######## design 1 ########
Fig. 1: design 1, where the registers sit
Bar = 20 um. Other sequential cells in the stronger gray, the rest of the logic in the fainter gray.
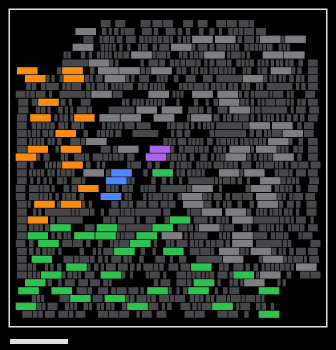
Fig. 2: design 1, pin map
Bar = 20 um. Pins as bars across the die edge, other pins in gray.
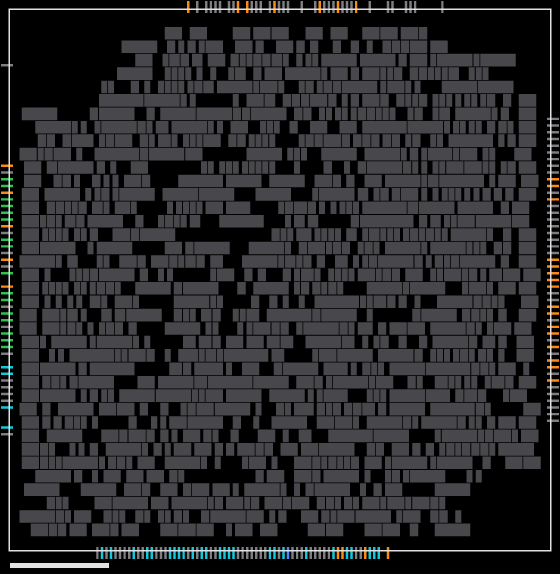
[config.mk]
export PLATFORM = sky130hd
export DESIGN_NAME = store_unit
export DESIGN_NICKNAME = d
export VERILOG_FILES = /design/src/rtl/store_pkg.sv /design/src/rtl/store_merge.sv /design/src/rtl/store_unit.sv
export SDC_FILE = /design/constraint.sdc
export NUM_CORES = 1
export LEC_CHECK = 0
export ABC_AREA = 1
export CORE_MARGIN = 1.5
export CORE_UTILIZATION = 50
export CTS_CLUSTER_DIAMETER = 120
export CTS_CLUSTER_SIZE = 24
export DETAILED_ROUTE_END_ITERATION = 10
export MAX_ROUTING_LAYER = met4
export PLACE_DENSITY = 0.89
export SLEW_MARGIN = 40
export SYNTH_ARGS = -nofsm -noshare
export SYNTH_HDL_FRONTEND = slang
export SYNTH_SLANG_ARGS = --single-unit
[constraint.sdc]
create_clock -name clk -period 4.05 [get_ports clk]
set_clock_uncertainty 0.2 [all_clocks]
set_input_delay 0.81 -clock clk [delete_from_list [all_inputs] [get_ports clk]]
set_output_delay 0.81 -clock clk [all_outputs]
set_load 0.02 [all_outputs]
[src/rtl/store_pkg.sv]
// Shared encodings for the store unit: request size codes, FSM states and
// the alignment rule applied at request acceptance.
package store_pkg;

  localparam logic [1:0] SZ_BYTE = 2'b00;
  localparam logic [1:0] SZ_HALF = 2'b01;
  localparam logic [1:0] SZ_WORD = 2'b10;
  localparam logic [1:0] SZ_ILL  = 2'b11;

  typedef enum logic [2:0] {
    IDLE  = 3'd0,
    READ  = 3'd1,
    MERGE = 3'd2,
    WRITE = 3'd3,
    FAULT = 3'd4
  } state_e;

  // True when the request cannot be performed: an illegal size code, a
  // halfword on an odd address, or a word that is not on a 4-byte boundary.
  function automatic logic misaligned_req(input logic [1:0] size,
                                          input logic [1:0] addr_lo);
    logic bad;
    case (size)
      SZ_BYTE: bad = 1'b0;
      SZ_HALF: bad = addr_lo[0];
      SZ_WORD: bad = (addr_lo != 2'b00);
      default: bad = 1'b1;
    endcase
    return bad;
  endfunction

endpackage

[src/rtl/store_merge.sv]
// Lane insertion for byte/halfword stores: the addressed lane(s) of the old
// memory word are replaced by the low bits of the store data, little-endian.
module store_merge
  import store_pkg::*;
(
  input  logic [31:0] old_word,
  input  logic [31:0] new_data,
  input  logic [1:0]  size,
  input  logic [1:0]  addr_lo,
  output logic [31:0] merged
);

  // Replace the selected lane(s); anything not a byte/half/word keeps the old word.
  always_comb begin
    merged = old_word;
    case (size)
      SZ_BYTE: begin
        case (addr_lo)
          2'd0:    merged[7:0]   = new_data[7:0];
          2'd1:    merged[15:8]  = new_data[7:0];
          2'd2:    merged[23:16] = new_data[7:0];
          default: merged[31:24] = new_data[7:0];
        endcase
      end
      SZ_HALF: begin
        if (addr_lo[1]) merged[31:16] = new_data[15:0];
        else            merged[15:0]  = new_data[15:0];
      end
      SZ_WORD: merged = new_data;
      default: merged = old_word;
    endcase
  end

endmodule

[src/rtl/store_unit.sv]
// Narrows 32-bit register data into byte/halfword/word stores for a
// word-wide memory without byte enables. Sub-word stores are done as
// read-modify-write; misaligned or illegal requests fault without any
// memory access.
//
// state | meaning
// ------+-----------------------------------------------------------
// IDLE  | ready for a request, no memory activity
// READ  | read strobe to the captured word address
// MERGE | read data arrives, selected lane(s) merged into merge_q
// WRITE | write strobe, done pulse, completed-store count advances
// FAULT | done + misaligned pulse, memory untouched
module store_unit
  import store_pkg::*;
#(
  parameter int ADDR_W = 32,
  parameter int CNT_W  = 16
) (
  input  logic              clk,
  input  logic              reset,
  input  logic              req_valid,
  output logic              req_ready,
  input  logic [1:0]        req_size,
  input  logic [ADDR_W-1:0] req_addr,
  input  logic [31:0]       req_data,
  output logic [ADDR_W-3:0] mem_addr,
  output logic              mem_rd_en,
  input  logic [31:0]       mem_rdata,
  output logic              mem_wr_en,
  output logic [31:0]       mem_wdata,
  output logic              done,
  output logic              misaligned,
  output logic [CNT_W-1:0]  store_count
);

  state_e            state;
  state_e            state_nxt;
  logic [1:0]        size_q;
  logic [ADDR_W-1:0] addr_q;
  logic [31:0]       data_q;
  logic [31:0]       merge_q;
  logic [31:0]       merged;
  logic [CNT_W-1:0]  count_q;
  logic              accept;

  assign accept = req_valid && (state == IDLE);

  store_merge u_merge (
    .old_word (mem_rdata),
    .new_data (data_q),
    .size     (size_q),
    .addr_lo  (addr_q[1:0]),
    .merged   (merged)
  );

  // State register; reset wins over any request seen in the same cycle.
  always_ff @(posedge clk) begin
    if (reset) state <= IDLE;
    else       state <= state_nxt;
  end

  // Latch the request on acceptance; req_* are ignored until the next IDLE.
  always_ff @(posedge clk) begin
    if (reset) begin
      size_q <= '0;
      addr_q <= '0;
      data_q <= '0;
    end else if (accept) begin
      size_q <= req_size;
      addr_q <= req_addr;
      data_q <= req_data;
    end
  end

  // Memory data is only meaningful in MERGE, so that is the sole capture point.
  always_ff @(posedge clk) begin
    if (reset)                merge_q <= '0;
    else if (state == MERGE)  merge_q <= merged;
  end

  // Count every completed write; wraps naturally at the counter width.
  always_ff @(posedge clk) begin
    if (reset)               count_q <= '0;
    else if (state == WRITE) count_q <= count_q + 1'b1;
  end

  // Next-state decode.
  always_comb begin
    state_nxt = state;
    case (state)
      IDLE: begin
        if (req_valid) begin
          if (misaligned_req(req_size, req_addr[1:0])) state_nxt = FAULT;
          else if (req_size == SZ_WORD)                state_nxt = WRITE;
          else                                         state_nxt = READ;
        end
      end
      READ:    state_nxt = MERGE;
      MERGE:   state_nxt = WRITE;
      WRITE:   state_nxt = IDLE;
      FAULT:   state_nxt = IDLE;
      default: state_nxt = IDLE;
    endcase
  end

  // Output decode from registered state only; no path from req_* to outputs.
  always_comb begin
    req_ready  = 1'b0;
    mem_addr   = '0;
    mem_rd_en  = 1'b0;
    mem_wr_en  = 1'b0;
    mem_wdata  = '0;
    done       = 1'b0;
    misaligned = 1'b0;
    case (state)
      IDLE: req_ready = 1'b1;
      READ: begin
        mem_rd_en = 1'b1;
        mem_addr  = addr_q[ADDR_W-1:2];
      end
      MERGE: mem_addr = addr_q[ADDR_W-1:2];
      WRITE: begin
        mem_addr  = addr_q[ADDR_W-1:2];
        mem_wr_en = 1'b1;
        mem_wdata = (size_q == SZ_WORD) ? data_q : merge_q;
        done      = 1'b1;
      end
      FAULT: begin
        done       = 1'b1;
        misaligned = 1'b1;
      end
      default: req_ready = 1'b0;
    endcase
  end

  assign store_count = count_q;

endmodule

==> commit_impl_results.txt <==
Add synthesis and place-and-route results

* Critical Path Sink Type: output port
* Longest Clk Path Bufs: 2
- Status: completed
* Total internal power: 0.00241 W
- Min-Delay Path Depth: 2
* Multi-input gate area in the final layout: between 2000 and 3000 um2
- Total congestion overflow: 0
- The critical path is of the flip-flop to output port type.
- At the pin with the least slew margin, the transition time is between 700 and 800 ps.
* Post-synth area from yosys stat: 5670 um2
- In this run switching power makes up 28.2% of total power.
* Non-clock buffers: roughly 200
- Std cell rows: 38
- The final critical path takes up 87.0% of the cycle.
* Clock slew at reported path FFs: 50 ps
* CTS tree: yes
- According to the dpl log, the detail-placed design has an HPWL of 12400 um.
- The final timing report lists a hold violation count of 0.
- The finished layout holds between 1000 and 1500 standard cells, fillers aside.
- Buffers inserted to repair hold after CTS numbered 0.
- The most numerous cell type found on the critical path is sky130_fd_sc_hd__inv_2.
Notes on Fig. 1 above:
- purple: `size_q` (placed flops 2)
- blue: `state` (placed flops 3)
- green: `addr_q` (placed flops 32)
- orange: `store_count` (placed flops 16)

Notes on Fig. 2 above:
- blue: `req_valid` (pins 1; direction input; edge bottom)
- green: `store_count` (pins 16; direction output; edge left)
- cyan: `mem_addr` (pins 30; direction output; edge 26 bottom, 4 left)
- orange: `req_data` (pins 32; direction input; edge 16 right, 7 top, 5 left, 4 bottom)
- all pins by edge: 64 bottom, 46 right, 38 left, 36 top

[synth_stat cells, drive strengths merged]
cell type  instances
o211ai             9
nand2            173
nand4             20
a31oi              2
ha                 1
o31ai              2
o221ai             1
xnor2              1
and2               1
nand3             48
dfxtp            117
and3               1
o21ai             90
nor2             127
inv               98
buf               26
a21oi            117
clkbuf            26
nor3               4
clkinv             1
[routing by layer]
metal	up-vias	part of all wire [%]	global-route usage, %	wire (um)
met5	-	0	-	0
met4	0	3.5	14.0	648
met3	58	9.8	8.83	1790
met2	311	47	51.8	8640
met1	2855	40	37.3	7310
li1	3139	-	-	-
[power by group through the flow]
stage	Combinational, W	Sequential [W]	Clock [W]
6_report	0.000630	0.00132	0.00141
5_1_grt	0.000698	0.00133	0.00147
4_1_cts	0.000622	0.00132	0.00142
3_5_place_dp	0.000616	0.00134	0
3_3_place_gp	0.000606	0.00134	0
2_1_floorplan	0.000391	0.00131	0
[registers in the layout (all words and copies together) (netlist names)]
register,flops
store_count,16
state,3
merge_q,32
size_q,2
addr_q,32
data_q,32

######## design 2 ########
<file path="src/rtl/im2col_seq_ctrl_pkg.sv">
`default_nettype none
// ============================================================================
// Package : im2col_pkg
// Brief   : Shared types and helpers for the im2col read sequencer.
// Rev     : 1.0  initial release
// ============================================================================
package im2col_pkg;

  localparam int PIX_W = 8;

  typedef enum logic [1:0] {
    IDLE  = 2'd0,
    RUN   = 2'd1,
    DRAIN = 2'd2,
    DONE  = 2'd3
  } im2col_state_t;

  typedef struct packed {
    logic [PIX_W-1:0] data;
    logic             colLast;
    logic             frameLast;
  } im2col_elem_t;

  function automatic int out_w(input int img_w, input int k, input int stride);
    return (img_w - k) / stride + 1;
  endfunction

  function automatic int out_h(input int img_h, input int k, input int stride);
    return (img_h - k) / stride + 1;
  endfunction

endpackage
`default_nettype wire

</file>
<file path="src/rtl/im2col_seq_ctrl_if.sv">
`default_nettype none
// ============================================================================
// Interface : im2col_seq_ctrl_if
// Brief     : Start/base, feature-map read port and output stream of the sequencer.
// Rev       : 1.0  initial release
// ============================================================================
interface im2col_seq_ctrl_if #(
  parameter int ADDR_W = 16,
  parameter int DATA_W = im2col_pkg::PIX_W
);
  logic              iStart;
  logic [ADDR_W-1:0] iBaseAddr;
  logic              oRdEn;
  logic [ADDR_W-1:0] oRdAddr;
  logic [DATA_W-1:0] iRdData;
  logic [DATA_W-1:0] oData;
  logic              oValid;
  logic              iReady;
  logic              oColLast;
  logic              oFrameLast;
  logic              oBusy;
  logic              oDone;

  modport master (
    input  iStart, iBaseAddr, iRdData, iReady,
    output oRdEn, oRdAddr, oData, oValid, oColLast, oFrameLast, oBusy, oDone
  );

  modport slave (
    output iStart, iBaseAddr, iRdData, iReady,
    input  oRdEn, oRdAddr, oData, oValid, oColLast, oFrameLast, oBusy, oDone
  );
endinterface
`default_nettype wire

</file>
<file path="src/rtl/im2col_seq_ctrl_skid_fifo.sv">
`default_nettype none
// ============================================================================
// Module : im2col_skid_fifo
// Brief  : Two-entry FIFO of stream elements; simultaneous push/pop allowed.
// Rev    : 1.0  initial release
// ============================================================================
module im2col_skid_fifo
  import im2col_pkg::*;
(
  input  wire logic         clk,
  input  wire logic         rst,
  input  wire logic         i_push,
  input  wire im2col_elem_t i_elem,
  input  wire logic         i_pop,
  output im2col_elem_t      o_head,
  output logic [1:0]        o_count
);

  im2col_elem_t r_mem [2];
  logic         r_wr_ptr;
  logic         r_rd_ptr;
  logic [1:0]   r_count;

  always_ff @(posedge clk) begin
    if (rst) begin
      r_mem[0] <= '0;
      r_mem[1] <= '0;
      r_wr_ptr <= 1'b0;
      r_rd_ptr <= 1'b0;
      r_count  <= 2'd0;
    end else begin
      if (i_push) begin
        r_mem[r_wr_ptr] <= i_elem;
        r_wr_ptr        <= ~r_wr_ptr;
      end
      if (i_pop) begin
        r_rd_ptr <= ~r_rd_ptr;
      end
      case ({i_push, i_pop})
        2'b10:   r_count <= r_count + 2'd1;
        2'b01:   r_count <= r_count - 2'd1;
        default: r_count <= r_count;
      endcase
    end
  end

  assign o_head  = r_mem[r_rd_ptr];
  assign o_count = r_count;

endmodule
`default_nettype wire

</file>
<file path="src/rtl/im2col_seq_ctrl.sv">
`default_nettype none
// ============================================================================
// Module : im2col_seq_ctrl
// Brief  : Walks every KxK window of the feature map, reads each pixel and
//          streams it with column/frame markers through a 2-entry buffer.
// Rev    : 1.0  initial release
// ============================================================================
module im2col_seq_ctrl
  import im2col_pkg::*;
#(
  parameter int IMG_W  = 4,
  parameter int IMG_H  = 4,
  parameter int K      = 3,
  parameter int STRIDE = 1,
  parameter int ADDR_W = 16,
  parameter int DATA_W = PIX_W
) (
  input wire logic          iClk,
  input wire logic          iRst,
  im2col_seq_ctrl_if.master bus
);

  localparam int c_OUT_W = out_w(IMG_W, K, STRIDE);
  localparam int c_OUT_H = out_h(IMG_H, K, STRIDE);
  localparam int c_CW    = 16;

  typedef logic [c_CW-1:0] cnt_t;

  localparam cnt_t c_K_MAX  = cnt_t'(K - 1);
  localparam cnt_t c_OX_MAX = cnt_t'(c_OUT_W - 1);
  localparam cnt_t c_OY_MAX = cnt_t'(c_OUT_H - 1);

  im2col_state_t     r_state, w_state_nxt;
  cnt_t              r_kx, r_ky, r_ox, r_oy;
  cnt_t              w_kx_nxt, w_ky_nxt, w_ox_nxt, w_oy_nxt;
  logic [ADDR_W-1:0] r_base, r_addr, w_addr_nxt;
  logic              r_inflight, r_tag_col, r_tag_frame;
  logic              w_col, w_frame, w_pop, w_issue, w_valid;
  logic [2:0]        w_pending;
  logic [1:0]        w_count;
  logic [DATA_W-1:0] w_rd_data;
  im2col_elem_t      w_head, w_push_elem;

  assign w_col   = (r_kx == c_K_MAX) && (r_ky == c_K_MAX);
  assign w_frame = w_col && (r_ox == c_OX_MAX) && (r_oy == c_OY_MAX);
  assign w_valid = (w_count != 2'd0);
  assign w_pop   = w_valid && bus.iReady;

  // Buffered plus in-flight elements once this cycle's pop has left.
  assign w_pending = {1'b0, w_count} + {2'b00, r_inflight} - {2'b00, w_pop};
  assign w_issue   = (r_state == RUN) && (w_pending < 3'd2);

  always_comb begin
    w_kx_nxt = r_kx;
    w_ky_nxt = r_ky;
    w_ox_nxt = r_ox;
    w_oy_nxt = r_oy;
    if (w_issue) begin
      if (r_kx != c_K_MAX) begin
        w_kx_nxt = r_kx + cnt_t'(1);
      end else begin
        w_kx_nxt = '0;
        if (r_ky != c_K_MAX) begin
          w_ky_nxt = r_ky + cnt_t'(1);
        end else begin
          w_ky_nxt = '0;
          if (r_ox != c_OX_MAX) begin
            w_ox_nxt = r_ox + cnt_t'(1);
          end else begin
            w_ox_nxt = '0;
            w_oy_nxt = (r_oy == c_OY_MAX) ? '0 : r_oy + cnt_t'(1);
          end
        end
      end
    end
    w_addr_nxt = r_base
               + (ADDR_W'(w_oy_nxt) * ADDR_W'(STRIDE) + ADDR_W'(w_ky_nxt)) * ADDR_W'(IMG_W)
               + ADDR_W'(w_ox_nxt) * ADDR_W'(STRIDE) + ADDR_W'(w_kx_nxt);
  end

  always_comb begin
    w_state_nxt = r_state;
    case (r_state)
      IDLE:    if (bus.iStart) w_state_nxt = RUN;
      RUN:     if (w_issue && w_frame) w_state_nxt = DRAIN;
      // Leave on the accept of the last element so oDone lands the next cycle.
      DRAIN:   if (w_pending == 3'd0) w_state_nxt = DONE;
      DONE:    w_state_nxt = IDLE;
      default: w_state_nxt = IDLE;
    endcase
  end

  always_ff @(posedge iClk) begin
    if (iRst) begin
      r_state     <= IDLE;
      r_kx        <= '0;
      r_ky        <= '0;
      r_ox        <= '0;
      r_oy        <= '0;
      r_base      <= '0;
      r_addr      <= '0;
      r_inflight  <= 1'b0;
      r_tag_col   <= 1'b0;
      r_tag_frame <= 1'b0;
    end else begin
      r_state    <= w_state_nxt;
      r_inflight <= w_issue;
      if (w_issue) begin
        r_tag_col   <= w_col;
        r_tag_frame <= w_frame;
      end
      if ((r_state == IDLE) && bus.iStart) begin
        r_base <= bus.iBaseAddr;
        r_addr <= bus.iBaseAddr;
        r_kx   <= '0;
        r_ky   <= '0;
        r_ox   <= '0;
        r_oy   <= '0;
      end else begin
        r_addr <= w_addr_nxt;
        r_kx   <= w_kx_nxt;
        r_ky   <= w_ky_nxt;
        r_ox   <= w_ox_nxt;
        r_oy   <= w_oy_nxt;
      end
    end
  end

  assign w_rd_data   = bus.iRdData;
  assign w_push_elem = '{data: w_rd_data, colLast: r_tag_col, frameLast: r_tag_frame};

  im2col_skid_fifo u_fifo (
    .clk     (iClk),
    .rst     (iRst),
    .i_push  (r_inflight),
    .i_elem  (w_push_elem),
    .i_pop   (w_pop),
    .o_head  (w_head),
    .o_count (w_count)
  );

  assign bus.oRdEn      = w_issue;
  assign bus.oRdAddr    = r_addr;
  assign bus.oValid     = w_valid;
  assign bus.oData      = w_valid ? w_head.data : '0;
  assign bus.oColLast   = w_valid && w_head.colLast;
  assign bus.oFrameLast = w_valid && w_head.frameLast;
  assign bus.oBusy      = (r_state == RUN) || (r_state == DRAIN);
  assign bus.oDone      = (r_state == DONE);

endmodule
`default_nettype wire

</file>
<file path="src/flat_wrapper.sv">
// flat-port wrapper written by rule: the top's interface ports become plain ports
module im2col_seq_ctrl_flat import im2col_pkg::*;
#(
  parameter int IMG_W  = 4,
  parameter int IMG_H  = 4,
  parameter int K      = 3,
  parameter int STRIDE = 1,
  parameter int ADDR_W = 16,
  parameter int DATA_W = PIX_W
)
  (iClk, iRst, bus_iStart, bus_iBaseAddr, bus_iRdData, bus_iReady, bus_oRdEn, bus_oRdAddr, bus_oData, bus_oValid, bus_oColLast, bus_oFrameLast, bus_oBusy, bus_oDone);
  im2col_seq_ctrl_if #(.ADDR_W(ADDR_W), .DATA_W(DATA_W)) bus_i ();
  input wire logic iClk;
  input wire logic iRst;
  input wire logic [$bits(bus_i.iStart)-1:0] bus_iStart;
  input wire logic [$bits(bus_i.iBaseAddr)-1:0] bus_iBaseAddr;
  input wire logic [$bits(bus_i.iRdData)-1:0] bus_iRdData;
  input wire logic [$bits(bus_i.iReady)-1:0] bus_iReady;
  output wire logic [$bits(bus_i.oRdEn)-1:0] bus_oRdEn;
  output wire logic [$bits(bus_i.oRdAddr)-1:0] bus_oRdAddr;
  output wire logic [$bits(bus_i.oData)-1:0] bus_oData;
  output wire logic [$bits(bus_i.oValid)-1:0] bus_oValid;
  output wire logic [$bits(bus_i.oColLast)-1:0] bus_oColLast;
  output wire logic [$bits(bus_i.oFrameLast)-1:0] bus_oFrameLast;
  output wire logic [$bits(bus_i.oBusy)-1:0] bus_oBusy;
  output wire logic [$bits(bus_i.oDone)-1:0] bus_oDone;
  assign bus_i.iStart = bus_iStart;
  assign bus_i.iBaseAddr = bus_iBaseAddr;
  assign bus_i.iRdData = bus_iRdData;
  assign bus_i.iReady = bus_iReady;
  assign bus_oRdEn = bus_i.oRdEn;
  assign bus_oRdAddr = bus_i.oRdAddr;
  assign bus_oData = bus_i.oData;
  assign bus_oValid = bus_i.oValid;
  assign bus_oColLast = bus_i.oColLast;
  assign bus_oFrameLast = bus_i.oFrameLast;
  assign bus_oBusy = bus_i.oBusy;
  assign bus_oDone = bus_i.oDone;
  im2col_seq_ctrl #(.IMG_W(IMG_W), .IMG_H(IMG_H), .K(K), .STRIDE(STRIDE), .ADDR_W(ADDR_W), .DATA_W(DATA_W)) u_core (.iClk(iClk), .iRst(iRst), .bus(bus_i));
endmodule
</file>
<file path="config.mk">
export PLATFORM = sky130hd
export DESIGN_NAME = im2col_seq_ctrl_flat
export DESIGN_NICKNAME = d
export VERILOG_FILES = /design/src/rtl/im2col_seq_ctrl_pkg.sv /design/src/rtl/im2col_seq_ctrl_if.sv /design/src/rtl/im2col_seq_ctrl_skid_fifo.sv /design/src/rtl/im2col_seq_ctrl.sv /design/src/flat_wrapper.sv
export SDC_FILE = /design/constraint.sdc
export NUM_CORES = 1
export LEC_CHECK = 0
export ABC_AREA = 0
export CAP_MARGIN = 10
export CORE_UTILIZATION = 55
export CTS_BUF_LIST = sky130_fd_sc_hd__clkbuf_2 sky130_fd_sc_hd__clkbuf_4 sky130_fd_sc_hd__clkbuf_8
export DETAILED_ROUTE_END_ITERATION = 12
export HOLD_SLACK_MARGIN = 0.12
export MAX_ROUTING_LAYER = met4
export PLACE_DENSITY = 0.89
export REMOVE_ABC_BUFFERS = 1
export SYNTH_ARGS = -nofsm -noshare
export SYNTH_HDL_FRONTEND = slang
export SYNTH_HIERARCHICAL = 1
export SYNTH_SLANG_ARGS = --single-unit
</file>
<file path="constraint.sdc">
create_clock -name iClk -period 7.1 [get_ports iClk]
set_input_delay 0.71 -clock iClk [delete_from_list [all_inputs] [get_ports iClk]]
set_output_delay 0.71 -clock iClk [all_outputs]
set_load 0.05 [all_outputs]
</file>
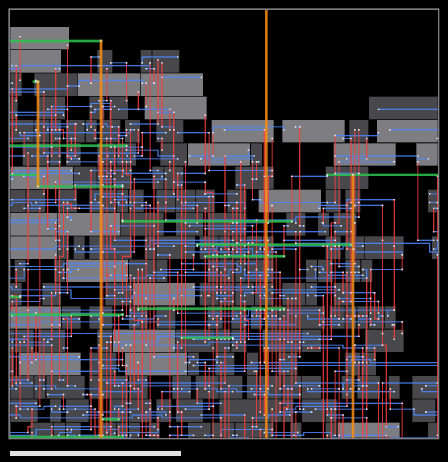
Fig. 3. Close-up of the layout (design 2).
Bar = 20 um. Region (34, 58) to (84, 108) um. Cells in gray, sequential cells in the stronger gray; small squares are vias.
- orange: M4
- blue: M1
- red: M2
- green: M3
- cells with their middle in the window: 178
- netlist names of flops here include: `u_core/r_oy` (12), `u_core/r_ky` (9)
- sequential cells in the window: 22
- most frequent: dfxtp_1 (22), nand2_1 (16), nor2_1 (16)

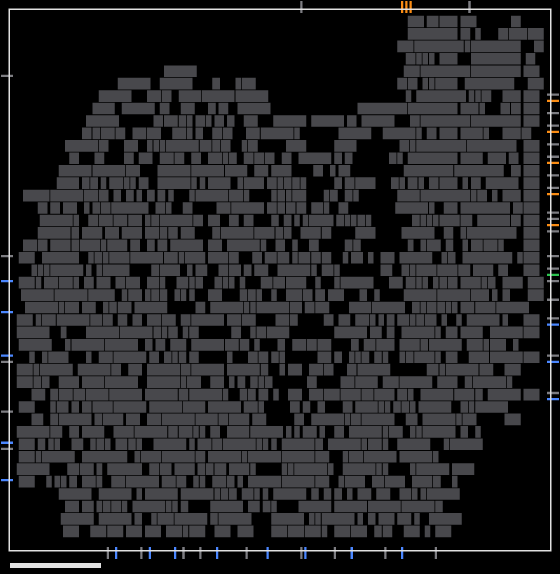
Fig. 4. Pin map (design 2).
Bar = 20 um. Pins as bars across the die edge, other pins in gray.
- orange: `bus_iRdData` (pins 8; direction input; edge 5 right, 3 top)
- blue: `bus_iBaseAddr` (pins 16; direction input; edge 8 bottom, 5 left, 3 right)
- green: `bus_iReady` (pins 1; direction input; edge right)
- all pins by edge: 26 right, 17 bottom, 10 left, 5 top

==> commit_impl_results.txt <==
Add synthesis and place-and-route results

- Number of distinct library cells after synthesis: about 45
- Hold wc startpoint: u_core/r_base[15]
* Number of instances in the placed design: about 1100
- Power per Cell Area: 240 nW/um2
* Status: completed
- Among all cell types in the netlist, the one instantiated most often is sky130_fd_sc_hd__dfxtp_1.
- Met2 global-route usage: 43.5%
- The first global-routing pass estimated 28800 um of wire.
- For reference, the most critical setup path is categorized as input port to flip-flop.
* Worst-skew pair later-pin latency: roughly 460 ps
- The OpenROAD report gives the critical path a required time of around 7400 ps.
* Min-Delay Path Depth: 2
- The vertical die dimension reported for this design is 118 um.
- For this run, the detailed router reports a per-instance via density of 5.55.
- Antenna violations before repair: 0
- Looking at the reg2reg group, the worst path ends at u_core/bus.oRdAddr[15].
- Longest individual stage delay on the worst path: 450 ps
* Total congestion overflow: 0
- Maximum level of the CTS H-tree: 4
- Fin crit share: 94.9%
- Total inserted antenna cells: 0
* Final routed wirelength across all metal layers: 17400 um
- Across all stage logs, warnings added up to 33.
- Detail Route met2 WL: 8550 um
- Top logic cells by instance count in the layout: sky130_fd_sc_hd__dfxtp_1 (106), sky130_fd_sc_hd__nor2_1 (88), sky130_fd_sc_hd__nand2_1 (82)
* Number of max-slew violations in the final report: 0
* Synth-to-layout area growth: 17.9%
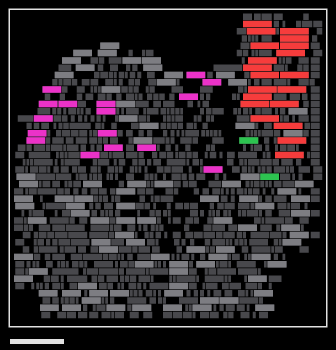
Fig. 5. Where the registers sit (design 2).
Bar = 20 um. Other sequential cells in the stronger gray, the rest of the logic in the fainter gray.
- green: `u_core/u_fifo/o_count` (placed flops 2)
- red: `u_core/u_fifo/r_mem` (placed flops 20; where upper right)
- magenta: `u_core/r_ky` (placed flops 16)
- not colored: 88

## power by group
part	internal (W)	switching, W
Clock	0.000336	0.000271
Combinational	0.000236	0.000414
Sequential	0.000799	0.0000424
Total	0.00137	0.000727
## timing repair
item / 4_1_cts / 5_1_grt
gates resized: 0 / 16
hold endpoints to repair: 0 / 0
setup endpoints to repair: 0 / 6
## final cells by class
type | instances | area, um2
Multi-Input combinational cell | 626 | 4490
Fill cell | 1043 | 4450
Sequential cell | 126 | 2720
Timing Repair Buffer | 76 | 713
Clock buffer | 26 | 333
Tap cell | 176 | 220
Inverter | 53 | 199
Clock inverter | 6 | 57.6
## critical path: cells and delay by family
| family | cells | cell delay (ps) |
|---|---|---|
| compound gates | 12 | 2000 |
| xor+xnor | 3 | 560 |
| fa+ha+maj | 7 | 2230 |
| simple gates | 6 | 750 |
| buf+inv | 6 | 830 |
## logic make-up after synthesis
kind of cell	count (synthesis)	synth area share (%)
buffers and inverters	73	3.81
DFF	126	36.7
xor gates and xnor gates	74	9.11
and+or+nand+nor	363	24.9
AOI/OAI and AO/OA	103	8.05
muxes	12	1.79
adders and majority gates	74	15.6

######## design 3 ########
[src/rtl/control_unit_mc.sv]
// rtl/control_unit_mc.sv - multicycle qtcore control unit with memory handshake, bus timeout, single-step and scan
// Optional retire counter output is enabled by defining QTCORE_RETIRE_COUNTER_EN.
module control_unit_mc #(
    parameter int PC_W         = 5,
    parameter int WAIT_TIMEOUT = 15,
    parameter int STATE_W      = 3
) (
    input  logic       clk,
    input  logic       rst,
    input  logic       processor_enable,
    input  logic [7:0] instruction,
    input  logic       ZF,
    input  logic       mem_ready,
    input  logic       step_mode,
    input  logic       step,
    output logic       mem_req,
    output logic       PC_write_enable,
    output logic [1:0] PC_mux_select,
    output logic       ACC_write_enable,
    output logic [1:0] ACC_mux_select,
    output logic       IR_load_enable,
    output logic [3:0] ALU_opcode,
    output logic       ALU_inputB_mux_select,
    output logic       Memory_write_enable,
    output logic [1:0] Memory_address_mux_select,
    output logic       processor_halted,
    output logic       bus_fault,
    input  logic       scan_enable,
    input  logic       scan_in,
    output logic       scan_out
`ifdef QTCORE_RETIRE_COUNTER_EN
    ,
    output logic [15:0] retired_count
`endif
);

    typedef enum logic [STATE_W-1:0] {
        S_RESET = 3'b000,
        S_FETCH = 3'b001,
        S_EXEC  = 3'b010,
        S_PAUSE = 3'b011,
        S_HALT  = 3'b100
    } state_t;

    localparam int CNT_W = (WAIT_TIMEOUT > 1) ? $clog2(WAIT_TIMEOUT + 1) : 1;
    localparam logic [CNT_W:0] LIMIT = (CNT_W + 1)'(WAIT_TIMEOUT);

    generate
        if (PC_W < 3 || PC_W > 16) begin : g_bad_pc_w
            $error("control_unit_mc: PC_W must be within 3..16");
        end
    endgenerate

    state_t           state, state_next;
    logic [CNT_W-1:0] wait_cnt;
    logic [CNT_W:0]   cnt_plus;
    logic             limit_next;
    logic             fault_set;
    logic             retire;

    logic is_mem_op, is_sta, is_ldar, is_load;

    assign is_ldar   = (instruction == 8'hFB);
    assign is_sta    = (instruction[7:5] == 3'b001);
    assign is_load   = (instruction[7:5] == 3'b000) || is_ldar;
    assign is_mem_op = (instruction[7:5] != 3'b111) || is_ldar;

    // The limit is hit in the cycle whose wait would bring the counter to WAIT_TIMEOUT.
    assign cnt_plus   = {1'b0, wait_cnt} + (CNT_W + 1)'(1);
    assign limit_next = (WAIT_TIMEOUT != 0) && (cnt_plus == LIMIT);

    assign scan_out         = state[STATE_W-1];
    assign processor_halted = (state == S_HALT);

    always_comb begin
        ALU_opcode = 4'b1111;
        casez (instruction)
            8'b010?????, 8'b1110????: ALU_opcode = 4'b0000;
            8'b011?????:              ALU_opcode = 4'b0001;
            8'b100?????:              ALU_opcode = 4'b0010;
            8'b101?????:              ALU_opcode = 4'b0011;
            8'b110?????:              ALU_opcode = 4'b0100;
            8'hF6:                    ALU_opcode = 4'b0101;
            8'hF7:                    ALU_opcode = 4'b0110;
            8'hF8:                    ALU_opcode = 4'b0111;
            8'hF9:                    ALU_opcode = 4'b1000;
            8'hFA:                    ALU_opcode = 4'b1001;
            8'hFC:                    ALU_opcode = 4'b1010;
            8'hFD:                    ALU_opcode = 4'b1011;
            8'hFE:                    ALU_opcode = 4'b1100;
            default:                  ALU_opcode = 4'b1111;
        endcase
    end

    always_comb begin
        state_next                = state;
        mem_req                   = 1'b0;
        PC_write_enable           = 1'b0;
        PC_mux_select             = 2'b00;
        ACC_write_enable          = 1'b0;
        ACC_mux_select            = 2'b00;
        IR_load_enable            = 1'b0;
        ALU_inputB_mux_select     = 1'b0;
        Memory_write_enable       = 1'b0;
        Memory_address_mux_select = 2'b00;
        fault_set                 = 1'b0;
        retire                    = 1'b0;

        if (processor_enable) begin
            case (state)
                S_RESET: state_next = S_FETCH;
                S_FETCH: begin
                    mem_req                   = 1'b1;
                    Memory_address_mux_select = 2'b10;
                    if (mem_ready) begin
                        IR_load_enable  = 1'b1;
                        PC_write_enable = 1'b1;
                        state_next      = (instruction == 8'hFF) ? S_HALT : S_EXEC;
                    end else if (limit_next) begin
                        fault_set  = 1'b1;
                        state_next = S_HALT;
                    end
                end
                S_EXEC: begin
                    if (is_mem_op) begin
                        mem_req                   = 1'b1;
                        Memory_address_mux_select = is_ldar ? 2'b01 : 2'b00;
                        if (mem_ready) begin
                            ACC_write_enable    = !is_sta;
                            ACC_mux_select      = is_load ? 2'b01 : 2'b00;
                            Memory_write_enable = is_sta;
                            retire              = 1'b1;
                        end else if (limit_next) begin
                            fault_set  = 1'b1;
                            state_next = S_HALT;
                        end
                    end else begin
                        retire = 1'b1;
                        casez (instruction)
                            8'b1110????: begin
                                ACC_write_enable      = 1'b1;
                                ALU_inputB_mux_select = 1'b1;
                            end
                            8'hF0: begin
                                PC_write_enable = 1'b1;
                                PC_mux_select   = 2'b01;
                            end
                            8'hF1: begin
                                PC_write_enable  = 1'b1;
                                PC_mux_select    = 2'b01;
                                ACC_write_enable = 1'b1;
                                ACC_mux_select   = 2'b10;
                            end
                            8'hF2: begin
                                PC_write_enable = ZF;
                                PC_mux_select   = ZF ? 2'b11 : 2'b00;
                            end
                            8'hF3: begin
                                PC_write_enable = ZF;
                                PC_mux_select   = ZF ? 2'b10 : 2'b00;
                            end
                            8'hF4: begin
                                PC_write_enable = !ZF;
                                PC_mux_select   = !ZF ? 2'b11 : 2'b00;
                            end
                            8'hF5: begin
                                PC_write_enable = !ZF;
                                PC_mux_select   = !ZF ? 2'b10 : 2'b00;
                            end
                            8'hF6, 8'hF7, 8'hF8, 8'hF9, 8'hFA, 8'hFC, 8'hFD, 8'hFE:
                                ACC_write_enable = 1'b1;
                            default: ;
                        endcase
                    end
                    if (retire)
                        state_next = step_mode ? S_PAUSE : S_FETCH;
                end
                S_PAUSE: begin
                    if (step || !step_mode)
                        state_next = S_FETCH;
                end
                S_HALT:  state_next = S_HALT;
                default: state_next = S_FETCH;
            endcase
        end
    end

    always_ff @(posedge clk) begin
        if (!rst) begin
            state     <= S_RESET;
            wait_cnt  <= '0;
            bus_fault <= 1'b0;
        end else if (scan_enable) begin
            state <= state_t'({scan_in, state[STATE_W-1:1]});
        end else if (processor_enable) begin
            state <= state_next;
            if (fault_set)
                bus_fault <= 1'b1;
            if (mem_req && !mem_ready && (state_next == state)) begin
                if (wait_cnt != '1)
                    wait_cnt <= cnt_plus[CNT_W-1:0];
            end else begin
                wait_cnt <= '0;
            end
        end
    end

`ifdef QTCORE_RETIRE_COUNTER_EN
    always_ff @(posedge clk) begin
        if (!rst)
            retired_count <= 16'd0;
        else if (!scan_enable && retire)
            retired_count <= retired_count + 16'd1;
    end
`endif

endmodule
[config.mk]
export PLATFORM = sky130hd
export DESIGN_NAME = control_unit_mc
export DESIGN_NICKNAME = d
export VERILOG_FILES = /design/src/rtl/control_unit_mc.sv
export SDC_FILE = /design/constraint.sdc
export NUM_CORES = 1
export LEC_CHECK = 0
export CORE_ASPECT_RATIO = 0.7
export CORE_MARGIN = 4
export CORE_UTILIZATION = 40
export CTS_BUF_LIST = sky130_fd_sc_hd__clkbuf_8 sky130_fd_sc_hd__clkbuf_16
export CTS_CLUSTER_SIZE = 28
export DETAILED_ROUTE_END_ITERATION = 12
export PLACE_DENSITY = 0.72
export SLEW_MARGIN = 20
export SYNTH_ARGS = -nofsm -noshare
export SYNTH_HDL_FRONTEND = slang
export SYNTH_SLANG_ARGS = --single-unit
[constraint.sdc]
create_clock -name clk -period 1.6 [get_ports clk]
set_input_delay 0.24 -clock clk [delete_from_list [all_inputs] [get_ports clk]]
set_output_delay 0.24 -clock clk [all_outputs]
set_load 0.03 [all_outputs]
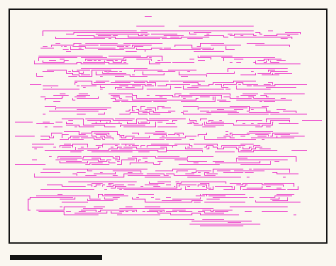
Fig. 6. M1 wires (design 3).
Bar = 20 um.
- share of all routed wire: 37%
- nets with wire on the layer: 238
- main direction: horizontal
- longest straight run: 24.4 um
- wire length on this layer: 2530 um

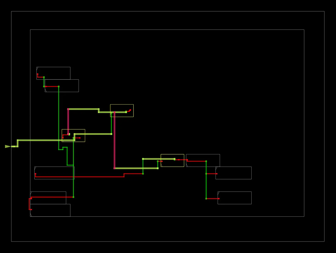
Fig. 7. Clock nets (design 3).
TritonCTS buffer count: 3
CLK BUF: 3
worst-skew pair later-pin latency: 240 ps
FFs & Latches: 8
Sink Count: 8

==> commit_impl_results.txt <==
Add synthesis and place-and-route results

- Quantity of gates resized following cts: approximately 110
- The analysis attributes to cell leakage a power of 0.946 nW.
- Along the critical path, the tally of buffer and inverter instances is 2.
- Status: finished with violations
- Worst slack on hold paths: 568 ps
- Leading cell type by number of instances after synthesis: sky130_fd_sc_hd__o21ai_0
- Measured in cells, the most critical reg-to-reg path has a length of 7.
* Final setup margin: -368 ps
- Part of the total power dissipated in sequential elements: around 22%
* M1 wire length: 2530 um
* Seq area share: 7.53%
* Final count of negative-setup-slack endpoints: 21
* Area fraction of the dominant cell type after synthesis: 15.7%
- The power report puts the net switching power at roughly 0.00034 W.
- Violations in the final reports: negative setup slack
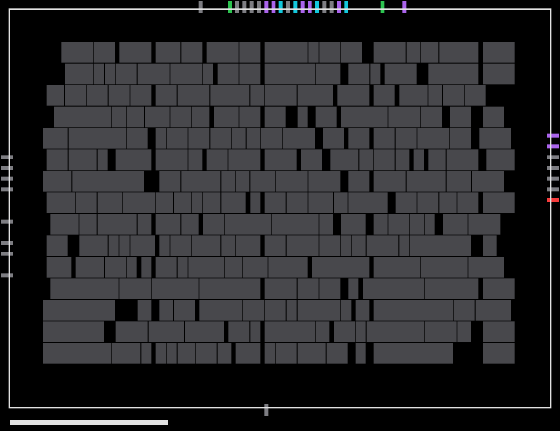
Fig. 8. Pin map (design 3).
Bar = 20 um. Pins as bars across the die edge, other pins in gray.
- cyan: `ALU_opcode` (pins 4; direction output; edge top)
- red: `IR_load_enable` (pins 1; direction output; edge right)
- green: `ACC_mux_select` (pins 2; direction output; edge top)
- purple: `instruction` (pins 8; direction input; edge 6 top, 2 right)
- all pins by edge: 20 top, 8 left, 7 right, 1 bottom

cells in the final DEF, fill, tap and decap left out, drive strengths merged, types with 2 or more instances in the layout:
cell type | netlist | final
o22a | 2 | 2
inv | 10 | 10
nor3 | 6 | 6
ha | 2 | 2
a22o | 2 | 2
a31oi | 3 | 3
nor4 | 2 | 2
nand2 | 13 | 13
o22ai | 2 | 2
clkdlybuf4s50 | 0 | 7
o21ai | 16 | 16
nand4 | 2 | 2
and4bb | 2 | 2
a21oi | 14 | 14
clkbuf | 3 | 3
dlygate4sd2 | 0 | 3
nor2b | 3 | 3
and3 | 2 | 2
nand3 | 3 | 3
buf | 5 | 90
and2 | 2 | 2
nor2 | 13 | 13
a2111oi | 2 | 2
o211ai | 2 | 2
nand2b | 6 | 6
dfxtp | 8 | 8
or3b | 2 | 2
tightest hold or removal path, delay by kind of cell, from the launching register on:
family / cells / cell delay (ps)
AND-OR/OR-AND: 1 / 90
flip-flops: 1 / 350
AND/OR/NAND/NOR: 1 / 90
state kept, by name (all words and copies together), names as in the netlist:
| register | cells |
|---|---|
| wait_cnt | 4 |
| state | 3 |
| bus_fault | 1 |

######## design 4 ########
Fig. 9: design 4, M1 wires
Bar = 20 um.
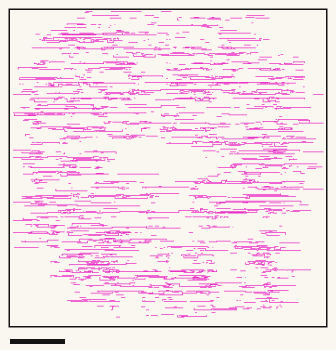
Fig. 10: design 4, close-up of the layout
Bar = 20 um. Region (33, 56) to (83, 106) um. Cells in gray, sequential cells in the stronger gray; small squares are vias.
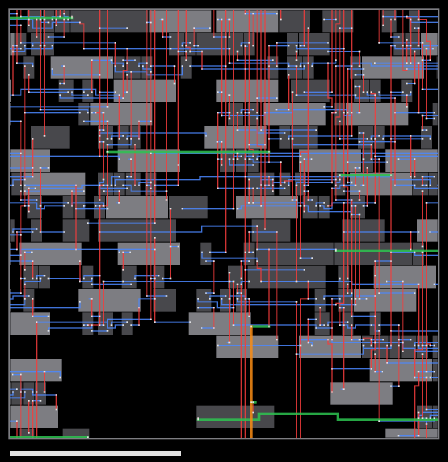
File: src/rtl/i2s_capture_ctrl.sv
`default_nettype none
// ============================================================================
//  Module   : i2s_capture_ctrl
//  Brief    : I2S master clock generator, start/stop sequencer and stereo
//             pair packer feeding a FRAME_LEN-block AXI-Stream output.
//  Revision : 1.0  initial release
// ============================================================================
module i2s_capture_ctrl #(
   parameter int DATA_WIDTH    = 32,
   parameter int SCK_DIV       = 16,
   parameter int BITS_PER_SLOT = 32,
   parameter int FRAME_LEN     = 1024
) (
   input  logic                    M_AXIS_ACLK,
   input  logic                    M_AXIS_ARESET,
   input  logic                    enable,
   input  logic                    clear_overflow,
   output logic                    sck,
   output logic                    ws,
   input  logic                    S_AXIS_TVALID,
   input  logic [DATA_WIDTH-1:0]   S_AXIS_TDATA,
   input  logic                    S_AXIS_TLAST,
   output logic                    S_AXIS_TREADY,
   output logic                    M_AXIS_TVALID,
   input  logic                    M_AXIS_TREADY,
   output logic [2*DATA_WIDTH-1:0] M_AXIS_TDATA,
   output logic                    M_AXIS_TLAST,
   output logic                    busy,
   output logic                    overflow
);

   localparam int c_DIV_W = (SCK_DIV > 1)       ? $clog2(SCK_DIV)       : 1;
   localparam int c_BIT_W = (BITS_PER_SLOT > 1) ? $clog2(BITS_PER_SLOT) : 1;
   localparam int c_BLK_W = (FRAME_LEN > 1)     ? $clog2(FRAME_LEN)     : 1;

   localparam logic [c_DIV_W-1:0] c_DIV_LAST = c_DIV_W'(SCK_DIV - 1);
   localparam logic [c_BIT_W-1:0] c_BIT_LAST = c_BIT_W'(BITS_PER_SLOT - 1);
   localparam logic [c_BLK_W-1:0] c_BLK_LAST = c_BLK_W'(FRAME_LEN - 1);

   typedef enum logic [1:0] {
      ST_IDLE = 2'd0,
      ST_SYNC = 2'd1,
      ST_RUN  = 2'd2,
      ST_STOP = 2'd3
   } state_t;

   state_t                  r_state;
   logic                    r_busy;
   logic [c_DIV_W-1:0]      r_div;
   logic [c_BIT_W-1:0]      r_bit;
   logic                    r_sck;
   logic                    r_ws;
   logic [DATA_WIDTH-1:0]   r_hold;
   logic                    r_left_ok;
   logic [c_BLK_W-1:0]      r_blk;
   logic                    r_tvalid;
   logic [2*DATA_WIDTH-1:0] r_tdata;
   logic                    r_tlast;
   logic                    r_overflow;

   logic w_active;
   logic w_div_wrap;
   logic w_slot_end;
   logic w_hs;
   logic w_pairing;
   logic w_left;
   logic w_right;
   logic w_can_load;
   logic w_stop_done;

   assign w_active    = (r_state != ST_IDLE);
   assign w_div_wrap  = (r_div == c_DIV_LAST);
   assign w_slot_end  = (r_bit == c_BIT_LAST);
   assign w_hs        = r_tvalid & M_AXIS_TREADY;
   assign w_pairing   = (r_state == ST_RUN) | (r_state == ST_STOP);
   assign w_left      = w_pairing & S_AXIS_TVALID & ~S_AXIS_TLAST;
   assign w_right     = w_pairing & S_AXIS_TVALID & S_AXIS_TLAST & r_left_ok;
   assign w_can_load  = ~r_tvalid | w_hs;
   assign w_stop_done = (r_state == ST_STOP) & w_hs & r_tlast;

   // Sequencer: SYNC discards words up to the first right-channel word so
   // that pairing always starts on a complete frame boundary.
   always_ff @(posedge M_AXIS_ACLK) begin
      if (M_AXIS_ARESET) begin
         r_state <= ST_IDLE;
         r_busy  <= 1'b0;
      end else begin
         case (r_state)
            ST_IDLE: begin
               if (enable) begin
                  r_state <= ST_SYNC;
                  r_busy  <= 1'b1;
               end
            end
            ST_SYNC: begin
               if (S_AXIS_TVALID && S_AXIS_TLAST) begin
                  r_state <= ST_RUN;
               end
            end
            ST_RUN: begin
               if (!enable) begin
                  r_state <= ST_STOP;
               end
            end
            ST_STOP: begin
               if (w_stop_done) begin
                  r_state <= ST_IDLE;
                  r_busy  <= 1'b0;
               end
            end
            default: begin
               r_state <= ST_IDLE;
               r_busy  <= 1'b0;
            end
         endcase
      end
   end

   // Bit clock and word select; bit/slot counting advances on sck falls.
   always_ff @(posedge M_AXIS_ACLK) begin
      if (M_AXIS_ARESET || !w_active || w_stop_done) begin
         r_div <= '0;
         r_bit <= '0;
         r_sck <= 1'b0;
         r_ws  <= 1'b0;
      end else if (w_div_wrap) begin
         r_div <= '0;
         r_sck <= ~r_sck;
         if (r_sck) begin
            if (w_slot_end) begin
               r_bit <= '0;
               r_ws  <= ~r_ws;
            end else begin
               r_bit <= r_bit + 1'b1;
            end
         end
      end else begin
         r_div <= r_div + 1'b1;
      end
   end

   // Pair packer and output register. A pair that cannot be loaded because
   // the output is stalled is dropped and flagged rather than queued.
   always_ff @(posedge M_AXIS_ACLK) begin
      if (M_AXIS_ARESET) begin
         r_hold     <= '0;
         r_left_ok  <= 1'b0;
         r_blk      <= '0;
         r_tvalid   <= 1'b0;
         r_tdata    <= '0;
         r_tlast    <= 1'b0;
         r_overflow <= 1'b0;
      end else begin
         if (clear_overflow) begin
            r_overflow <= 1'b0;
         end
         if (w_hs) begin
            r_tvalid <= 1'b0;
         end
         if (w_stop_done) begin
            r_blk     <= '0;
            r_left_ok <= 1'b0;
         end else if (w_left) begin
            r_hold    <= S_AXIS_TDATA;
            r_left_ok <= 1'b1;
         end else if (w_right) begin
            r_left_ok <= 1'b0;
            if (w_can_load) begin
               r_tdata  <= {r_hold, S_AXIS_TDATA};
               r_tvalid <= 1'b1;
               r_tlast  <= (r_blk == c_BLK_LAST);
               if (r_blk == c_BLK_LAST) begin
                  r_blk <= '0;
               end else begin
                  r_blk <= r_blk + 1'b1;
               end
            end else begin
               r_overflow <= 1'b1;
            end
         end
      end
   end

   assign sck           = r_sck;
   assign ws            = r_ws;
   assign S_AXIS_TREADY = 1'b1;
   assign M_AXIS_TVALID = r_tvalid;
   assign M_AXIS_TDATA  = r_tdata;
   assign M_AXIS_TLAST  = r_tlast;
   assign busy          = r_busy;
   assign overflow      = r_overflow;

endmodule
`default_nettype wire

File: config.mk
export PLATFORM = sky130hd
export DESIGN_NAME = i2s_capture_ctrl
export DESIGN_NICKNAME = d
export VERILOG_FILES = /design/src/rtl/i2s_capture_ctrl.sv
export SDC_FILE = /design/constraint.sdc
export NUM_CORES = 1
export LEC_CHECK = 0
export CELL_PAD_IN_SITES_DETAIL_PLACEMENT = 0
export CELL_PAD_IN_SITES_GLOBAL_PLACEMENT = 1
export CORE_MARGIN = 1
export CORE_UTILIZATION = 36
export DETAILED_ROUTE_END_ITERATION = 10
export HOLD_SLACK_MARGIN = 0.15
export PLACE_DENSITY = 0.76
export SYNTH_ARGS = -nofsm -noshare
export SYNTH_HDL_FRONTEND = slang
export SYNTH_SLANG_ARGS = --single-unit
File: constraint.sdc
create_clock -name M_AXIS_ACLK -period 2 [get_ports M_AXIS_ACLK]
set_input_delay 0.4 -clock M_AXIS_ACLK [delete_from_list [all_inputs] [get_ports M_AXIS_ACLK]]
set_output_delay 0.4 -clock M_AXIS_ACLK [all_outputs]
set_load 0.05 [all_outputs]
==> commit_impl_results.txt <==
Add synthesis and place-and-route results

- The run finished with clean final reports.
- After synthesis the cells add up to 4660 um2.
* Number of max-slew violations in the final report: 0
* Hold wc startpoint: r_hold[4]
* Startpoint of the most critical register-to-register path: r_bit[0]
- Fin crit share: 98.4%
- Slew at the pin closest to its max-slew limit: 553 ps
* Top logic cell by instance count in the layout: sky130_fd_sc_hd__nand2_1
* Top logic cells by instance count in the layout: sky130_fd_sc_hd__nand2_1 (195), sky130_fd_sc_hd__dfxtp_1 (123), sky130_fd_sc_hd__a21oi_1 (107)
- Library cell with the largest summed area after synthesis: sky130_fd_sc_hd__dfxtp_1
- Ratio of cells with drive above 1 in the final layout: 7.28%
- Part of the total power dissipated in sequential elements: 44.5%
- The worst register-to-register path depth is 5.
- Hold-check failures listed in the final report amount to 0.
- Internal reg-to-reg setup slack: about 100 ps
* Yosys reg bits: 124
* Log Warnings: 31
* Total congestion overflow: 0
- Multi-input gate area in the final layout: 2000 um2
- Number of iterations in the first detailed-routing pass: 4
* Net count of the finished layout: 724
* Count of buffers added by post-CTS timing repair for setup: 0
* Asr flop ratio synth: 0%
Notes on Fig. 9 above:
- longest straight run: 34.0 um
- main direction: horizontal
- share of all routed wire: 46%
- nets with wire on the layer: 647
- wire length on this layer: 5330 um

Notes on Fig. 10 above:
- red: M2
- orange: M4
- green: M3
- blue: M1
- cells with their middle in the window: 144
- most frequent: nand2_1 (63), dfxtp_1 (31), a21oi_1 (31)
- netlist names of flops here include: `M_AXIS_TDATA` (19), `r_hold` (12)
- sequential cells in the window: 31

## routing by layer
layer  track usage, %  up-vias  part of all wire [%]
li1                 -     2106                     -
met1             21.7     1906                    46
met2             28.2      104                    47
met3             6.54       15                   6.0
met4             7.18        0                   1.5
met5                0        -                     0
## flip-flops by register name, indices dropped and copies added (netlist names), 2 cells and up
name	cells
M_AXIS_TDATA	64
r_hold	32
r_state	2
r_blk	10
r_div	4
r_bit	5
## logic make-up (layout without fill, tap and decap cells)
logic type | Yosys count | in the layout | share of synthesized area [%]
AOI/OAI and AO/OA | 127 | 127 | 14.9
DFF | 124 | 124 | 53.3
other | 1 | 1 | 0.0805
adders and majority gates | 8 | 8 | 2.15
xor gates and xnor gates | 11 | 11 | 2.07
muxes | 3 | 3 | 0.645
buffers and inverters | 41 | 156 | 3.95
and+or+nand+nor | 257 | 257 | 22.9
## repair_timing
| item | in CTS | in global routing |
|---|---|---|
| gates cloned | 0 | 1 |
| gates resized | 6 | 32 |
| setup endpoints to repair | 6 | 46 |
## tightest hold or removal path, stage by stage (launching register included)
cell and delay (ps):
sky130_fd_sc_hd__dfxtp_1 300, sky130_fd_sc_hd__nand2_1 50, sky130_fd_sc_hd__a21oi_1 50

######## design 5 ########
Fig. 11: design 5, pin map
Bar = 20 um. Pins as bars across the die edge, other pins in gray.
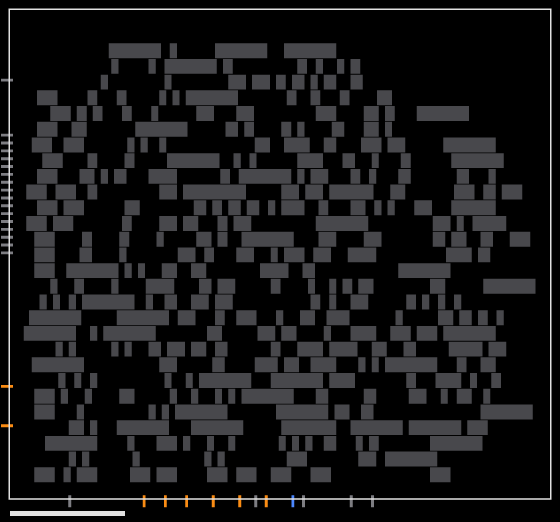
Fig. 12: design 5, M1 wires
Bar = 20 um.
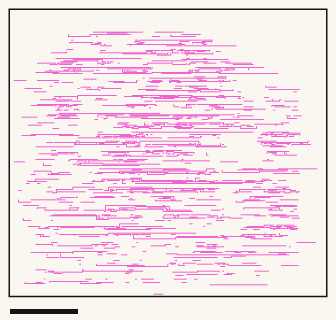
`config.mk`:
```
export PLATFORM = sky130hd
export DESIGN_NAME = trigger_pulse_gen
export DESIGN_NICKNAME = d
export VERILOG_FILES = /design/src/rtl/trigger_pulse_gen.sv
export SDC_FILE = /design/constraint.sdc
export NUM_CORES = 1
export LEC_CHECK = 0
export CELL_PAD_IN_SITES_DETAIL_PLACEMENT = 1
export CELL_PAD_IN_SITES_GLOBAL_PLACEMENT = 2
export CORE_ASPECT_RATIO = 0.9
export CORE_MARGIN = 2
export CORE_UTILIZATION = 34
export CTS_CLUSTER_DIAMETER = 150
export DETAILED_ROUTE_END_ITERATION = 8
export PLACE_DENSITY = 0.78
export SYNTH_ARGS = -nofsm -noshare
export SYNTH_HDL_FRONTEND = slang
export SYNTH_SLANG_ARGS = --single-unit
export TNS_END_PERCENT = 30
```
`constraint.sdc`:
```
create_clock -name clk -period 3.2 [get_ports clk]
set_clock_uncertainty 0.05 [all_clocks]
set_input_delay 0.64 -clock clk [delete_from_list [all_inputs] [get_ports clk]]
set_output_delay 0.64 -clock clk [all_outputs]
set_load 0.02 [all_outputs]
```
`src/rtl/trigger_pulse_gen.sv`:
```
// Trigger-line pulse generator: programmable delay, active width and hold-off, with busy/done handshake.
// Define TRIGGER_PULSE_GEN_BURST_EN to add the burst port (train of N pulses per start).

module trigger_pulse_gen #(
    parameter int unsigned CNT_W = 8
) (
    input  logic             clk,
    input  logic             reset,
    input  logic             start,
    input  logic             edge_sel,
    input  logic [CNT_W-1:0] delay,
    input  logic [CNT_W-1:0] width,
    input  logic [CNT_W-1:0] gap,
`ifdef TRIGGER_PULSE_GEN_BURST_EN
    input  logic [CNT_W-1:0] burst,
`endif
    output logic             out,
    output logic             busy,
    output logic             done
);

    typedef enum logic [1:0] {
        IDLE    = 2'd0,
        DELAY   = 2'd1,
        ACTIVE  = 2'd2,
        HOLDOFF = 2'd3
    } state_t;

    state_t           state_q, state_d;
    logic [CNT_W-1:0] cnt_q, cnt_d;
    logic [CNT_W-1:0] wid_q, wid_d;
    logic [CNT_W-1:0] gap_q, gap_d;
    logic [CNT_W-1:0] rem_q, rem_d;
    logic             pol_q, pol_d;
    logic             out_q, out_d;
    logic             busy_q, busy_d;
    logic             done_q, done_d;
    logic [CNT_W-1:0] extra_pulses;
    logic             last;
    logic             more;

`ifdef TRIGGER_PULSE_GEN_BURST_EN
    assign extra_pulses = (burst == '0) ? '0 : burst - CNT_W'(1);
`else
    assign extra_pulses = '0;
`endif

    assign last = (cnt_q <= CNT_W'(1));
    assign more = (rem_q != '0);

    // out is driven from the state one edge late, so the final busy cycle is
    // spent in IDLE retiring the operation (done strobe) before start is honoured.
    always_comb begin
        state_d = state_q;
        cnt_d   = cnt_q;
        wid_d   = wid_q;
        gap_d   = gap_q;
        rem_d   = rem_q;
        pol_d   = pol_q;
        busy_d  = busy_q;
        done_d  = 1'b0;
        out_d   = ~pol_q;
        case (state_q)
            IDLE: begin
                if (busy_q) begin
                    busy_d = 1'b0;
                    done_d = 1'b1;
                end else begin
                    out_d = ~edge_sel;
                    if (start) begin
                        pol_d  = edge_sel;
                        wid_d  = (width == '0) ? CNT_W'(1) : width;
                        gap_d  = gap;
                        rem_d  = extra_pulses;
                        busy_d = 1'b1;
                        if (delay != '0) begin
                            state_d = DELAY;
                            cnt_d   = delay;
                        end else begin
                            state_d = ACTIVE;
                            cnt_d   = (width == '0) ? CNT_W'(1) : width;
                        end
                    end
                end
            end
            DELAY: begin
                if (last) begin
                    state_d = ACTIVE;
                    cnt_d   = wid_q;
                end else begin
                    cnt_d = cnt_q - CNT_W'(1);
                end
            end
            ACTIVE: begin
                out_d = pol_q;
                if (!last) begin
                    cnt_d = cnt_q - CNT_W'(1);
                end else if (gap_q != '0) begin
                    state_d = HOLDOFF;
                    cnt_d   = gap_q;
                end else if (more) begin
                    rem_d = rem_q - CNT_W'(1);
                    cnt_d = wid_q;
                end else begin
                    state_d = IDLE;
                    cnt_d   = '0;
                end
            end
            HOLDOFF: begin
                if (!last) begin
                    cnt_d = cnt_q - CNT_W'(1);
                end else if (more) begin
                    state_d = ACTIVE;
                    rem_d   = rem_q - CNT_W'(1);
                    cnt_d   = wid_q;
                end else begin
                    state_d = IDLE;
                    cnt_d   = '0;
                end
            end
            default: begin
                state_d = IDLE;
            end
        endcase
    end

    always_ff @(posedge clk or posedge reset) begin
        if (reset) begin
            state_q <= IDLE;
            cnt_q   <= '0;
            wid_q   <= '0;
            gap_q   <= '0;
            rem_q   <= '0;
            pol_q   <= 1'b1;
            out_q   <= 1'b0;
            busy_q  <= 1'b0;
            done_q  <= 1'b0;
        end else begin
            state_q <= state_d;
            cnt_q   <= cnt_d;
            wid_q   <= wid_d;
            gap_q   <= gap_d;
            rem_q   <= rem_d;
            pol_q   <= pol_d;
            out_q   <= out_d;
            busy_q  <= busy_d;
            done_q  <= done_d;
        end
    end

    assign out  = out_q;
    assign busy = busy_q;
    assign done = done_q;

endmodule

```
==> commit_impl_results.txt <==
Add synthesis and place-and-route results

* Status: completed
* Area fraction of the dominant cell type after synthesis: 37.8%
* Total non-filler cell area in the finished layout: 2950 um2
* Multi-input gate area in the final layout: 1390 um2
- For this run, asynchronously set or reset flops after synthesis account for 100%.
- After layout, the worst setup slack is 549 ps.
* Headroom to the max-slew limit: 50.7%
- Std cell rows: 29
* Number of standard cells reported by yosys: 283
- Post-Synthesis Net Count: 318
* Antenna violations before repair: 0
- After detailed placement, the design holds a cell count of between 300 and 400.
- For the final routed database, the setup TNS stands at 0 ps.
* Final GP Congestion: just under 0.8
* Pin count of the biggest net entering global routing: 39
- According to the CTS report, the clock sink count is 38.
Notes on Fig. 11 above:
- blue: `busy` (pins 1; direction output; edge bottom)
- orange: `gap` (pins 8; direction input; edge 6 bottom, 2 left)

Notes on Fig. 12 above:
- share of all routed wire: 51%
- longest straight run: 33.1 um
- nets with wire on the layer: 317
- main direction: horizontal

-- worst max-delay path, stage by stage (launching register included) --
cell and delay (ps):
sky130_fd_sc_hd__dfrtp_1 410, sky130_fd_sc_hd__inv_1 120, sky130_fd_sc_hd__ha_1 310, sky130_fd_sc_hd__or2_0 340, sky130_fd_sc_hd__and3_1 330, sky130_fd_sc_hd__a21oi_2 640, sky130_fd_sc_hd__nor3_1 130, sky130_fd_sc_hd__o21a_1 210
-- logic make-up after synthesis --
family / share of synthesized area (%)
muxes: 1.68
AOI/OAI and AO/OA: 23.2
DFF: 38.8
buffers and inverters: 4.69
xor gates and xnor gates: 1.07
and+or+nand+nor: 26.9
adders and majority gates: 3.57
-- final cells by class --
cell class	count	area share, %
Multi-Input combinational cell	220	46.9
Sequential cell	38	32.3
Timing Repair Buffer	36	11.7
Tap cell	93	3.94
Clock buffer	6	2.46
Inverter	11	1.40
Clock inverter	2	1.27
-- power groups by stage --
stage	sequential (W)	clock, W	combinational, W
CTS	0.000933	0.000426	0.00185
global route	0.000970	0.000447	0.00206
global placement	0.000936	0	0.00181
floorplan	0.000882	0	0.00142
finish	0.000932	0.000417	0.00185
detailed placement	0.000941	0	0.00184

######## design 6 ########
File: config.mk
export PLATFORM = sky130hd
export DESIGN_NAME = cache_mem_arbiter
export DESIGN_NICKNAME = d
export VERILOG_FILES = /design/src/rtl/cache_mem_arbiter_pkg.sv /design/src/rtl/cache_mem_arbiter_rr_arb2.sv /design/src/rtl/cache_mem_arbiter.sv
export SDC_FILE = /design/constraint.sdc
export NUM_CORES = 1
export LEC_CHECK = 0
export CORE_AREA = 2 2 344 346
export DETAILED_ROUTE_END_ITERATION = 12
export DIE_AREA = 0 0 346 348
export GPL_ROUTABILITY_DRIVEN = 0
export SYNTH_ARGS = -nofsm -noshare
export SYNTH_HDL_FRONTEND = slang
export SYNTH_SLANG_ARGS = --single-unit
export TNS_END_PERCENT = 20
File: constraint.sdc
create_clock -name clk -period 2.4 [get_ports clk]
set_input_delay 0.72 -clock clk [delete_from_list [all_inputs] [get_ports clk]]
set_output_delay 0.72 -clock clk [all_outputs]
set_load 0.01 [all_outputs]
File: src/rtl/cache_mem_arbiter_pkg.sv
// Shared types and constants for the cache-to-memory line-port arbiter.
// Requester 0 is the instruction cache, requester 1 the data cache.
package cache_mem_arb_pkg;

  typedef enum logic [1:0] {
    IDLE = 2'd0,
    BUSY = 2'd1,
    RESP = 2'd2
  } state_e;

  localparam logic REQ_I = 1'b0;
  localparam logic REQ_D = 1'b1;

  localparam int DEF_ADDR_W = 32;
  localparam int DEF_LINE_W = 128;

endpackage

File: src/rtl/cache_mem_arbiter_rr_arb2.sv
// Two-input round-robin arbiter: combinational grant from the request pair and
// the previous winner, with the winner pointer registered when grant_en is high.
module rr_arb2 (
  input  logic       clk,
  input  logic       rst_n,
  input  logic [1:0] req,
  input  logic       grant_en,
  output logic       any_req,
  output logic       grant
);

  logic last_grant;

  // On a tie the requester that did not win last time is chosen.
  always_comb begin
    any_req = |req;
    case (req)
      2'b01:   grant = 1'b0;
      2'b10:   grant = 1'b1;
      2'b11:   grant = ~last_grant;
      default: grant = 1'b0;
    endcase
  end

  // Reset to 1 so requester 0 wins the first tie.
  always_ff @(posedge clk or negedge rst_n) begin
    if (!rst_n)        last_grant <= 1'b1;
    else if (grant_en) last_grant <= grant;
  end

endmodule

File: src/rtl/cache_mem_arbiter.sv
// Shares the cache-to-memory line port between the I-cache (c0) and D-cache (c1)
// with round-robin arbitration, a registered memory request and a response watchdog.
module cache_mem_arbiter
  import cache_mem_arb_pkg::*;
#(
  parameter int ADDR_W  = DEF_ADDR_W,
  parameter int LINE_W  = DEF_LINE_W,
  parameter int TIMEOUT = 255,
  parameter int CNT_W   = 8
) (
  input  logic              clk,
  input  logic              r,
  input  logic              c0_valid,
  input  logic              c0_rw,
  input  logic [ADDR_W-1:0] c0_addr,
  input  logic [LINE_W-1:0] c0_wdata,
  output logic [LINE_W-1:0] c0_rdata,
  output logic              c0_ready,
  input  logic              c1_valid,
  input  logic              c1_rw,
  input  logic [ADDR_W-1:0] c1_addr,
  input  logic [LINE_W-1:0] c1_wdata,
  output logic [LINE_W-1:0] c1_rdata,
  output logic              c1_ready,
  output logic              arb2mem_valid,
  output logic              arb2mem_rw,
  output logic [ADDR_W-1:0] arb2mem_addr,
  output logic [LINE_W-1:0] arb2mem_data,
  input  logic [LINE_W-1:0] mem2arb_data,
  input  logic              mem2arb_ready,
  output logic              busy,
  output logic              timeout_err,
  output logic [1:0]        state_dbg
);

  // Handshake: a requester raises cX_valid with stable fields and holds them until
  // its one-cycle cX_ready pulse, dropping valid in that same cycle. Memory sees a
  // request held on arb2mem_* while arb2mem_valid is high and completes it with a
  // single-cycle mem2arb_ready.

  state_e           state_q, state_d;
  logic             any_req, arb_grant, grant_en, mem_done, wd_fire, grant_q;
  logic [CNT_W-1:0] wd_q;

  rr_arb2 u_rr (
    .clk      (clk),
    .rst_n    (r),
    .req      ({c1_valid, c0_valid}),
    .grant_en (grant_en),
    .any_req  (any_req),
    .grant    (arb_grant)
  );

  assign busy      = (state_q != IDLE);
  assign state_dbg = state_q;

  always_ff @(posedge clk or negedge r) begin
    if (!r) state_q <= IDLE;
    else    state_q <= state_d;
  end

  always_comb begin
    state_d  = state_q;
    grant_en = 1'b0;
    mem_done = 1'b0;
    wd_fire  = 1'b0;
    case (state_q)
      IDLE: if (any_req) begin
        grant_en = 1'b1;
        state_d  = BUSY;
      end
      BUSY: if (mem2arb_ready) begin
        mem_done = 1'b1;
        state_d  = RESP;
      end else if ((TIMEOUT != 0) && (wd_q == CNT_W'(TIMEOUT))) begin
        wd_fire = 1'b1;
        state_d = RESP;
      end
      RESP:    state_d = IDLE;
      default: state_d = IDLE;
    endcase
  end

  // Watchdog holds the number of BUSY cycles spent so far, including the current one.
  always_ff @(posedge clk or negedge r) begin
    if (!r) begin
      grant_q       <= 1'b0;
      wd_q          <= '0;
      arb2mem_valid <= 1'b0;
      arb2mem_rw    <= 1'b0;
      arb2mem_addr  <= '0;
      arb2mem_data  <= '0;
      c0_rdata      <= '0;
      c1_rdata      <= '0;
      c0_ready      <= 1'b0;
      c1_ready      <= 1'b0;
      timeout_err   <= 1'b0;
    end else begin
      c0_ready <= 1'b0;
      c1_ready <= 1'b0;
      if (grant_en) begin
        grant_q       <= arb_grant;
        wd_q          <= CNT_W'(1);
        arb2mem_valid <= 1'b1;
        arb2mem_rw    <= (arb_grant == REQ_D) ? c1_rw    : c0_rw;
        arb2mem_addr  <= (arb_grant == REQ_D) ? c1_addr  : c0_addr;
        arb2mem_data  <= (arb_grant == REQ_D) ? c1_wdata : c0_wdata;
      end else if (mem_done || wd_fire) begin
        arb2mem_valid <= 1'b0;
        if (wd_fire) timeout_err <= 1'b1;
        if (grant_q == REQ_D) begin
          c1_ready <= 1'b1;
          if (wd_fire)          c1_rdata <= '0;
          else if (!arb2mem_rw) c1_rdata <= mem2arb_data;
        end else begin
          c0_ready <= 1'b1;
          if (wd_fire)          c0_rdata <= '0;
          else if (!arb2mem_rw) c0_rdata <= mem2arb_data;
        end
      end else if (state_q == BUSY) begin
        wd_q <= wd_q + CNT_W'(1);
      end else if (state_q == RESP) begin
        wd_q <= '0;
      end
    end
  end

endmodule

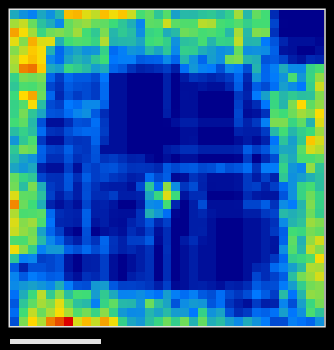
Fig. 13. Signal metal coverage by tile (design 6).
Bar = 100 um. 35 x 35 tiles, from dark blue (low) to red (high), scaled to the fullest tile. Values are wire area over tile area, all layers added.
- fullest tile: 0.46
- densest ninth of the die: upper left
- emptiest ninth of the die: center
- nearly empty tiles: 12%

## report_power, final
group          internal (W)  switching [W]  leakage [nW]
registers            0.0109        0.00223          5.28
logic                0.0103        0.00736          7.76
clock network       0.00455        0.00333         0.826
## path summary, 6_finish.rpt
kind / startpoint / end / slack, ps / cells past startpoint
max reg2reg: wd_q[1] / c1_rdata[19] / 160 / 7
min in group clk: timeout_err / timeout_err / 470 / 1
min reg2reg: timeout_err / timeout_err / 470 / 1
min: r / arb2mem_data[98] / 60 / 1
max: arb2mem_data[9] / arb2mem_data[9] / 60 / 1
max in group asynchronous: r / c0_rdata[60] / 1550 / 2
## per-layer routing
layer	vias up	wire length, um	GRT usage [%]
met3	140	6860	4.72
met4	0	2480	4.56
li1	6959	-	-
met1	7275	35500	16.5
met5	-	0	0
met2	618	40900	22.8
## area by class of cell
class	count	area, um2
antenna	15	37.5
clock buffer	75	1460
clock inverter	19	223
fill	12200	84900
inverter	5	18.8
multi-input combinational	931	7610
sequential	433	10800
tap	1536	1920
timing repair buffer	988	9960
## metrics by stage
stage                     cell area [um2]  worst slack, ps
after floorplan                     19000              109
after global placement              30400             -440
after detailed placement            30400             -432
after CTS                           32000            -67.8
after global routing                32100             3.14
final                               32100             64.2
==> commit_impl_results.txt <==
Add synthesis and place-and-route results

- The run finished with clean final reports.
* Post-synthesis share of cell area spent on full adders, half adders and majority gates: less than 1%
- Main flop type: sky130_fd_sc_hd__dfrtp_1
* Number of global-route vias before repair: 15400
- Area enclosed by the die boundary: ~120000 um2
- STA puts the critical path data required time at about 1700 ps.
- Die Span X: roughly 350 um
- The first global-routing pass estimated 119000 um of wire.
- The smallest clock period supported by the final layout is computed as ~2300 ps.
* Average wire per standard cell: 21.4 um
* Clock slew at reported path FFs: ~60 ps
- Fin crit share: 97.3%
- Total power: 0.0387 W
- STA classifies the critical path startpoint as a flip-flop.
* Non-filler instance count after layout: 4002
- Once detail routing completed, the nets flagged for antenna violations numbered 0.
- In this design, the largest share of critical-path delay is due to buffers and inverters.

######## design 7 ########
===== src/rtl/pipe_control.sv =====
// Pipeline control unit: ID decode, control word carried through ID/EX, EX/MEM and MEM/WB,
// load-use stall detection and MEM-stage branch resolution with flush.
module pipe_control #(
  parameter int CNT_W = 16
) (
  input  logic             clk,
  input  logic             reset,
  input  logic [5:0]       OpCode,
  input  logic [4:0]       id_rs,
  input  logic [4:0]       id_rt,
  input  logic [4:0]       ex_rt,
  input  logic             mem_Zero,
  output logic             RegDst,
  output logic             AluSrc,
  output logic [3:0]       ALUOp,
  output logic             MemRead,
  output logic             MemWrite,
  output logic             Branch,
  output logic             MemtoReg,
  output logic             RegWrite,
  output logic             PCSrc,
  output logic             PCWrite,
  output logic             IFIDWrite,
  output logic             Flush,
  output logic [CNT_W-1:0] stall_cnt,
  output logic [CNT_W-1:0] flush_cnt
);

  localparam logic [5:0] OP_R    = 6'b000000;
  localparam logic [5:0] OP_LW   = 6'b100011;
  localparam logic [5:0] OP_SW   = 6'b101011;
  localparam logic [5:0] OP_BEQ  = 6'b000100;
  localparam logic [5:0] OP_ADDI = 6'b001000;
  localparam logic [5:0] OP_ORI  = 6'b001101;

  typedef struct packed {
    logic       RegDst;
    logic       AluSrc;
    logic [3:0] ALUOp;
    logic       MemRead;
    logic       MemWrite;
    logic       Branch;
    logic       MemtoReg;
    logic       RegWrite;
  } ctrl_t;

  typedef struct packed {
    logic MemRead;
    logic MemWrite;
    logic Branch;
    logic MemtoReg;
    logic RegWrite;
  } mem_t;

  typedef struct packed {
    logic MemtoReg;
    logic RegWrite;
  } wb_t;

  ctrl_t r_idex;
  mem_t  r_exmem;
  wb_t   r_memwb;
  logic [CNT_W-1:0] r_stall_cnt;
  logic [CNT_W-1:0] r_flush_cnt;

  ctrl_t w_dec;
  logic  w_use_rt;
  logic  w_hazard;
  logic  w_pcsrc;
  logic  w_stall;

  always_comb begin
    w_dec = '0;
    case (OpCode)
      OP_R:    begin w_dec.RegDst = 1'b1; w_dec.RegWrite = 1'b1; w_dec.ALUOp = 4'b0010; end
      OP_LW:   begin
        w_dec.AluSrc   = 1'b1; w_dec.MemRead  = 1'b1;
        w_dec.MemtoReg = 1'b1; w_dec.RegWrite = 1'b1; w_dec.ALUOp = 4'b0000;
      end
      OP_SW:   begin w_dec.AluSrc = 1'b1; w_dec.MemWrite = 1'b1; w_dec.ALUOp = 4'b0000; end
      OP_BEQ:  begin w_dec.Branch = 1'b1; w_dec.ALUOp = 4'b0001; end
      OP_ADDI: begin w_dec.AluSrc = 1'b1; w_dec.RegWrite = 1'b1; w_dec.ALUOp = 4'b0000; end
      OP_ORI:  begin w_dec.AluSrc = 1'b1; w_dec.RegWrite = 1'b1; w_dec.ALUOp = 4'b0011; end
      default: w_dec = '0;
    endcase
  end

  // Only instructions that actually read rt can hit a load-use hazard through it.
  assign w_use_rt = (OpCode == OP_R) || (OpCode == OP_SW) || (OpCode == OP_BEQ);
  assign w_hazard = r_idex.MemRead && (ex_rt != 5'd0) &&
                    ((ex_rt == id_rs) || ((ex_rt == id_rt) && w_use_rt));
  assign w_pcsrc  = r_exmem.Branch && mem_Zero;
  // A taken branch squashes the hazarding pair anyway, so it wins over the stall.
  assign w_stall  = w_hazard && !w_pcsrc;

  always_ff @(posedge clk or posedge reset) begin
    if (reset) begin
      r_idex      <= '0;
      r_exmem     <= '0;
      r_memwb     <= '0;
      r_stall_cnt <= '0;
      r_flush_cnt <= '0;
    end else begin
      r_memwb.MemtoReg <= r_exmem.MemtoReg;
      r_memwb.RegWrite <= r_exmem.RegWrite;
      if (w_pcsrc) begin
        r_idex  <= '0;
        r_exmem <= '0;
      end else begin
        r_exmem.MemRead  <= r_idex.MemRead;
        r_exmem.MemWrite <= r_idex.MemWrite;
        r_exmem.Branch   <= r_idex.Branch;
        r_exmem.MemtoReg <= r_idex.MemtoReg;
        r_exmem.RegWrite <= r_idex.RegWrite;
        r_idex           <= w_stall ? '0 : w_dec;
      end
      if (w_stall && (r_stall_cnt != '1)) r_stall_cnt <= r_stall_cnt + CNT_W'(1);
      if (w_pcsrc && (r_flush_cnt != '1)) r_flush_cnt <= r_flush_cnt + CNT_W'(1);
    end
  end

  assign RegDst    = r_idex.RegDst;
  assign AluSrc    = r_idex.AluSrc;
  assign ALUOp     = r_idex.ALUOp;
  assign MemRead   = r_exmem.MemRead;
  assign MemWrite  = r_exmem.MemWrite;
  assign Branch    = r_exmem.Branch;
  assign MemtoReg  = r_memwb.MemtoReg;
  assign RegWrite  = r_memwb.RegWrite;
  assign PCSrc     = w_pcsrc;
  assign Flush     = w_pcsrc;
  assign PCWrite   = !w_stall;
  assign IFIDWrite = !w_stall;
  assign stall_cnt = r_stall_cnt;
  assign flush_cnt = r_flush_cnt;

endmodule


===== config.mk =====
export PLATFORM = sky130hd
export DESIGN_NAME = pipe_control
export DESIGN_NICKNAME = d
export VERILOG_FILES = /design/src/rtl/pipe_control.sv
export SDC_FILE = /design/constraint.sdc
export NUM_CORES = 1
export LEC_CHECK = 0
export CAP_MARGIN = 20
export CORE_MARGIN = 2
export CORE_UTILIZATION = 46
export DETAILED_ROUTE_END_ITERATION = 7
export PLACE_DENSITY_LB_ADDON = 0.05
export SYNTH_ARGS = -nofsm -noshare
export SYNTH_HDL_FRONTEND = slang
export SYNTH_SLANG_ARGS = --single-unit

===== constraint.sdc =====
create_clock -name clk -period 2.47 [get_ports clk]
set_input_delay 0.494 -clock clk [delete_from_list [all_inputs] [get_ports clk]]
set_output_delay 0.494 -clock clk [all_outputs]
set_load 0.1 [all_outputs]

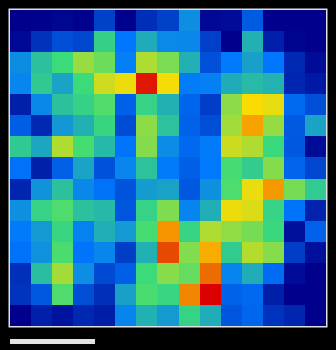
Fig. 14. Signal metal coverage by tile (design 7).
Bar = 20 um. 15 x 15 tiles, from dark blue (low) to red (high), scaled to the fullest tile. Values are wire area over tile area, all layers added.
- tiles over half the peak: 22%
- mean over tiles: 0.15
- nearly empty tiles: 8.0%

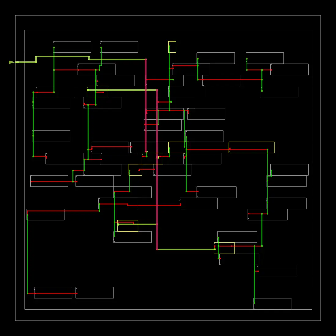
Fig. 15. Clock nets (design 7).
TritonCTS buffer count: 5
CLK BUF: 5
power in the clock group: 0.000565 W
Sink Count: 46

==> commit_impl_results.txt <==
Add synthesis and place-and-route results

- The number of antenna diodes in the final layout is 0.
- Entering global routing, the biggest net connects 30 pins.
- At the floorplan stage, the core utilization is reported as 47.8%.
* Top logic cells by instance count in the layout: sky130_fd_sc_hd__buf_4 (64), sky130_fd_sc_hd__dfrtp_1 (38), sky130_fd_sc_hd__xor2_1 (20)
* Number of global-route vias before repair: 1818
- Final setup margin: 45.0 ps
* Net count of the finished layout: 327
- After the first detailed-routing iteration, the DRC count stood at roughly 65.
* Post-synth tally of flip-flops with integrated enable: 0
- Data on the critical path arrives at its endpoint at 1930 ps.
* Die outline height: 74.3 um
- For this block, the via count after detailed routing is 1821.
- Setup repair after global routing missed its margin: true
- Subtracting the final worst setup slack from the clock period gives 2430 ps.
- Log Warnings: 27
- Longest individual stage delay on the worst path: between 500 and 600 ps
* Area after detailed placement: 3090 um2
* Status: completed
- Number of distinct library cells after synthesis: 38
- At the pin with the least slew margin, the transition time is 604 ps.
- Across every metal layer, demand over resource in global routing totals 20.3%.
- The power report attributes to the combinational group a share of between 10% and 20%.
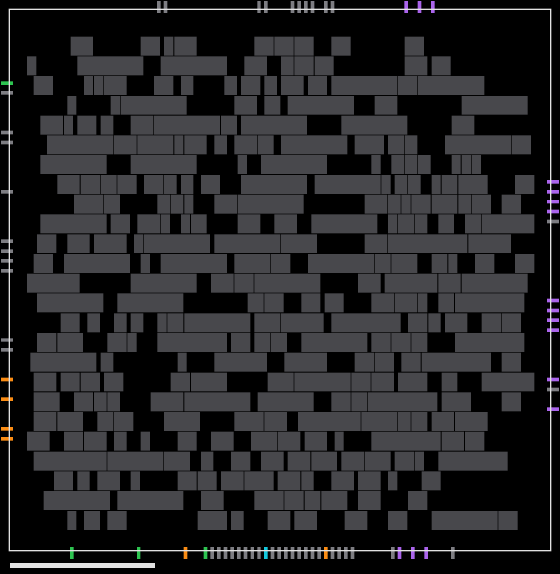
Fig. 16. Pin map (design 7).
Bar = 20 um. Pins as bars across the die edge, other pins in gray.
- cyan: `mem_Zero` (pins 1; direction input; edge bottom)
- orange: `OpCode` (pins 6; direction input; edge 4 left, 2 bottom)
- green: `ALUOp` (pins 4; direction output; edge 3 bottom, 1 left)
- purple: `stall_cnt` (pins 16; direction output; edge 10 right, 3 bottom, 3 top)

per-stage QoR:
stage,std cells,total power (W),hold slack (ps),TNS (ps),util [%]
2_1_floorplan,210,0.000925,331,0,-
3_3_place_gp,357,0.00101,331,-5640,65.0
3_5_place_dp,357,0.00102,350,-5940,65.0
4_1_cts,369,0.00159,374,0,68.6
5_1_grt,369,0.00165,385,-35.8,69.4
6_report,369,0.00157,370,0,69.4
metal layers:
layer  vias to the layer above  GRT usage, %  wire (um)
li1                        901             -          -
met1                       869          25.0       2210
met2                        41          34.6       2690
met3                        10          5.01        186
met4                         0          7.94        110
met5                         -             0          0
kinds of logic (layout without fill, tap and decap cells):
kind of cell    after synthesis  count (layout)  share of synthesized area (%)
fa+ha+maj                     2               2                           1.10
flops                        46              46                           50.6
simple gates                 95              95                           24.2
mux                           5               5                           2.42
xor+xnor                     39              39                           15.0
other cells                   1               2                          0.165
compound gates                7               7                           2.86
buf+inv                      14             106                           3.63
final cells by class:
class | instances | area [um2]
Sequential cell | 46 | 1160
Tap cell | 67 | 83.8
Fill cell | 376 | 1450
Clock inverter | 3 | 43.8
Timing Repair Buffer | 93 | 801
Clock buffer | 5 | 68.8
Inverter | 5 | 22.5
Multi-Input combinational cell | 150 | 1120

######## design 8 ########
[src/rtl/alu_pkg.sv]
// Shared CompALU definitions: opcode/function encodings, the fetch FSM state type
// and the legality check used by both the fetch stage and the ALU decoder.
package alu_pkg;

    localparam logic [5:0] OP_RTYPE = 6'b000000;
    localparam logic [5:0] OP_HALT  = 6'b111111;

    localparam logic [5:0] FN_ADD = 6'd27;
    localparam logic [5:0] FN_SUB = 6'd28;
    localparam logic [5:0] FN_SRL = 6'd29;
    localparam logic [5:0] FN_SLL = 6'd30;
    localparam logic [5:0] FN_XOR = 6'd31;
    localparam logic [5:0] FN_AND = 6'd32;

    typedef enum logic [1:0] {
        FS_IDLE,
        FS_FETCH,
        FS_ISSUE,
        FS_DONE
    } fetch_state_e;

    // An R-type word is executable only if its function code is one CompALU implements.
    function automatic logic is_legal(input logic [5:0] op, input logic [5:0] fn);
        return (op == OP_RTYPE) &&
               ((fn == FN_ADD) || (fn == FN_SUB) || (fn == FN_SRL) ||
                (fn == FN_SLL) || (fn == FN_XOR) || (fn == FN_AND));
    endfunction

endpackage

[src/rtl/alu_instr_rom.sv]
// Program memory for the fetch stage: one synchronous write port and one
// synchronous read port with a registered output. Contents survive reset.
module alu_instr_rom #(
    parameter int ADDR_W = 5,
    parameter int DATA_W = 32
) (
    input  logic              clk,
    input  logic              we,
    input  logic [ADDR_W-1:0] waddr,
    input  logic [DATA_W-1:0] wdata,
    input  logic [ADDR_W-1:0] raddr,
    output logic [DATA_W-1:0] rdata
);

    logic [DATA_W-1:0] mem [2**ADDR_W];

    always_ff @(posedge clk) begin
        if (we) begin
            mem[waddr] <= wdata;
        end
        rdata <= mem[raddr];
    end

endmodule

[src/rtl/alu_instr_fetch.sv]
// Issue stage for CompALU: walks the program memory from address 0, presents legal
// R-type words on a valid/ready handshake and stops on HALT or the last address.
module alu_instr_fetch
    import alu_pkg::*;
#(
    parameter int ADDR_W = 5,
    parameter int DATA_W = 32,
    parameter int CNT_W  = 8
) (
    input  logic              clk,
    input  logic              rst,
    input  logic              ld_en,
    input  logic [ADDR_W-1:0] ld_addr,
    input  logic [DATA_W-1:0] ld_data,
    input  logic              start,
    input  logic              instr_ready,
    output logic [DATA_W-1:0] instr,
    output logic              instr_valid,
    output logic [ADDR_W-1:0] pc,
    output logic              busy,
    output logic              done,
    output logic              bad_instr,
    output logic [CNT_W-1:0]  issue_cnt,
    output logic [CNT_W-1:0]  skip_cnt
);

    fetch_state_e      state, state_n;
    logic [ADDR_W-1:0] pc_n;
    logic [DATA_W-1:0] instr_n;
    logic              bad_n;
    logic [CNT_W-1:0]  issue_n, skip_n;
    logic              rom_we;
    logic [DATA_W-1:0] rom_q;

    // The ROM is addressed with the next pc so the word is already registered
    // when FETCH is entered; this keeps one FETCH cycle per instruction.
    alu_instr_rom #(
        .ADDR_W (ADDR_W),
        .DATA_W (DATA_W)
    ) u_rom (
        .clk   (clk),
        .we    (rom_we),
        .waddr (ld_addr),
        .wdata (ld_data),
        .raddr (pc_n),
        .rdata (rom_q)
    );

    assign instr_valid = (state == FS_ISSUE);
    assign busy        = (state == FS_FETCH) || (state == FS_ISSUE);
    assign done        = (state == FS_DONE);

    always_ff @(posedge clk) begin
        if (rst) begin
            state     <= FS_IDLE;
            pc        <= '0;
            instr     <= '0;
            bad_instr <= 1'b0;
            issue_cnt <= '0;
            skip_cnt  <= '0;
        end else begin
            state     <= state_n;
            pc        <= pc_n;
            instr     <= instr_n;
            bad_instr <= bad_n;
            issue_cnt <= issue_n;
            skip_cnt  <= skip_n;
        end
    end

    always_comb begin
        state_n = state;
        pc_n    = pc;
        instr_n = instr;
        bad_n   = bad_instr;
        issue_n = issue_cnt;
        skip_n  = skip_cnt;
        rom_we  = 1'b0;

        unique case (state)
            FS_IDLE, FS_DONE: begin
                if (start) begin
                    state_n = FS_FETCH;
                    pc_n    = '0;
                    bad_n   = 1'b0;
                    issue_n = '0;
                    skip_n  = '0;
                end else if (ld_en && !rst) begin
                    rom_we = 1'b1;
                end
            end
            FS_FETCH: begin
                if (is_legal(rom_q[DATA_W-1:DATA_W-6], rom_q[5:0])) begin
                    state_n = FS_ISSUE;
                    instr_n = rom_q;
                end else if (rom_q[DATA_W-1:DATA_W-6] == OP_HALT) begin
                    state_n = FS_DONE;
                end else begin
                    bad_n  = 1'b1;
                    skip_n = (skip_cnt == '1) ? skip_cnt : skip_cnt + CNT_W'(1);
                    if (pc == '1) begin
                        state_n = FS_DONE;
                    end else begin
                        pc_n = pc + ADDR_W'(1);
                    end
                end
            end
            FS_ISSUE: begin
                if (instr_ready) begin
                    issue_n = (issue_cnt == '1) ? issue_cnt : issue_cnt + CNT_W'(1);
                    if (pc == '1) begin
                        state_n = FS_DONE;
                    end else begin
                        state_n = FS_FETCH;
                        pc_n    = pc + ADDR_W'(1);
                    end
                end
            end
            default: state_n = FS_IDLE;
        endcase
    end

endmodule

[config.mk]
export PLATFORM = sky130hd
export DESIGN_NAME = alu_instr_fetch
export DESIGN_NICKNAME = d
export VERILOG_FILES = /design/src/rtl/alu_pkg.sv /design/src/rtl/alu_instr_rom.sv /design/src/rtl/alu_instr_fetch.sv
export SDC_FILE = /design/constraint.sdc
export NUM_CORES = 1
export LEC_CHECK = 0
export CAP_MARGIN = 30
export CORE_MARGIN = 4
export CORE_UTILIZATION = 55
export DETAILED_ROUTE_END_ITERATION = 8
export GPL_TIMING_DRIVEN = 0
export HOLD_SLACK_MARGIN = 0.03
export PLACE_DENSITY = 0.74
export RECOVER_POWER = 50
export SETUP_SLACK_MARGIN = 0.1
export SLEW_MARGIN = 30
export SYNTH_ARGS = -nofsm -noshare
export SYNTH_HDL_FRONTEND = slang
export SYNTH_SLANG_ARGS = --single-unit
export TNS_END_PERCENT = 30
[constraint.sdc]
create_clock -name clk -period 3.6 [get_ports clk]
set_clock_uncertainty 0.1 [all_clocks]
set_input_delay 0.72 -clock clk [delete_from_list [all_inputs] [get_ports clk]]
set_output_delay 0.72 -clock clk [all_outputs]
set_load 0.01 [all_outputs]
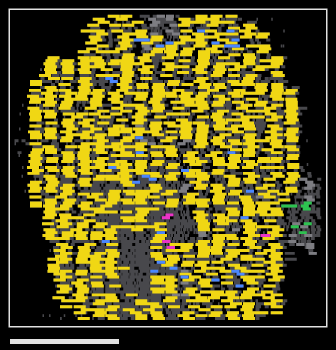
Fig. 17. Where the registers sit (design 8).
Bar = 100 um. Other sequential cells in the stronger gray, the rest of the logic in the fainter gray.
- blue: `u_rom.rdata` (placed flops 32)
- yellow: `u_rom.mem` (placed flops 1024; where widely spread)
- green: `skip_cnt` (placed flops 8)
- magenta: `pc` (placed flops 5)
- not colored: 43

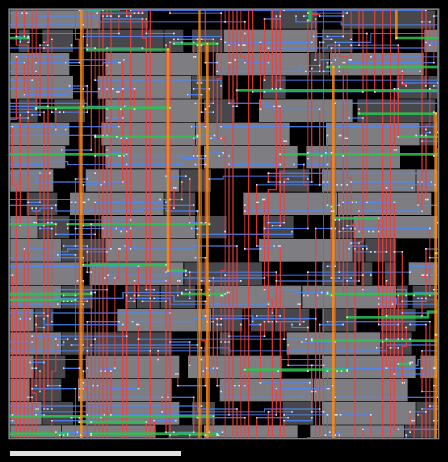
Fig. 18. Close-up of the layout (design 8).
Bar = 20 um. Region (120, 178) to (170, 228) um. Cells in gray, sequential cells in the stronger gray; small squares are vias.
- green: M3
- orange: M4
- blue: M1
- red: M2
- cells with their middle in the window: 105
- most frequent: edfxtp_1 (48), mux2i_1 (27), nand2_1 (5)
- sequential cells in the window: 48
- netlist names of flops here include: `u_rom.mem` (48)

==> commit_impl_results.txt <==
Add synthesis and place-and-route results

- The run finished, with violations left.
- The final reports fail on max-capacitance violations, max-slew violations, negative setup slack.
- Area enclosed by the die boundary: 84100 um2
- For this design, Yosys synthesis ends with a cell count of 2472.
- The cell-mix breakdown from Yosys lists the compound-gate area share as just under 5%.
- Listed in order, past its start point the critical path passes inv_1 -> ha_1 -> buf_2 -> a21oi_1 -> a31oi_1 -> or3_1 -> a31oi_2 -> or3_1 -> clkbuf_1 -> clkbuf_2 -> o22ai_1 -> a311oi_2.
* Longest Clk Path Bufs: 3
- Worst-skew pair later-pin latency: 670 ps
- I/O pin count: 99
* Worst Setup Start Kind: flip-flop
- Per the post-run analysis, buffers plus inverters along the critical path come to 4.
* Area after detailed placement: 47700 um2
* Pin count of the biggest net entering global routing: 33
- The final timing report counts setup violations totalling 5.
* Tally of yosys warning messages: 0
- Max-slew check failures listed in the final report amount to 231.
* Sequential cell area fraction in the yosys report: between 70 and 80%
* Die outline height: 290 um
- Net switching power figure: 0.00717 W
- Die Span X: 290 um
- Final setup margin: -58.3 ps
* Number of distinct library cells after synthesis: 58
* Relative contribution of the clock network to total power: approximately two fifths
- Data arrival time of the critical path: approximately 4100 ps
- Maxcap violations: 7
## state kept, by name (all words and copies together) (netlist names)
register and cells:
u_rom.mem 1024, state 2, instr 32, skip_cnt 8, u_rom.rdata 32, bad_instr 1, issue_cnt 8, pc 5
## layout by cell type, fill, tap and decap left out, types with 34 or more instances in the layout
cell / netlist / final
sky130_fd_sc_hd__buf_4: 32 / 47
sky130_fd_sc_hd__buf_16: 0 / 52
sky130_fd_sc_hd__nand2_1: 103 / 101
sky130_fd_sc_hd__buf_6: 10 / 48
sky130_fd_sc_hd__a21oi_1: 36 / 36
sky130_fd_sc_hd__clkbuf_16: 0 / 108
sky130_fd_sc_hd__clkbuf_1: 40 / 71
sky130_fd_sc_hd__o22ai_1: 65 / 61
sky130_fd_sc_hd__dfxtp_1: 88 / 86
sky130_fd_sc_hd__nor2_4: 0 / 34
sky130_fd_sc_hd__mux2i_1: 672 / 661
sky130_fd_sc_hd__edfxtp_1: 1024 / 1024
sky130_fd_sc_hd__dlygate4sd3_1: 0 / 56
## repair_timing
item | 4_1_cts | 5_1_grt
hold buffers | 0 | 0
pin swaps | 22 | 11
setup buffers | 32 | 8
gates resized | 102 | 123
setup endpoints to repair | 1056 | 520
endpoints found under the hold margin | 0 | 0

######## design 9 ########
Fig. 19: design 9, close-up of the layout
Bar = 20 um. Region (50, 80) to (100, 130) um. Cells in gray, sequential cells in the stronger gray; small squares are vias.
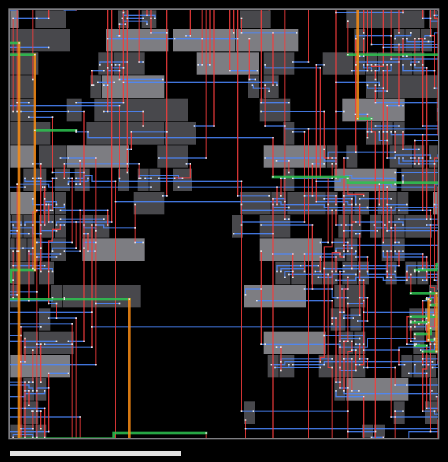
Fig. 20: design 9, pin map
Bar = 50 um. Pins as bars across the die edge, other pins in gray.
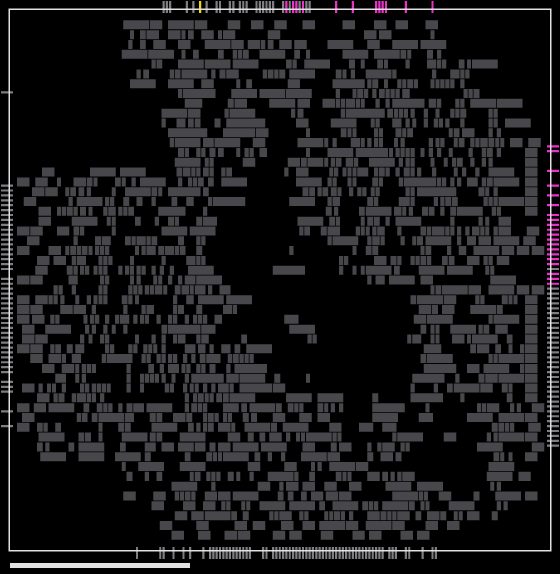
==> config.mk <==
export PLATFORM = sky130hd
export DESIGN_NAME = unidad_busqueda
export DESIGN_NICKNAME = d
export VERILOG_FILES = /design/src/rtl/unidad_busqueda.sv
export SDC_FILE = /design/constraint.sdc
export NUM_CORES = 1
export LEC_CHECK = 0
export ABC_AREA = 1
export CAP_MARGIN = 20
export CORE_MARGIN = 1.5
export CORE_UTILIZATION = 30
export DETAILED_ROUTE_END_ITERATION = 8
export GPL_TIMING_DRIVEN = 0
export MAX_ROUTING_LAYER = met4
export PLACE_DENSITY = 0.65
export SLEW_MARGIN = 30
export SYNTH_ARGS = -nofsm -noshare
export SYNTH_HDL_FRONTEND = slang
export SYNTH_SLANG_ARGS = --single-unit
==> constraint.sdc <==
create_clock -name clk -period 4.5 [get_ports clk]
set_input_delay 0.675 -clock clk [delete_from_list [all_inputs] [get_ports clk]]
set_output_delay 0.675 -clock clk [all_outputs]
set_load 0.03 [all_outputs]
==> src/rtl/unidad_busqueda.sv <==
// Instruction-fetch stage: owns the pc, drives the
// instruction memory and hands words to decode.
module unidad_busqueda #(
  parameter logic [31:0] RESET_PC  = 32'h0000_0000,
  parameter int          MEM_WORDS = 128
) (
  input  logic        clk,
  input  logic        reset,
  output logic [31:0] leer_direccion,
  input  logic [31:0] instruccion_mem,
  input  logic        salto_tomado,
  input  logic [31:0] direccion_salto,
  input  logic        id_listo,
  output logic        if_valido,
  output logic [31:0] instr_id,
  output logic [31:0] pc_id,
  output logic        error_alineacion,
  output logic        error_rango,
  output logic [31:0] contador_instr
);

  localparam logic [31:0] LIMITE = 32'(MEM_WORDS * 4);

  typedef enum logic [1:0] {
    ARRANQUE,
    CORRIENDO,
    ERROR
  } estado_t;

  estado_t     estado_q, estado_d;
  logic [31:0] pc_q, pc_d;
  logic        valido_q, valido_d;
  logic [31:0] instr_q, instr_d;
  logic [31:0] pc_id_q, pc_id_d;
  logic        err_al_q, err_al_d;
  logic        err_rg_q, err_rg_d;
  logic [31:0] cnt_q, cnt_d;
  logic        libre;
  logic        transfer;

  assign libre    = !valido_q || id_listo;
  assign transfer = valido_q && id_listo;

  // Next-state: redirect beats range check beats fetch beats stall.
  always_comb begin
    estado_d = estado_q;
    pc_d     = pc_q;
    valido_d = valido_q;
    instr_d  = instr_q;
    pc_id_d  = pc_id_q;
    err_al_d = err_al_q;
    err_rg_d = err_rg_q;
    cnt_d    = transfer ? cnt_q + 32'd1 : cnt_q;
    unique case (estado_q)
      ARRANQUE: begin
        estado_d = CORRIENDO;
      end
      CORRIENDO: begin
        if (salto_tomado && (direccion_salto[1:0] != 2'b00)) begin
          estado_d = ERROR;
          err_al_d = 1'b1;
          valido_d = 1'b0;
        end else if (salto_tomado) begin
          pc_d     = direccion_salto;
          valido_d = 1'b0;
        end else if ((pc_q >= LIMITE) && libre) begin
          estado_d = ERROR;
          err_rg_d = 1'b1;
          valido_d = 1'b0;
        end else if (libre) begin
          instr_d  = instruccion_mem;
          pc_id_d  = pc_q;
          valido_d = 1'b1;
          pc_d     = pc_q + 32'd4;
        end
      end
      ERROR: begin
        valido_d = 1'b0;
      end
      default: begin
        estado_d = ERROR;
        valido_d = 1'b0;
      end
    endcase
  end

  // State registers with synchronous reset.
  always_ff @(posedge clk) begin
    if (reset) begin
      estado_q <= ARRANQUE;
      pc_q     <= RESET_PC;
      valido_q <= 1'b0;
      instr_q  <= 32'h0;
      pc_id_q  <= 32'h0;
      err_al_q <= 1'b0;
      err_rg_q <= 1'b0;
      cnt_q    <= 32'h0;
    end else begin
      estado_q <= estado_d;
      pc_q     <= pc_d;
      valido_q <= valido_d;
      instr_q  <= instr_d;
      pc_id_q  <= pc_id_d;
      err_al_q <= err_al_d;
      err_rg_q <= err_rg_d;
      cnt_q    <= cnt_d;
    end
  end

  assign leer_direccion   = pc_q;
  assign if_valido        = valido_q;
  assign instr_id         = instr_q;
  assign pc_id            = pc_id_q;
  assign error_alineacion = err_al_q;
  assign error_rango      = err_rg_q;
  assign contador_instr   = cnt_q;

endmodule

==> commit_impl_results.txt <==
Add synthesis and place-and-route results

- Startpoint of the most critical register-to-register path: contador_instr[0]
* Worst r2r dst: contador_instr[18]
- Number of instances in the placed design: 1456
- Sum of negative setup slack: 0 ps
- The final report gives the core utilization as 44.6%.
* Total inserted antenna cells: 0
- Min-Delay Path Depth: 2
- The flow ran to the end, and the final reports show no timing, DRC or antenna violations.
* Area after detailed placement: 8780 um2
- Tally of yosys warning messages: 0
- Die outline height: around 150 um
- Yosys xor share: less than 1%
* CTS tree: yes
- The initial antenna violation count is 0.
* Number of max-slew violations in the final report: 0
* Hold wc startpoint: pc_id[18]
* Maximum level of the CTS H-tree: 4
- Half-perimeter wire length after detailed placement: 16300 um
* Data arrival time of the critical path: 2720 ps
* Final clock skew: about 14 ps
## Picture notes: Fig. 19
- green: M3
- blue: M1
- red: M2
- orange: M4
- most frequent: nand2_1 (28), inv_1 (19), dfxtp_1 (15)
- netlist names of flops here include: `contador_instr` (7), `pc_id` (5)
- sequential cells in the window: 15
- cells with their middle in the window: 146

## Picture notes: Fig. 20
- yellow: `error_rango` (pins 1; direction output; edge top)
- magenta: `contador_instr` (pins 32; direction output; edge 20 right, 12 top)
- all pins by edge: 64 bottom, 54 right, 44 left, 37 top

-- layer usage --
| layer | wire [um] | part of all wire (%) | up-vias | GRT usage [%] |
|---|---|---|---|---|
| met5 | 0 | 0 | - | - |
| met4 | 371 | 1.7 | 0 | 6.34 |
| met3 | 1320 | 6.1 | 36 | 3.81 |
| met2 | 10200 | 47 | 247 | 32.8 |
| met1 | 9580 | 45 | 3161 | 25.0 |
| li1 | - | - | 3560 | - |
-- cell families after synthesis --
family | after synthesis
simple gates | 566
compound gates | 146
flops | 133
buf+inv | 126
xor+xnor | 7
fa+ha+maj | 3
mux | 2
-- where the power goes --
part           switching (W)  leakage [nW]  internal [W]
sequential          0.000193          1.08       0.00139
clock               0.000536         0.306      0.000957
combinational        0.00102          2.13      0.000668
-- cell type report --
type                            count  share of cell area [%]
Buffer                             38                    2.26
Clock buffer                       20                    4.85
Clock inverter                     12                    1.87
Inverter                           88                    3.51
Multi-Input combinational cell    724                    34.5
Sequential cell                   133                    28.3
Tap cell                          275                    3.66
Timing Repair Buffer              198                    21.1

######## design 10 ########
Fig. 21: design 10, where the registers sit
Bar = 50 um. Other sequential cells in the stronger gray, the rest of the logic in the fainter gray.
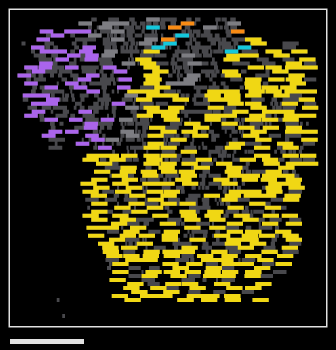
Fig. 22: design 10, M1 wires
Bar = 50 um.
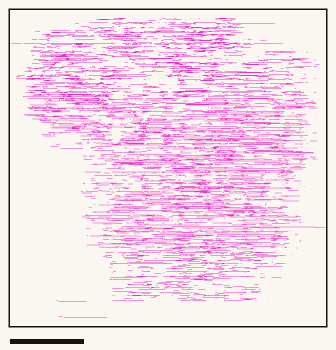
Fig. 23: design 10, close-up of the layout
Bar = 20 um. Region (82, 125) to (132, 175) um. Cells in gray, sequential cells in the stronger gray; small squares are vias.
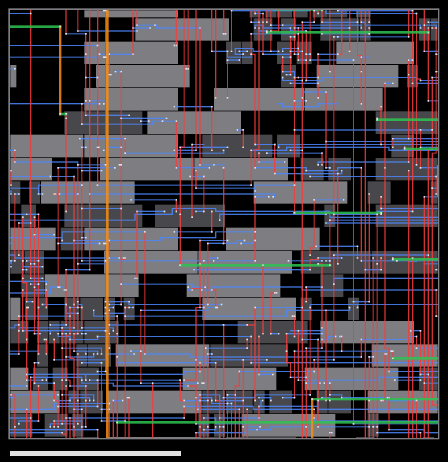
<file path="src/rtl/deck_dealer.sv">
// rtl/deck_dealer.sv - captures a shuffled 52-card stream into deck memory and deals it out decoded
module deck_dealer #(
    parameter int DECK_SIZE = 52,
    parameter int CARD_W    = 6
) (
    input  logic              clk,
    input  logic              rst,
    input  logic              newDeck,
    input  logic              loadFlag,
    input  logic [CARD_W-1:0] card,
    output logic              shuffleFlag,
    input  logic              dealReq,
    output logic              dealValid,
    output logic [CARD_W-1:0] dealCard,
    output logic [3:0]        rank,
    output logic [1:0]        suit,
    output logic [5:0]        cardsLeft,
    output logic              deckReady,
    output logic              deckEmpty,
    output logic              loadErr
);

    typedef enum logic [1:0] {
        IDLE  = 2'd0,
        LOAD  = 2'd1,
        READY = 2'd2,
        EMPTY = 2'd3
    } state_t;

    localparam logic [5:0]        LAST_IDX  = 6'(DECK_SIZE - 1);
    localparam logic [5:0]        FULL_CNT  = 6'(DECK_SIZE);
    localparam logic [CARD_W-1:0] NUM_CODES = CARD_W'(DECK_SIZE);
    localparam int                CODE_SPACE = 2 ** CARD_W;

    state_t              state;
    logic [5:0]          wrPtr;
    logic [5:0]          rdPtr;
    logic [DECK_SIZE-1:0] seen;
    logic [CARD_W-1:0]   mem [0:DECK_SIZE-1];

    // Seen mask widened to the full code space so out-of-range codes index safely
    logic [CODE_SPACE-1:0] seen_ext;
    logic                  code_ok;
    logic                  wr_en;
    logic [CARD_W-1:0]     rd_word;
    logic [3:0]            dec_rank;
    logic [1:0]            dec_suit;

    assign seen_ext = {{(CODE_SPACE - DECK_SIZE){1'b0}}, seen};
    assign code_ok  = (card < NUM_CODES);
    assign wr_en    = (state == LOAD) && loadFlag && code_ok && !seen_ext[card];
    assign rd_word  = mem[rdPtr];

    // Split the card code into suit (code/13) and rank (code mod 13, plus one)
    always_comb begin
        dec_suit = 2'd0;
        dec_rank = 4'(rd_word + 6'd1);
        if (rd_word >= 6'd39) begin
            dec_suit = 2'd3;
            dec_rank = 4'(rd_word - 6'd38);
        end else if (rd_word >= 6'd26) begin
            dec_suit = 2'd2;
            dec_rank = 4'(rd_word - 6'd25);
        end else if (rd_word >= 6'd13) begin
            dec_suit = 2'd1;
            dec_rank = 4'(rd_word - 6'd12);
        end
    end

    // Deck storage: accepted codes land at the write pointer, contents survive reset
    always_ff @(posedge clk) begin
        if (wr_en) begin
            mem[wrPtr[5:0]] <= card;
        end
    end

    // Control FSM with registered status and deal outputs
    always_ff @(posedge clk or negedge rst) begin
        if (!rst) begin
            state       <= IDLE;
            wrPtr       <= 6'd0;
            rdPtr       <= 6'd0;
            seen        <= '0;
            shuffleFlag <= 1'b0;
            dealValid   <= 1'b0;
            dealCard    <= '0;
            rank        <= 4'd0;
            suit        <= 2'd0;
            cardsLeft   <= 6'd0;
            deckReady   <= 1'b0;
            deckEmpty   <= 1'b0;
            loadErr     <= 1'b0;
        end else begin
            dealValid <= 1'b0;
            case (state)
                IDLE, EMPTY, READY: begin
                    if (newDeck) begin
                        // newDeck outranks a same-cycle dealReq
                        state       <= LOAD;
                        wrPtr       <= 6'd0;
                        rdPtr       <= 6'd0;
                        seen        <= '0;
                        loadErr     <= 1'b0;
                        shuffleFlag <= 1'b1;
                        cardsLeft   <= 6'd0;
                        deckReady   <= 1'b0;
                        deckEmpty   <= 1'b0;
                    end else if (state == READY && dealReq) begin
                        dealValid <= 1'b1;
                        dealCard  <= rd_word;
                        rank      <= dec_rank;
                        suit      <= dec_suit;
                        rdPtr     <= rdPtr + 6'd1;
                        cardsLeft <= cardsLeft - 6'd1;
                        if (rdPtr == LAST_IDX) begin
                            state     <= EMPTY;
                            deckReady <= 1'b0;
                            deckEmpty <= 1'b1;
                        end
                    end
                end
                LOAD: begin
                    if (loadFlag) begin
                        if (!code_ok || seen_ext[card]) begin
                            loadErr <= 1'b1;
                        end else begin
                            seen  <= seen | ({{(DECK_SIZE - 1){1'b0}}, 1'b1} << card);
                            wrPtr <= wrPtr + 6'd1;
                            if (wrPtr == LAST_IDX) begin
                                state       <= READY;
                                shuffleFlag <= 1'b0;
                                deckReady   <= 1'b1;
                                cardsLeft   <= FULL_CNT;
                            end
                        end
                    end
                end
                default: state <= IDLE;
            endcase
        end
    end

endmodule

</file>
<file path="config.mk">
export PLATFORM = sky130hd
export DESIGN_NAME = deck_dealer
export DESIGN_NICKNAME = d
export VERILOG_FILES = /design/src/rtl/deck_dealer.sv
export SDC_FILE = /design/constraint.sdc
export NUM_CORES = 1
export LEC_CHECK = 0
export CORE_MARGIN = 5
export CORE_UTILIZATION = 40
export DETAILED_ROUTE_END_ITERATION = 7
export PLACE_DENSITY = 0.6
export SYNTH_ARGS = -nofsm -noshare
export SYNTH_HDL_FRONTEND = slang
export SYNTH_SLANG_ARGS = --single-unit
</file>
<file path="constraint.sdc">
create_clock -name clk -period 4.8 [get_ports clk]
set_input_delay 0.96 -clock clk [delete_from_list [all_inputs] [get_ports clk]]
set_output_delay 0.96 -clock clk [all_outputs]
set_load 0.05 [all_outputs]
</file>
==> commit_impl_results.txt <==
Add synthesis and place-and-route results

- In this run the critical path is formed by buf_12 -> mux4_2 -> mux2i_1 -> nand2_1 -> a21oi_1 -> o21bai_1 -> inv_1 -> ha_1 -> a21oi_1 -> o21ai_0 -> a21boi_4 -> mux2i_1 -> or3_1 -> a21oi_1.
* CTS tree: yes
- Post-Synthesis Cells: 1035
- Data arrival time of the critical path: about 4900 ps
- Post-Synthesis Net Count: between 1000 and 1500
- The critical path's slowest stage uses the library cell sky130_fd_sc_hd__dfrtp_4.
- Count of buffers added by post-CTS timing repair for setup: 0
- Largest fanout of any net on the critical path: 23
- After detailed routing, the total wire length is a little over 40000 um.
* Max power group: registers
- Std cell rows: 75
* Number of I/O port buffers: 33
- The run reported a max-capacitance violation count of 0.
* Tally of yosys warning messages: 0
- Number of signal-net inverters in the final layout: 18
- The flow ran to the end, and the final reports show no timing, DRC or antenna violations.
* Post-synth tally of flip-flops with integrated enable: 312
About Fig. 21:
- yellow: `mem` (placed flops 312)
- purple: `seen` (placed flops 52; where upper left)
- cyan: `dealCard` (placed flops 6; where top center)
- orange: `rank` (placed flops 4; where top center)

About Fig. 22:
- wire length on this layer: 17900 um
- main direction: horizontal
- longest straight run: 48.3 um
- nets with wire on the layer: 1086
- share of all routed wire: 43%

About Fig. 23:
- red: M2
- orange: M4
- green: M3
- blue: M1
- sequential cells in the window: 33
- most frequent: edfxtp_1 (26), nor2_1 (14), buf_4 (10)
- cells with their middle in the window: 103
- netlist names of flops here include: `mem` (26), `rdPtr` (4), `wrPtr` (3)

-- per-layer routing --
metal | vias to the layer above | share of wire, % | GRT usage, %
met5 | - | 0 | 0
met4 | 0 | 2.4 | 5.28
met3 | 67 | 6.4 | 2.95
met2 | 347 | 48 | 28.9
met1 | 4973 | 43 | 25.4
li1 | 4204 | - | -
-- final timing paths --
check,start,to,slack (ps)
min in group clk,shuffleFlag,shuffleFlag,470
setup / recovery,rdPtr[0],rank[3],430
hold reg to reg,shuffleFlag,shuffleFlag,470
hold / removal,rst,seen[8],390
max in group asynchronous,rst,wrPtr[4],3400
setup reg to reg,rdPtr[0],rank[3],430
-- worst max-delay path, delay by kind of cell, from the launching register on --
family	cells	cell delay (ps)
flops	1	740
simple gates	2	490
compound gates	6	1420
fa+ha+maj	1	230
mux	3	920
buf+inv	2	460
-- sequential cells by signal, indices dropped and copies added (netlist names), 2 cells and up --
| name | cells |
|---|---|
| state | 2 |
| cardsLeft | 6 |
| wrPtr | 6 |
| dealCard | 6 |
| rdPtr | 6 |
| suit | 2 |
| seen | 52 |
| rank | 4 |
| mem | 312 |

######## design 11 ########
Fig. 24: design 11, M1 wires
Bar = 20 um.
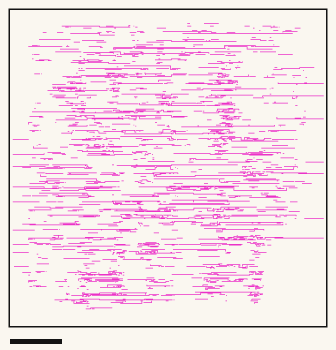
File: src/rtl/vga_rect_fill_if.sv
// Rectangle-fill command channel plus the shared pixel write port.
// The master side issues commands and may borrow the port; the slave side is the engine.
interface vga_rect_fill_if #(
  parameter int ADDR_WIDTH = 18,
  parameter int DATA_WIDTH = 8
);
  logic                  cmd_valid;
  logic                  cmd_ready;
  logic [8:0]            cmd_x0;
  logic [8:0]            cmd_y0;
  logic [9:0]            cmd_w;
  logic [9:0]            cmd_h;
  logic [DATA_WIDTH-1:0] cmd_color;
  logic                  fb_hold;
  logic                  busy;
  logic                  done;
  logic [ADDR_WIDTH-1:0] write_addr;
  logic [DATA_WIDTH-1:0] write_data;
  logic                  write_enable;

  modport master (
    output cmd_valid, cmd_x0, cmd_y0, cmd_w, cmd_h, cmd_color, fb_hold,
    input  cmd_ready, busy, done, write_addr, write_data, write_enable
  );

  modport slave (
    input  cmd_valid, cmd_x0, cmd_y0, cmd_w, cmd_h, cmd_color, fb_hold,
    output cmd_ready, busy, done, write_addr, write_data, write_enable
  );
endinterface

File: src/rtl/vga_rect_fill.sv
// Clipped rectangle fill engine: one pixel write per clock into the 400x300 framebuffer,
// raster order, with a same-cycle hold so other writers can share the port.
module vga_rect_fill #(
  parameter int ADDR_WIDTH   = 18,
  parameter int DATA_WIDTH   = 8,
  parameter int STRIDE_SHIFT = 9,
  parameter int FB_W         = 400,
  parameter int FB_H         = 300
) (
  input  logic            clk50M,
  input  logic            rst_n,
  vga_rect_fill_if.slave  bus
);

  localparam logic [10:0] FB_W11 = 11'(FB_W);
  localparam logic [10:0] FB_H11 = 11'(FB_H);

  typedef enum logic [1:0] {IDLE, SETUP, FILL, DONE} state_t;

  state_t state, state_nxt;

  // Stage p0: latched command; stage p1: clipped end coordinates.
  logic [8:0]            x0_p0, y0_p0;
  logic [9:0]            w_p0, h_p0;
  logic [DATA_WIDTH-1:0] color_p0;
  logic [10:0]           x_end_p1, y_end_p1;
  logic [8:0]            x, y;

  logic load_cmd, setup, adv, empty, last_x, last_y;
  logic [10:0] x_sum, y_sum;

  function automatic logic [10:0] clip_end(input logic [10:0] v, input logic [10:0] lim);
    return (v > lim) ? lim : v;
  endfunction

  assign x_sum  = {2'b00, x0_p0} + {1'b0, w_p0};
  assign y_sum  = {2'b00, y0_p0} + {1'b0, h_p0};
  assign empty  = (w_p0 == 10'd0) || (h_p0 == 10'd0) ||
                  ({2'b00, x0_p0} >= FB_W11) || ({2'b00, y0_p0} >= FB_H11);
  assign last_x = ({2'b00, x} == (x_end_p1 - 11'd1));
  assign last_y = ({2'b00, y} == (y_end_p1 - 11'd1));

  always_ff @(posedge clk50M or negedge rst_n) begin
    if (!rst_n) state <= IDLE;
    else        state <= state_nxt;
  end

  always_comb begin
    state_nxt = state;
    load_cmd  = 1'b0;
    setup     = 1'b0;
    adv       = 1'b0;
    case (state)
      IDLE: begin
        if (bus.cmd_valid) begin
          load_cmd  = 1'b1;
          state_nxt = SETUP;
        end
      end
      SETUP: begin
        setup     = 1'b1;
        state_nxt = empty ? DONE : FILL;
      end
      FILL: begin
        if (!bus.fb_hold) begin
          adv = 1'b1;
          if (last_x && last_y) state_nxt = DONE;
        end
      end
      DONE:    state_nxt = IDLE;
      default: state_nxt = IDLE;
    endcase
  end

  // Datapath registers carry no reset; every output is gated by the FSM state.
  always_ff @(posedge clk50M) begin
    if (load_cmd) begin
      x0_p0    <= bus.cmd_x0;
      y0_p0    <= bus.cmd_y0;
      w_p0     <= bus.cmd_w;
      h_p0     <= bus.cmd_h;
      color_p0 <= bus.cmd_color;
    end
    if (setup) begin
      x_end_p1 <= clip_end(x_sum, FB_W11);
      y_end_p1 <= clip_end(y_sum, FB_H11);
      x        <= x0_p0;
      y        <= y0_p0;
    end else if (adv) begin
      if (last_x) begin
        x <= x0_p0;
        y <= y + 9'd1;
      end else begin
        x <= x + 9'd1;
      end
    end
  end

  assign bus.cmd_ready    = (state == IDLE);
  assign bus.busy         = (state != IDLE);
  assign bus.done         = (state == DONE);
  assign bus.write_enable = (state == FILL) && !bus.fb_hold;
  assign bus.write_addr   = (state == FILL)
                            ? (ADDR_WIDTH'(y) << STRIDE_SHIFT) + ADDR_WIDTH'(x)
                            : '0;
  assign bus.write_data   = (state == FILL) ? color_p0 : '0;

endmodule

File: src/flat_wrapper.sv
// flat-port wrapper written by rule: the top's interface ports become plain ports
module vga_rect_fill_flat 
#(
  parameter int ADDR_WIDTH   = 18,
  parameter int DATA_WIDTH   = 8,
  parameter int STRIDE_SHIFT = 9,
  parameter int FB_W         = 400,
  parameter int FB_H         = 300
)
  (clk50M, rst_n, bus_cmd_valid, bus_cmd_x0, bus_cmd_y0, bus_cmd_w, bus_cmd_h, bus_cmd_color, bus_fb_hold, bus_cmd_ready, bus_busy, bus_done, bus_write_addr, bus_write_data, bus_write_enable);
  vga_rect_fill_if #(.ADDR_WIDTH(ADDR_WIDTH), .DATA_WIDTH(DATA_WIDTH)) bus_i ();
  input  logic clk50M;
  input  logic rst_n;
  input wire logic [$bits(bus_i.cmd_valid)-1:0] bus_cmd_valid;
  input wire logic [$bits(bus_i.cmd_x0)-1:0] bus_cmd_x0;
  input wire logic [$bits(bus_i.cmd_y0)-1:0] bus_cmd_y0;
  input wire logic [$bits(bus_i.cmd_w)-1:0] bus_cmd_w;
  input wire logic [$bits(bus_i.cmd_h)-1:0] bus_cmd_h;
  input wire logic [$bits(bus_i.cmd_color)-1:0] bus_cmd_color;
  input wire logic [$bits(bus_i.fb_hold)-1:0] bus_fb_hold;
  output wire logic [$bits(bus_i.cmd_ready)-1:0] bus_cmd_ready;
  output wire logic [$bits(bus_i.busy)-1:0] bus_busy;
  output wire logic [$bits(bus_i.done)-1:0] bus_done;
  output wire logic [$bits(bus_i.write_addr)-1:0] bus_write_addr;
  output wire logic [$bits(bus_i.write_data)-1:0] bus_write_data;
  output wire logic [$bits(bus_i.write_enable)-1:0] bus_write_enable;
  assign bus_i.cmd_valid = bus_cmd_valid;
  assign bus_i.cmd_x0 = bus_cmd_x0;
  assign bus_i.cmd_y0 = bus_cmd_y0;
  assign bus_i.cmd_w = bus_cmd_w;
  assign bus_i.cmd_h = bus_cmd_h;
  assign bus_i.cmd_color = bus_cmd_color;
  assign bus_i.fb_hold = bus_fb_hold;
  assign bus_cmd_ready = bus_i.cmd_ready;
  assign bus_busy = bus_i.busy;
  assign bus_done = bus_i.done;
  assign bus_write_addr = bus_i.write_addr;
  assign bus_write_data = bus_i.write_data;
  assign bus_write_enable = bus_i.write_enable;
  vga_rect_fill #(.ADDR_WIDTH(ADDR_WIDTH), .DATA_WIDTH(DATA_WIDTH), .STRIDE_SHIFT(STRIDE_SHIFT), .FB_W(FB_W), .FB_H(FB_H)) u_core (.clk50M(clk50M), .rst_n(rst_n), .bus(bus_i));
endmodule
File: config.mk
export PLATFORM = sky130hd
export DESIGN_NAME = vga_rect_fill_flat
export DESIGN_NICKNAME = d
export VERILOG_FILES = /design/src/rtl/vga_rect_fill_if.sv /design/src/rtl/vga_rect_fill.sv /design/src/flat_wrapper.sv
export SDC_FILE = /design/constraint.sdc
export NUM_CORES = 1
export LEC_CHECK = 0
export CAP_MARGIN = 30
export CELL_PAD_IN_SITES_DETAIL_PLACEMENT = 0
export CELL_PAD_IN_SITES_GLOBAL_PLACEMENT = 1
export CORE_MARGIN = 4
export CORE_UTILIZATION = 40
export DETAILED_ROUTE_END_ITERATION = 12
export GPL_TIMING_DRIVEN = 0
export PLACE_DENSITY_LB_ADDON = 0.08
export SLEW_MARGIN = 30
export SYNTH_ARGS = -nofsm -noshare
export SYNTH_HDL_FRONTEND = slang
export SYNTH_SLANG_ARGS = --single-unit
File: constraint.sdc
create_clock -name clk50M -period 5.8 [get_ports clk50M]
set_input_delay 0.58 -clock clk50M [delete_from_list [all_inputs] [get_ports clk50M]]
set_output_delay 0.58 -clock clk50M [all_outputs]
set_load 0.05 [all_outputs]
==> commit_impl_results.txt <==
Add synthesis and place-and-route results

- Yosys xor share: 8.30%
- The critical path in this run is classified as flip-flop to output port.
* Area-dominant class: registers
- The overall die size recorded for this design is 14800 um2.
- Net switching is 39.7% of the power.
* FFs & Latches: 88
* Worst slack, placed: 2580 ps
- Data on the critical path arrives at its endpoint at 2650 ps.
- Power in sequential cells: between 0.001 and 0.0015 W
- The endpoint identified for the worst register-to-register timing path is u_core.y[4].
* Ratio of cells with drive above 1 in the final layout: 7.30%
- Headroom to the max-slew limit: between 40% and 50%
* Final setup margin: ~2600 ps
* Mean instance size in the synthesized netlist: 11.5 um2
- Total non-filler cell area in the finished layout: 6560 um2
- Tapcells: 172
- In this run, synthesis inferred between 80 and 90 flip-flops with an integrated enable.
* Net count of the finished layout: around 620
- Combinational-cell power consumption: 0.00157 W
* Post-synthesis share of cell area spent on full adders, half adders and majority gates: between 7 and 8%
* Maximum level of the CTS H-tree: 3
- Clock tree root driver cell: sky130_fd_sc_hd__clkbuf_16
- The flow ran to the end, and the final reports show no timing, DRC or antenna violations.
- Sequential cells were found to cover 50.9% of the synthesized design area.
- Sink Count: 88
- Final core utilization: 52.0%
* ANT nets after route: 0
- Total power: approximately 0.0035 W
- The final route contains 3650 vias.
- Top logic cells by instance count in the layout: sky130_fd_sc_hd__edfxtp_1 (86), sky130_fd_sc_hd__clkdlybuf4s50_1 (79), sky130_fd_sc_hd__and2_1 (27)
About Fig. 24:
- nets with wire on the layer: 560
- longest straight run: 42.3 um
- share of all routed wire: 51%
- main direction: horizontal
- wire length on this layer: 5510 um

## routing by layer
layer / wire [um] / up-vias / part of all wire, % / track usage [%]
li1: - / 1859 / - / -
met1: 5510 / 1690 / 51 / 22.8
met2: 4670 / 88 / 43 / 22.8
met3: 537 / 13 / 4.9 / 3.02
met4: 182 / 0 / 1.7 / 5.67
met5: 0 / - / 0 / 0
## how the worst max path moves through the flow
stage	from	to	slack, ps	cells after the start
after floorplan	u_core.x_end_p1[0]	u_core.y[0]	2860	8
after detailed placement	u_core.x_end_p1[0]	u_core.y[8]	2580	8
final	u_core.state[0]	bus_write_addr[6]	2570	6
after global routing	u_core.state[0]	bus_write_addr[3]	2330	6
after CTS	u_core.state[0]	bus_write_addr[3]	2520	6
after global placement	u_core.x_end_p1[0]	u_core.y[8]	2330	8
## sequential cells by signal (all words and copies together), names as in the netlist, 9 cells and up
register and count:
u_core.h_p0 10, u_core.w_p0 10, u_core.x 9, u_core.x0_p0 9, u_core.x_end_p1 11, u_core.y 9
u_core.y0_p0 9, u_core.y_end_p1 11


==> screenshots <==
Where the registers sit.
(a)
Bar = 50 um. Other sequential cells in the stronger gray, the rest of the logic in the fainter gray.
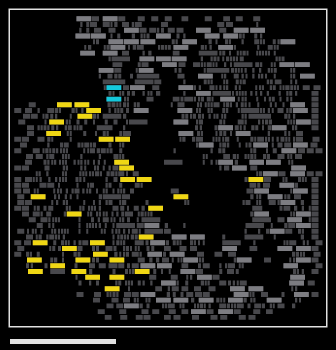
(b)
Bar = 20 um. Other sequential cells in the stronger gray, the rest of the logic in the fainter gray.
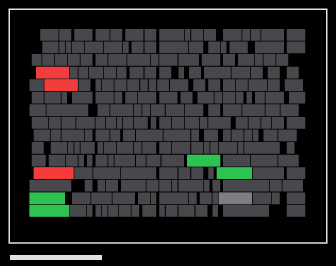
(c)
Bar = 20 um. Other sequential cells in the stronger gray, the rest of the logic in the fainter gray.
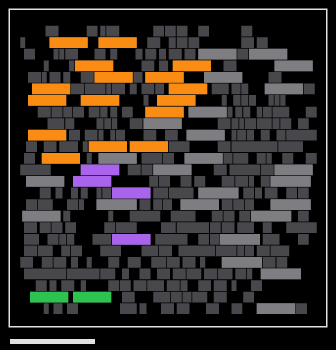
(d)
Bar = 20 um. Other sequential cells in the stronger gray, the rest of the logic in the fainter gray.
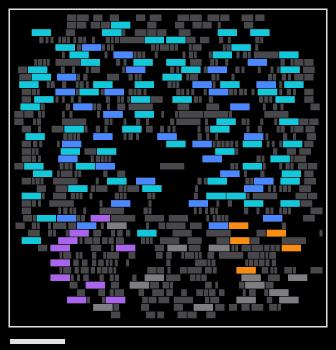
(e)
Bar = 20 um. Other sequential cells in the stronger gray, the rest of the logic in the fainter gray.
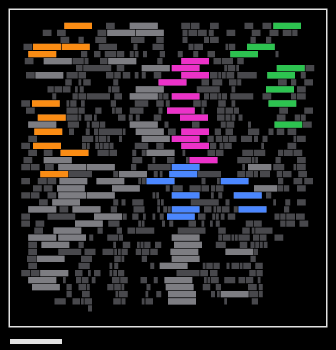
(f)
Bar = 20 um. Other sequential cells in the stronger gray, the rest of the logic in the fainter gray.
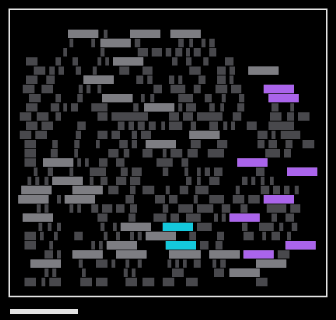
Of these, most cells: (a)
Of these, largest die: (a)
- (c) = design 7
- (e) = design 11
- (a) = design 9
- (b) = design 3
- (f) = design 5
- (d) = design 4

Key to (f):
- cyan: `state_q` (placed flops 2)
- purple: `rem_q` (placed flops 8)


==> gallery <==
Clock nets.
shot_01.png
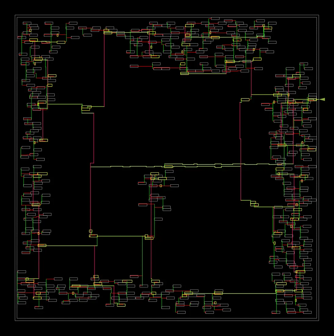
shot_02.png
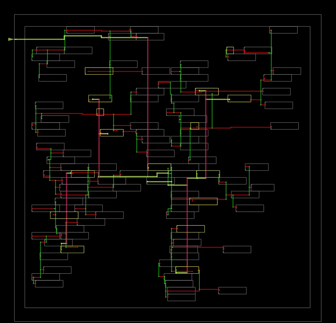
shot_03.png
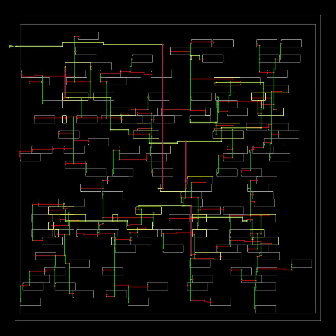
shot_04.png
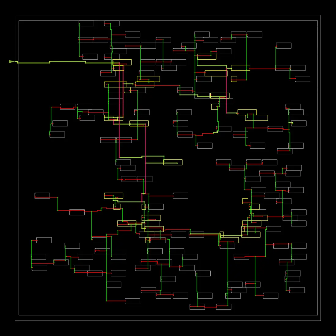
shot_05.png
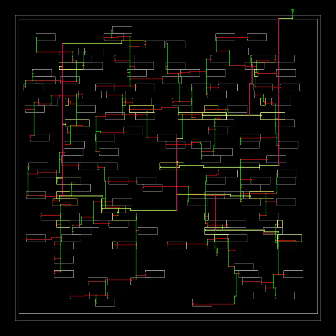
shot_06.png
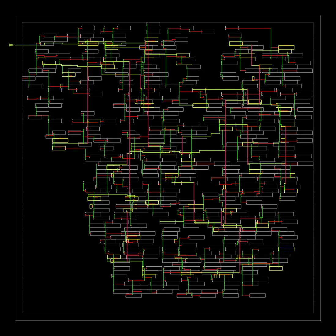
shot_05.png -> design 4
shot_06.png -> design 10
shot_01.png -> design 6
shot_04.png -> design 9
shot_03.png -> design 1
shot_02.png -> design 11
The one with the most clock buffers is shot_01.png.
The one with the fewest sequential cells is shot_02.png.

Power and IR drop assume default switching activity.
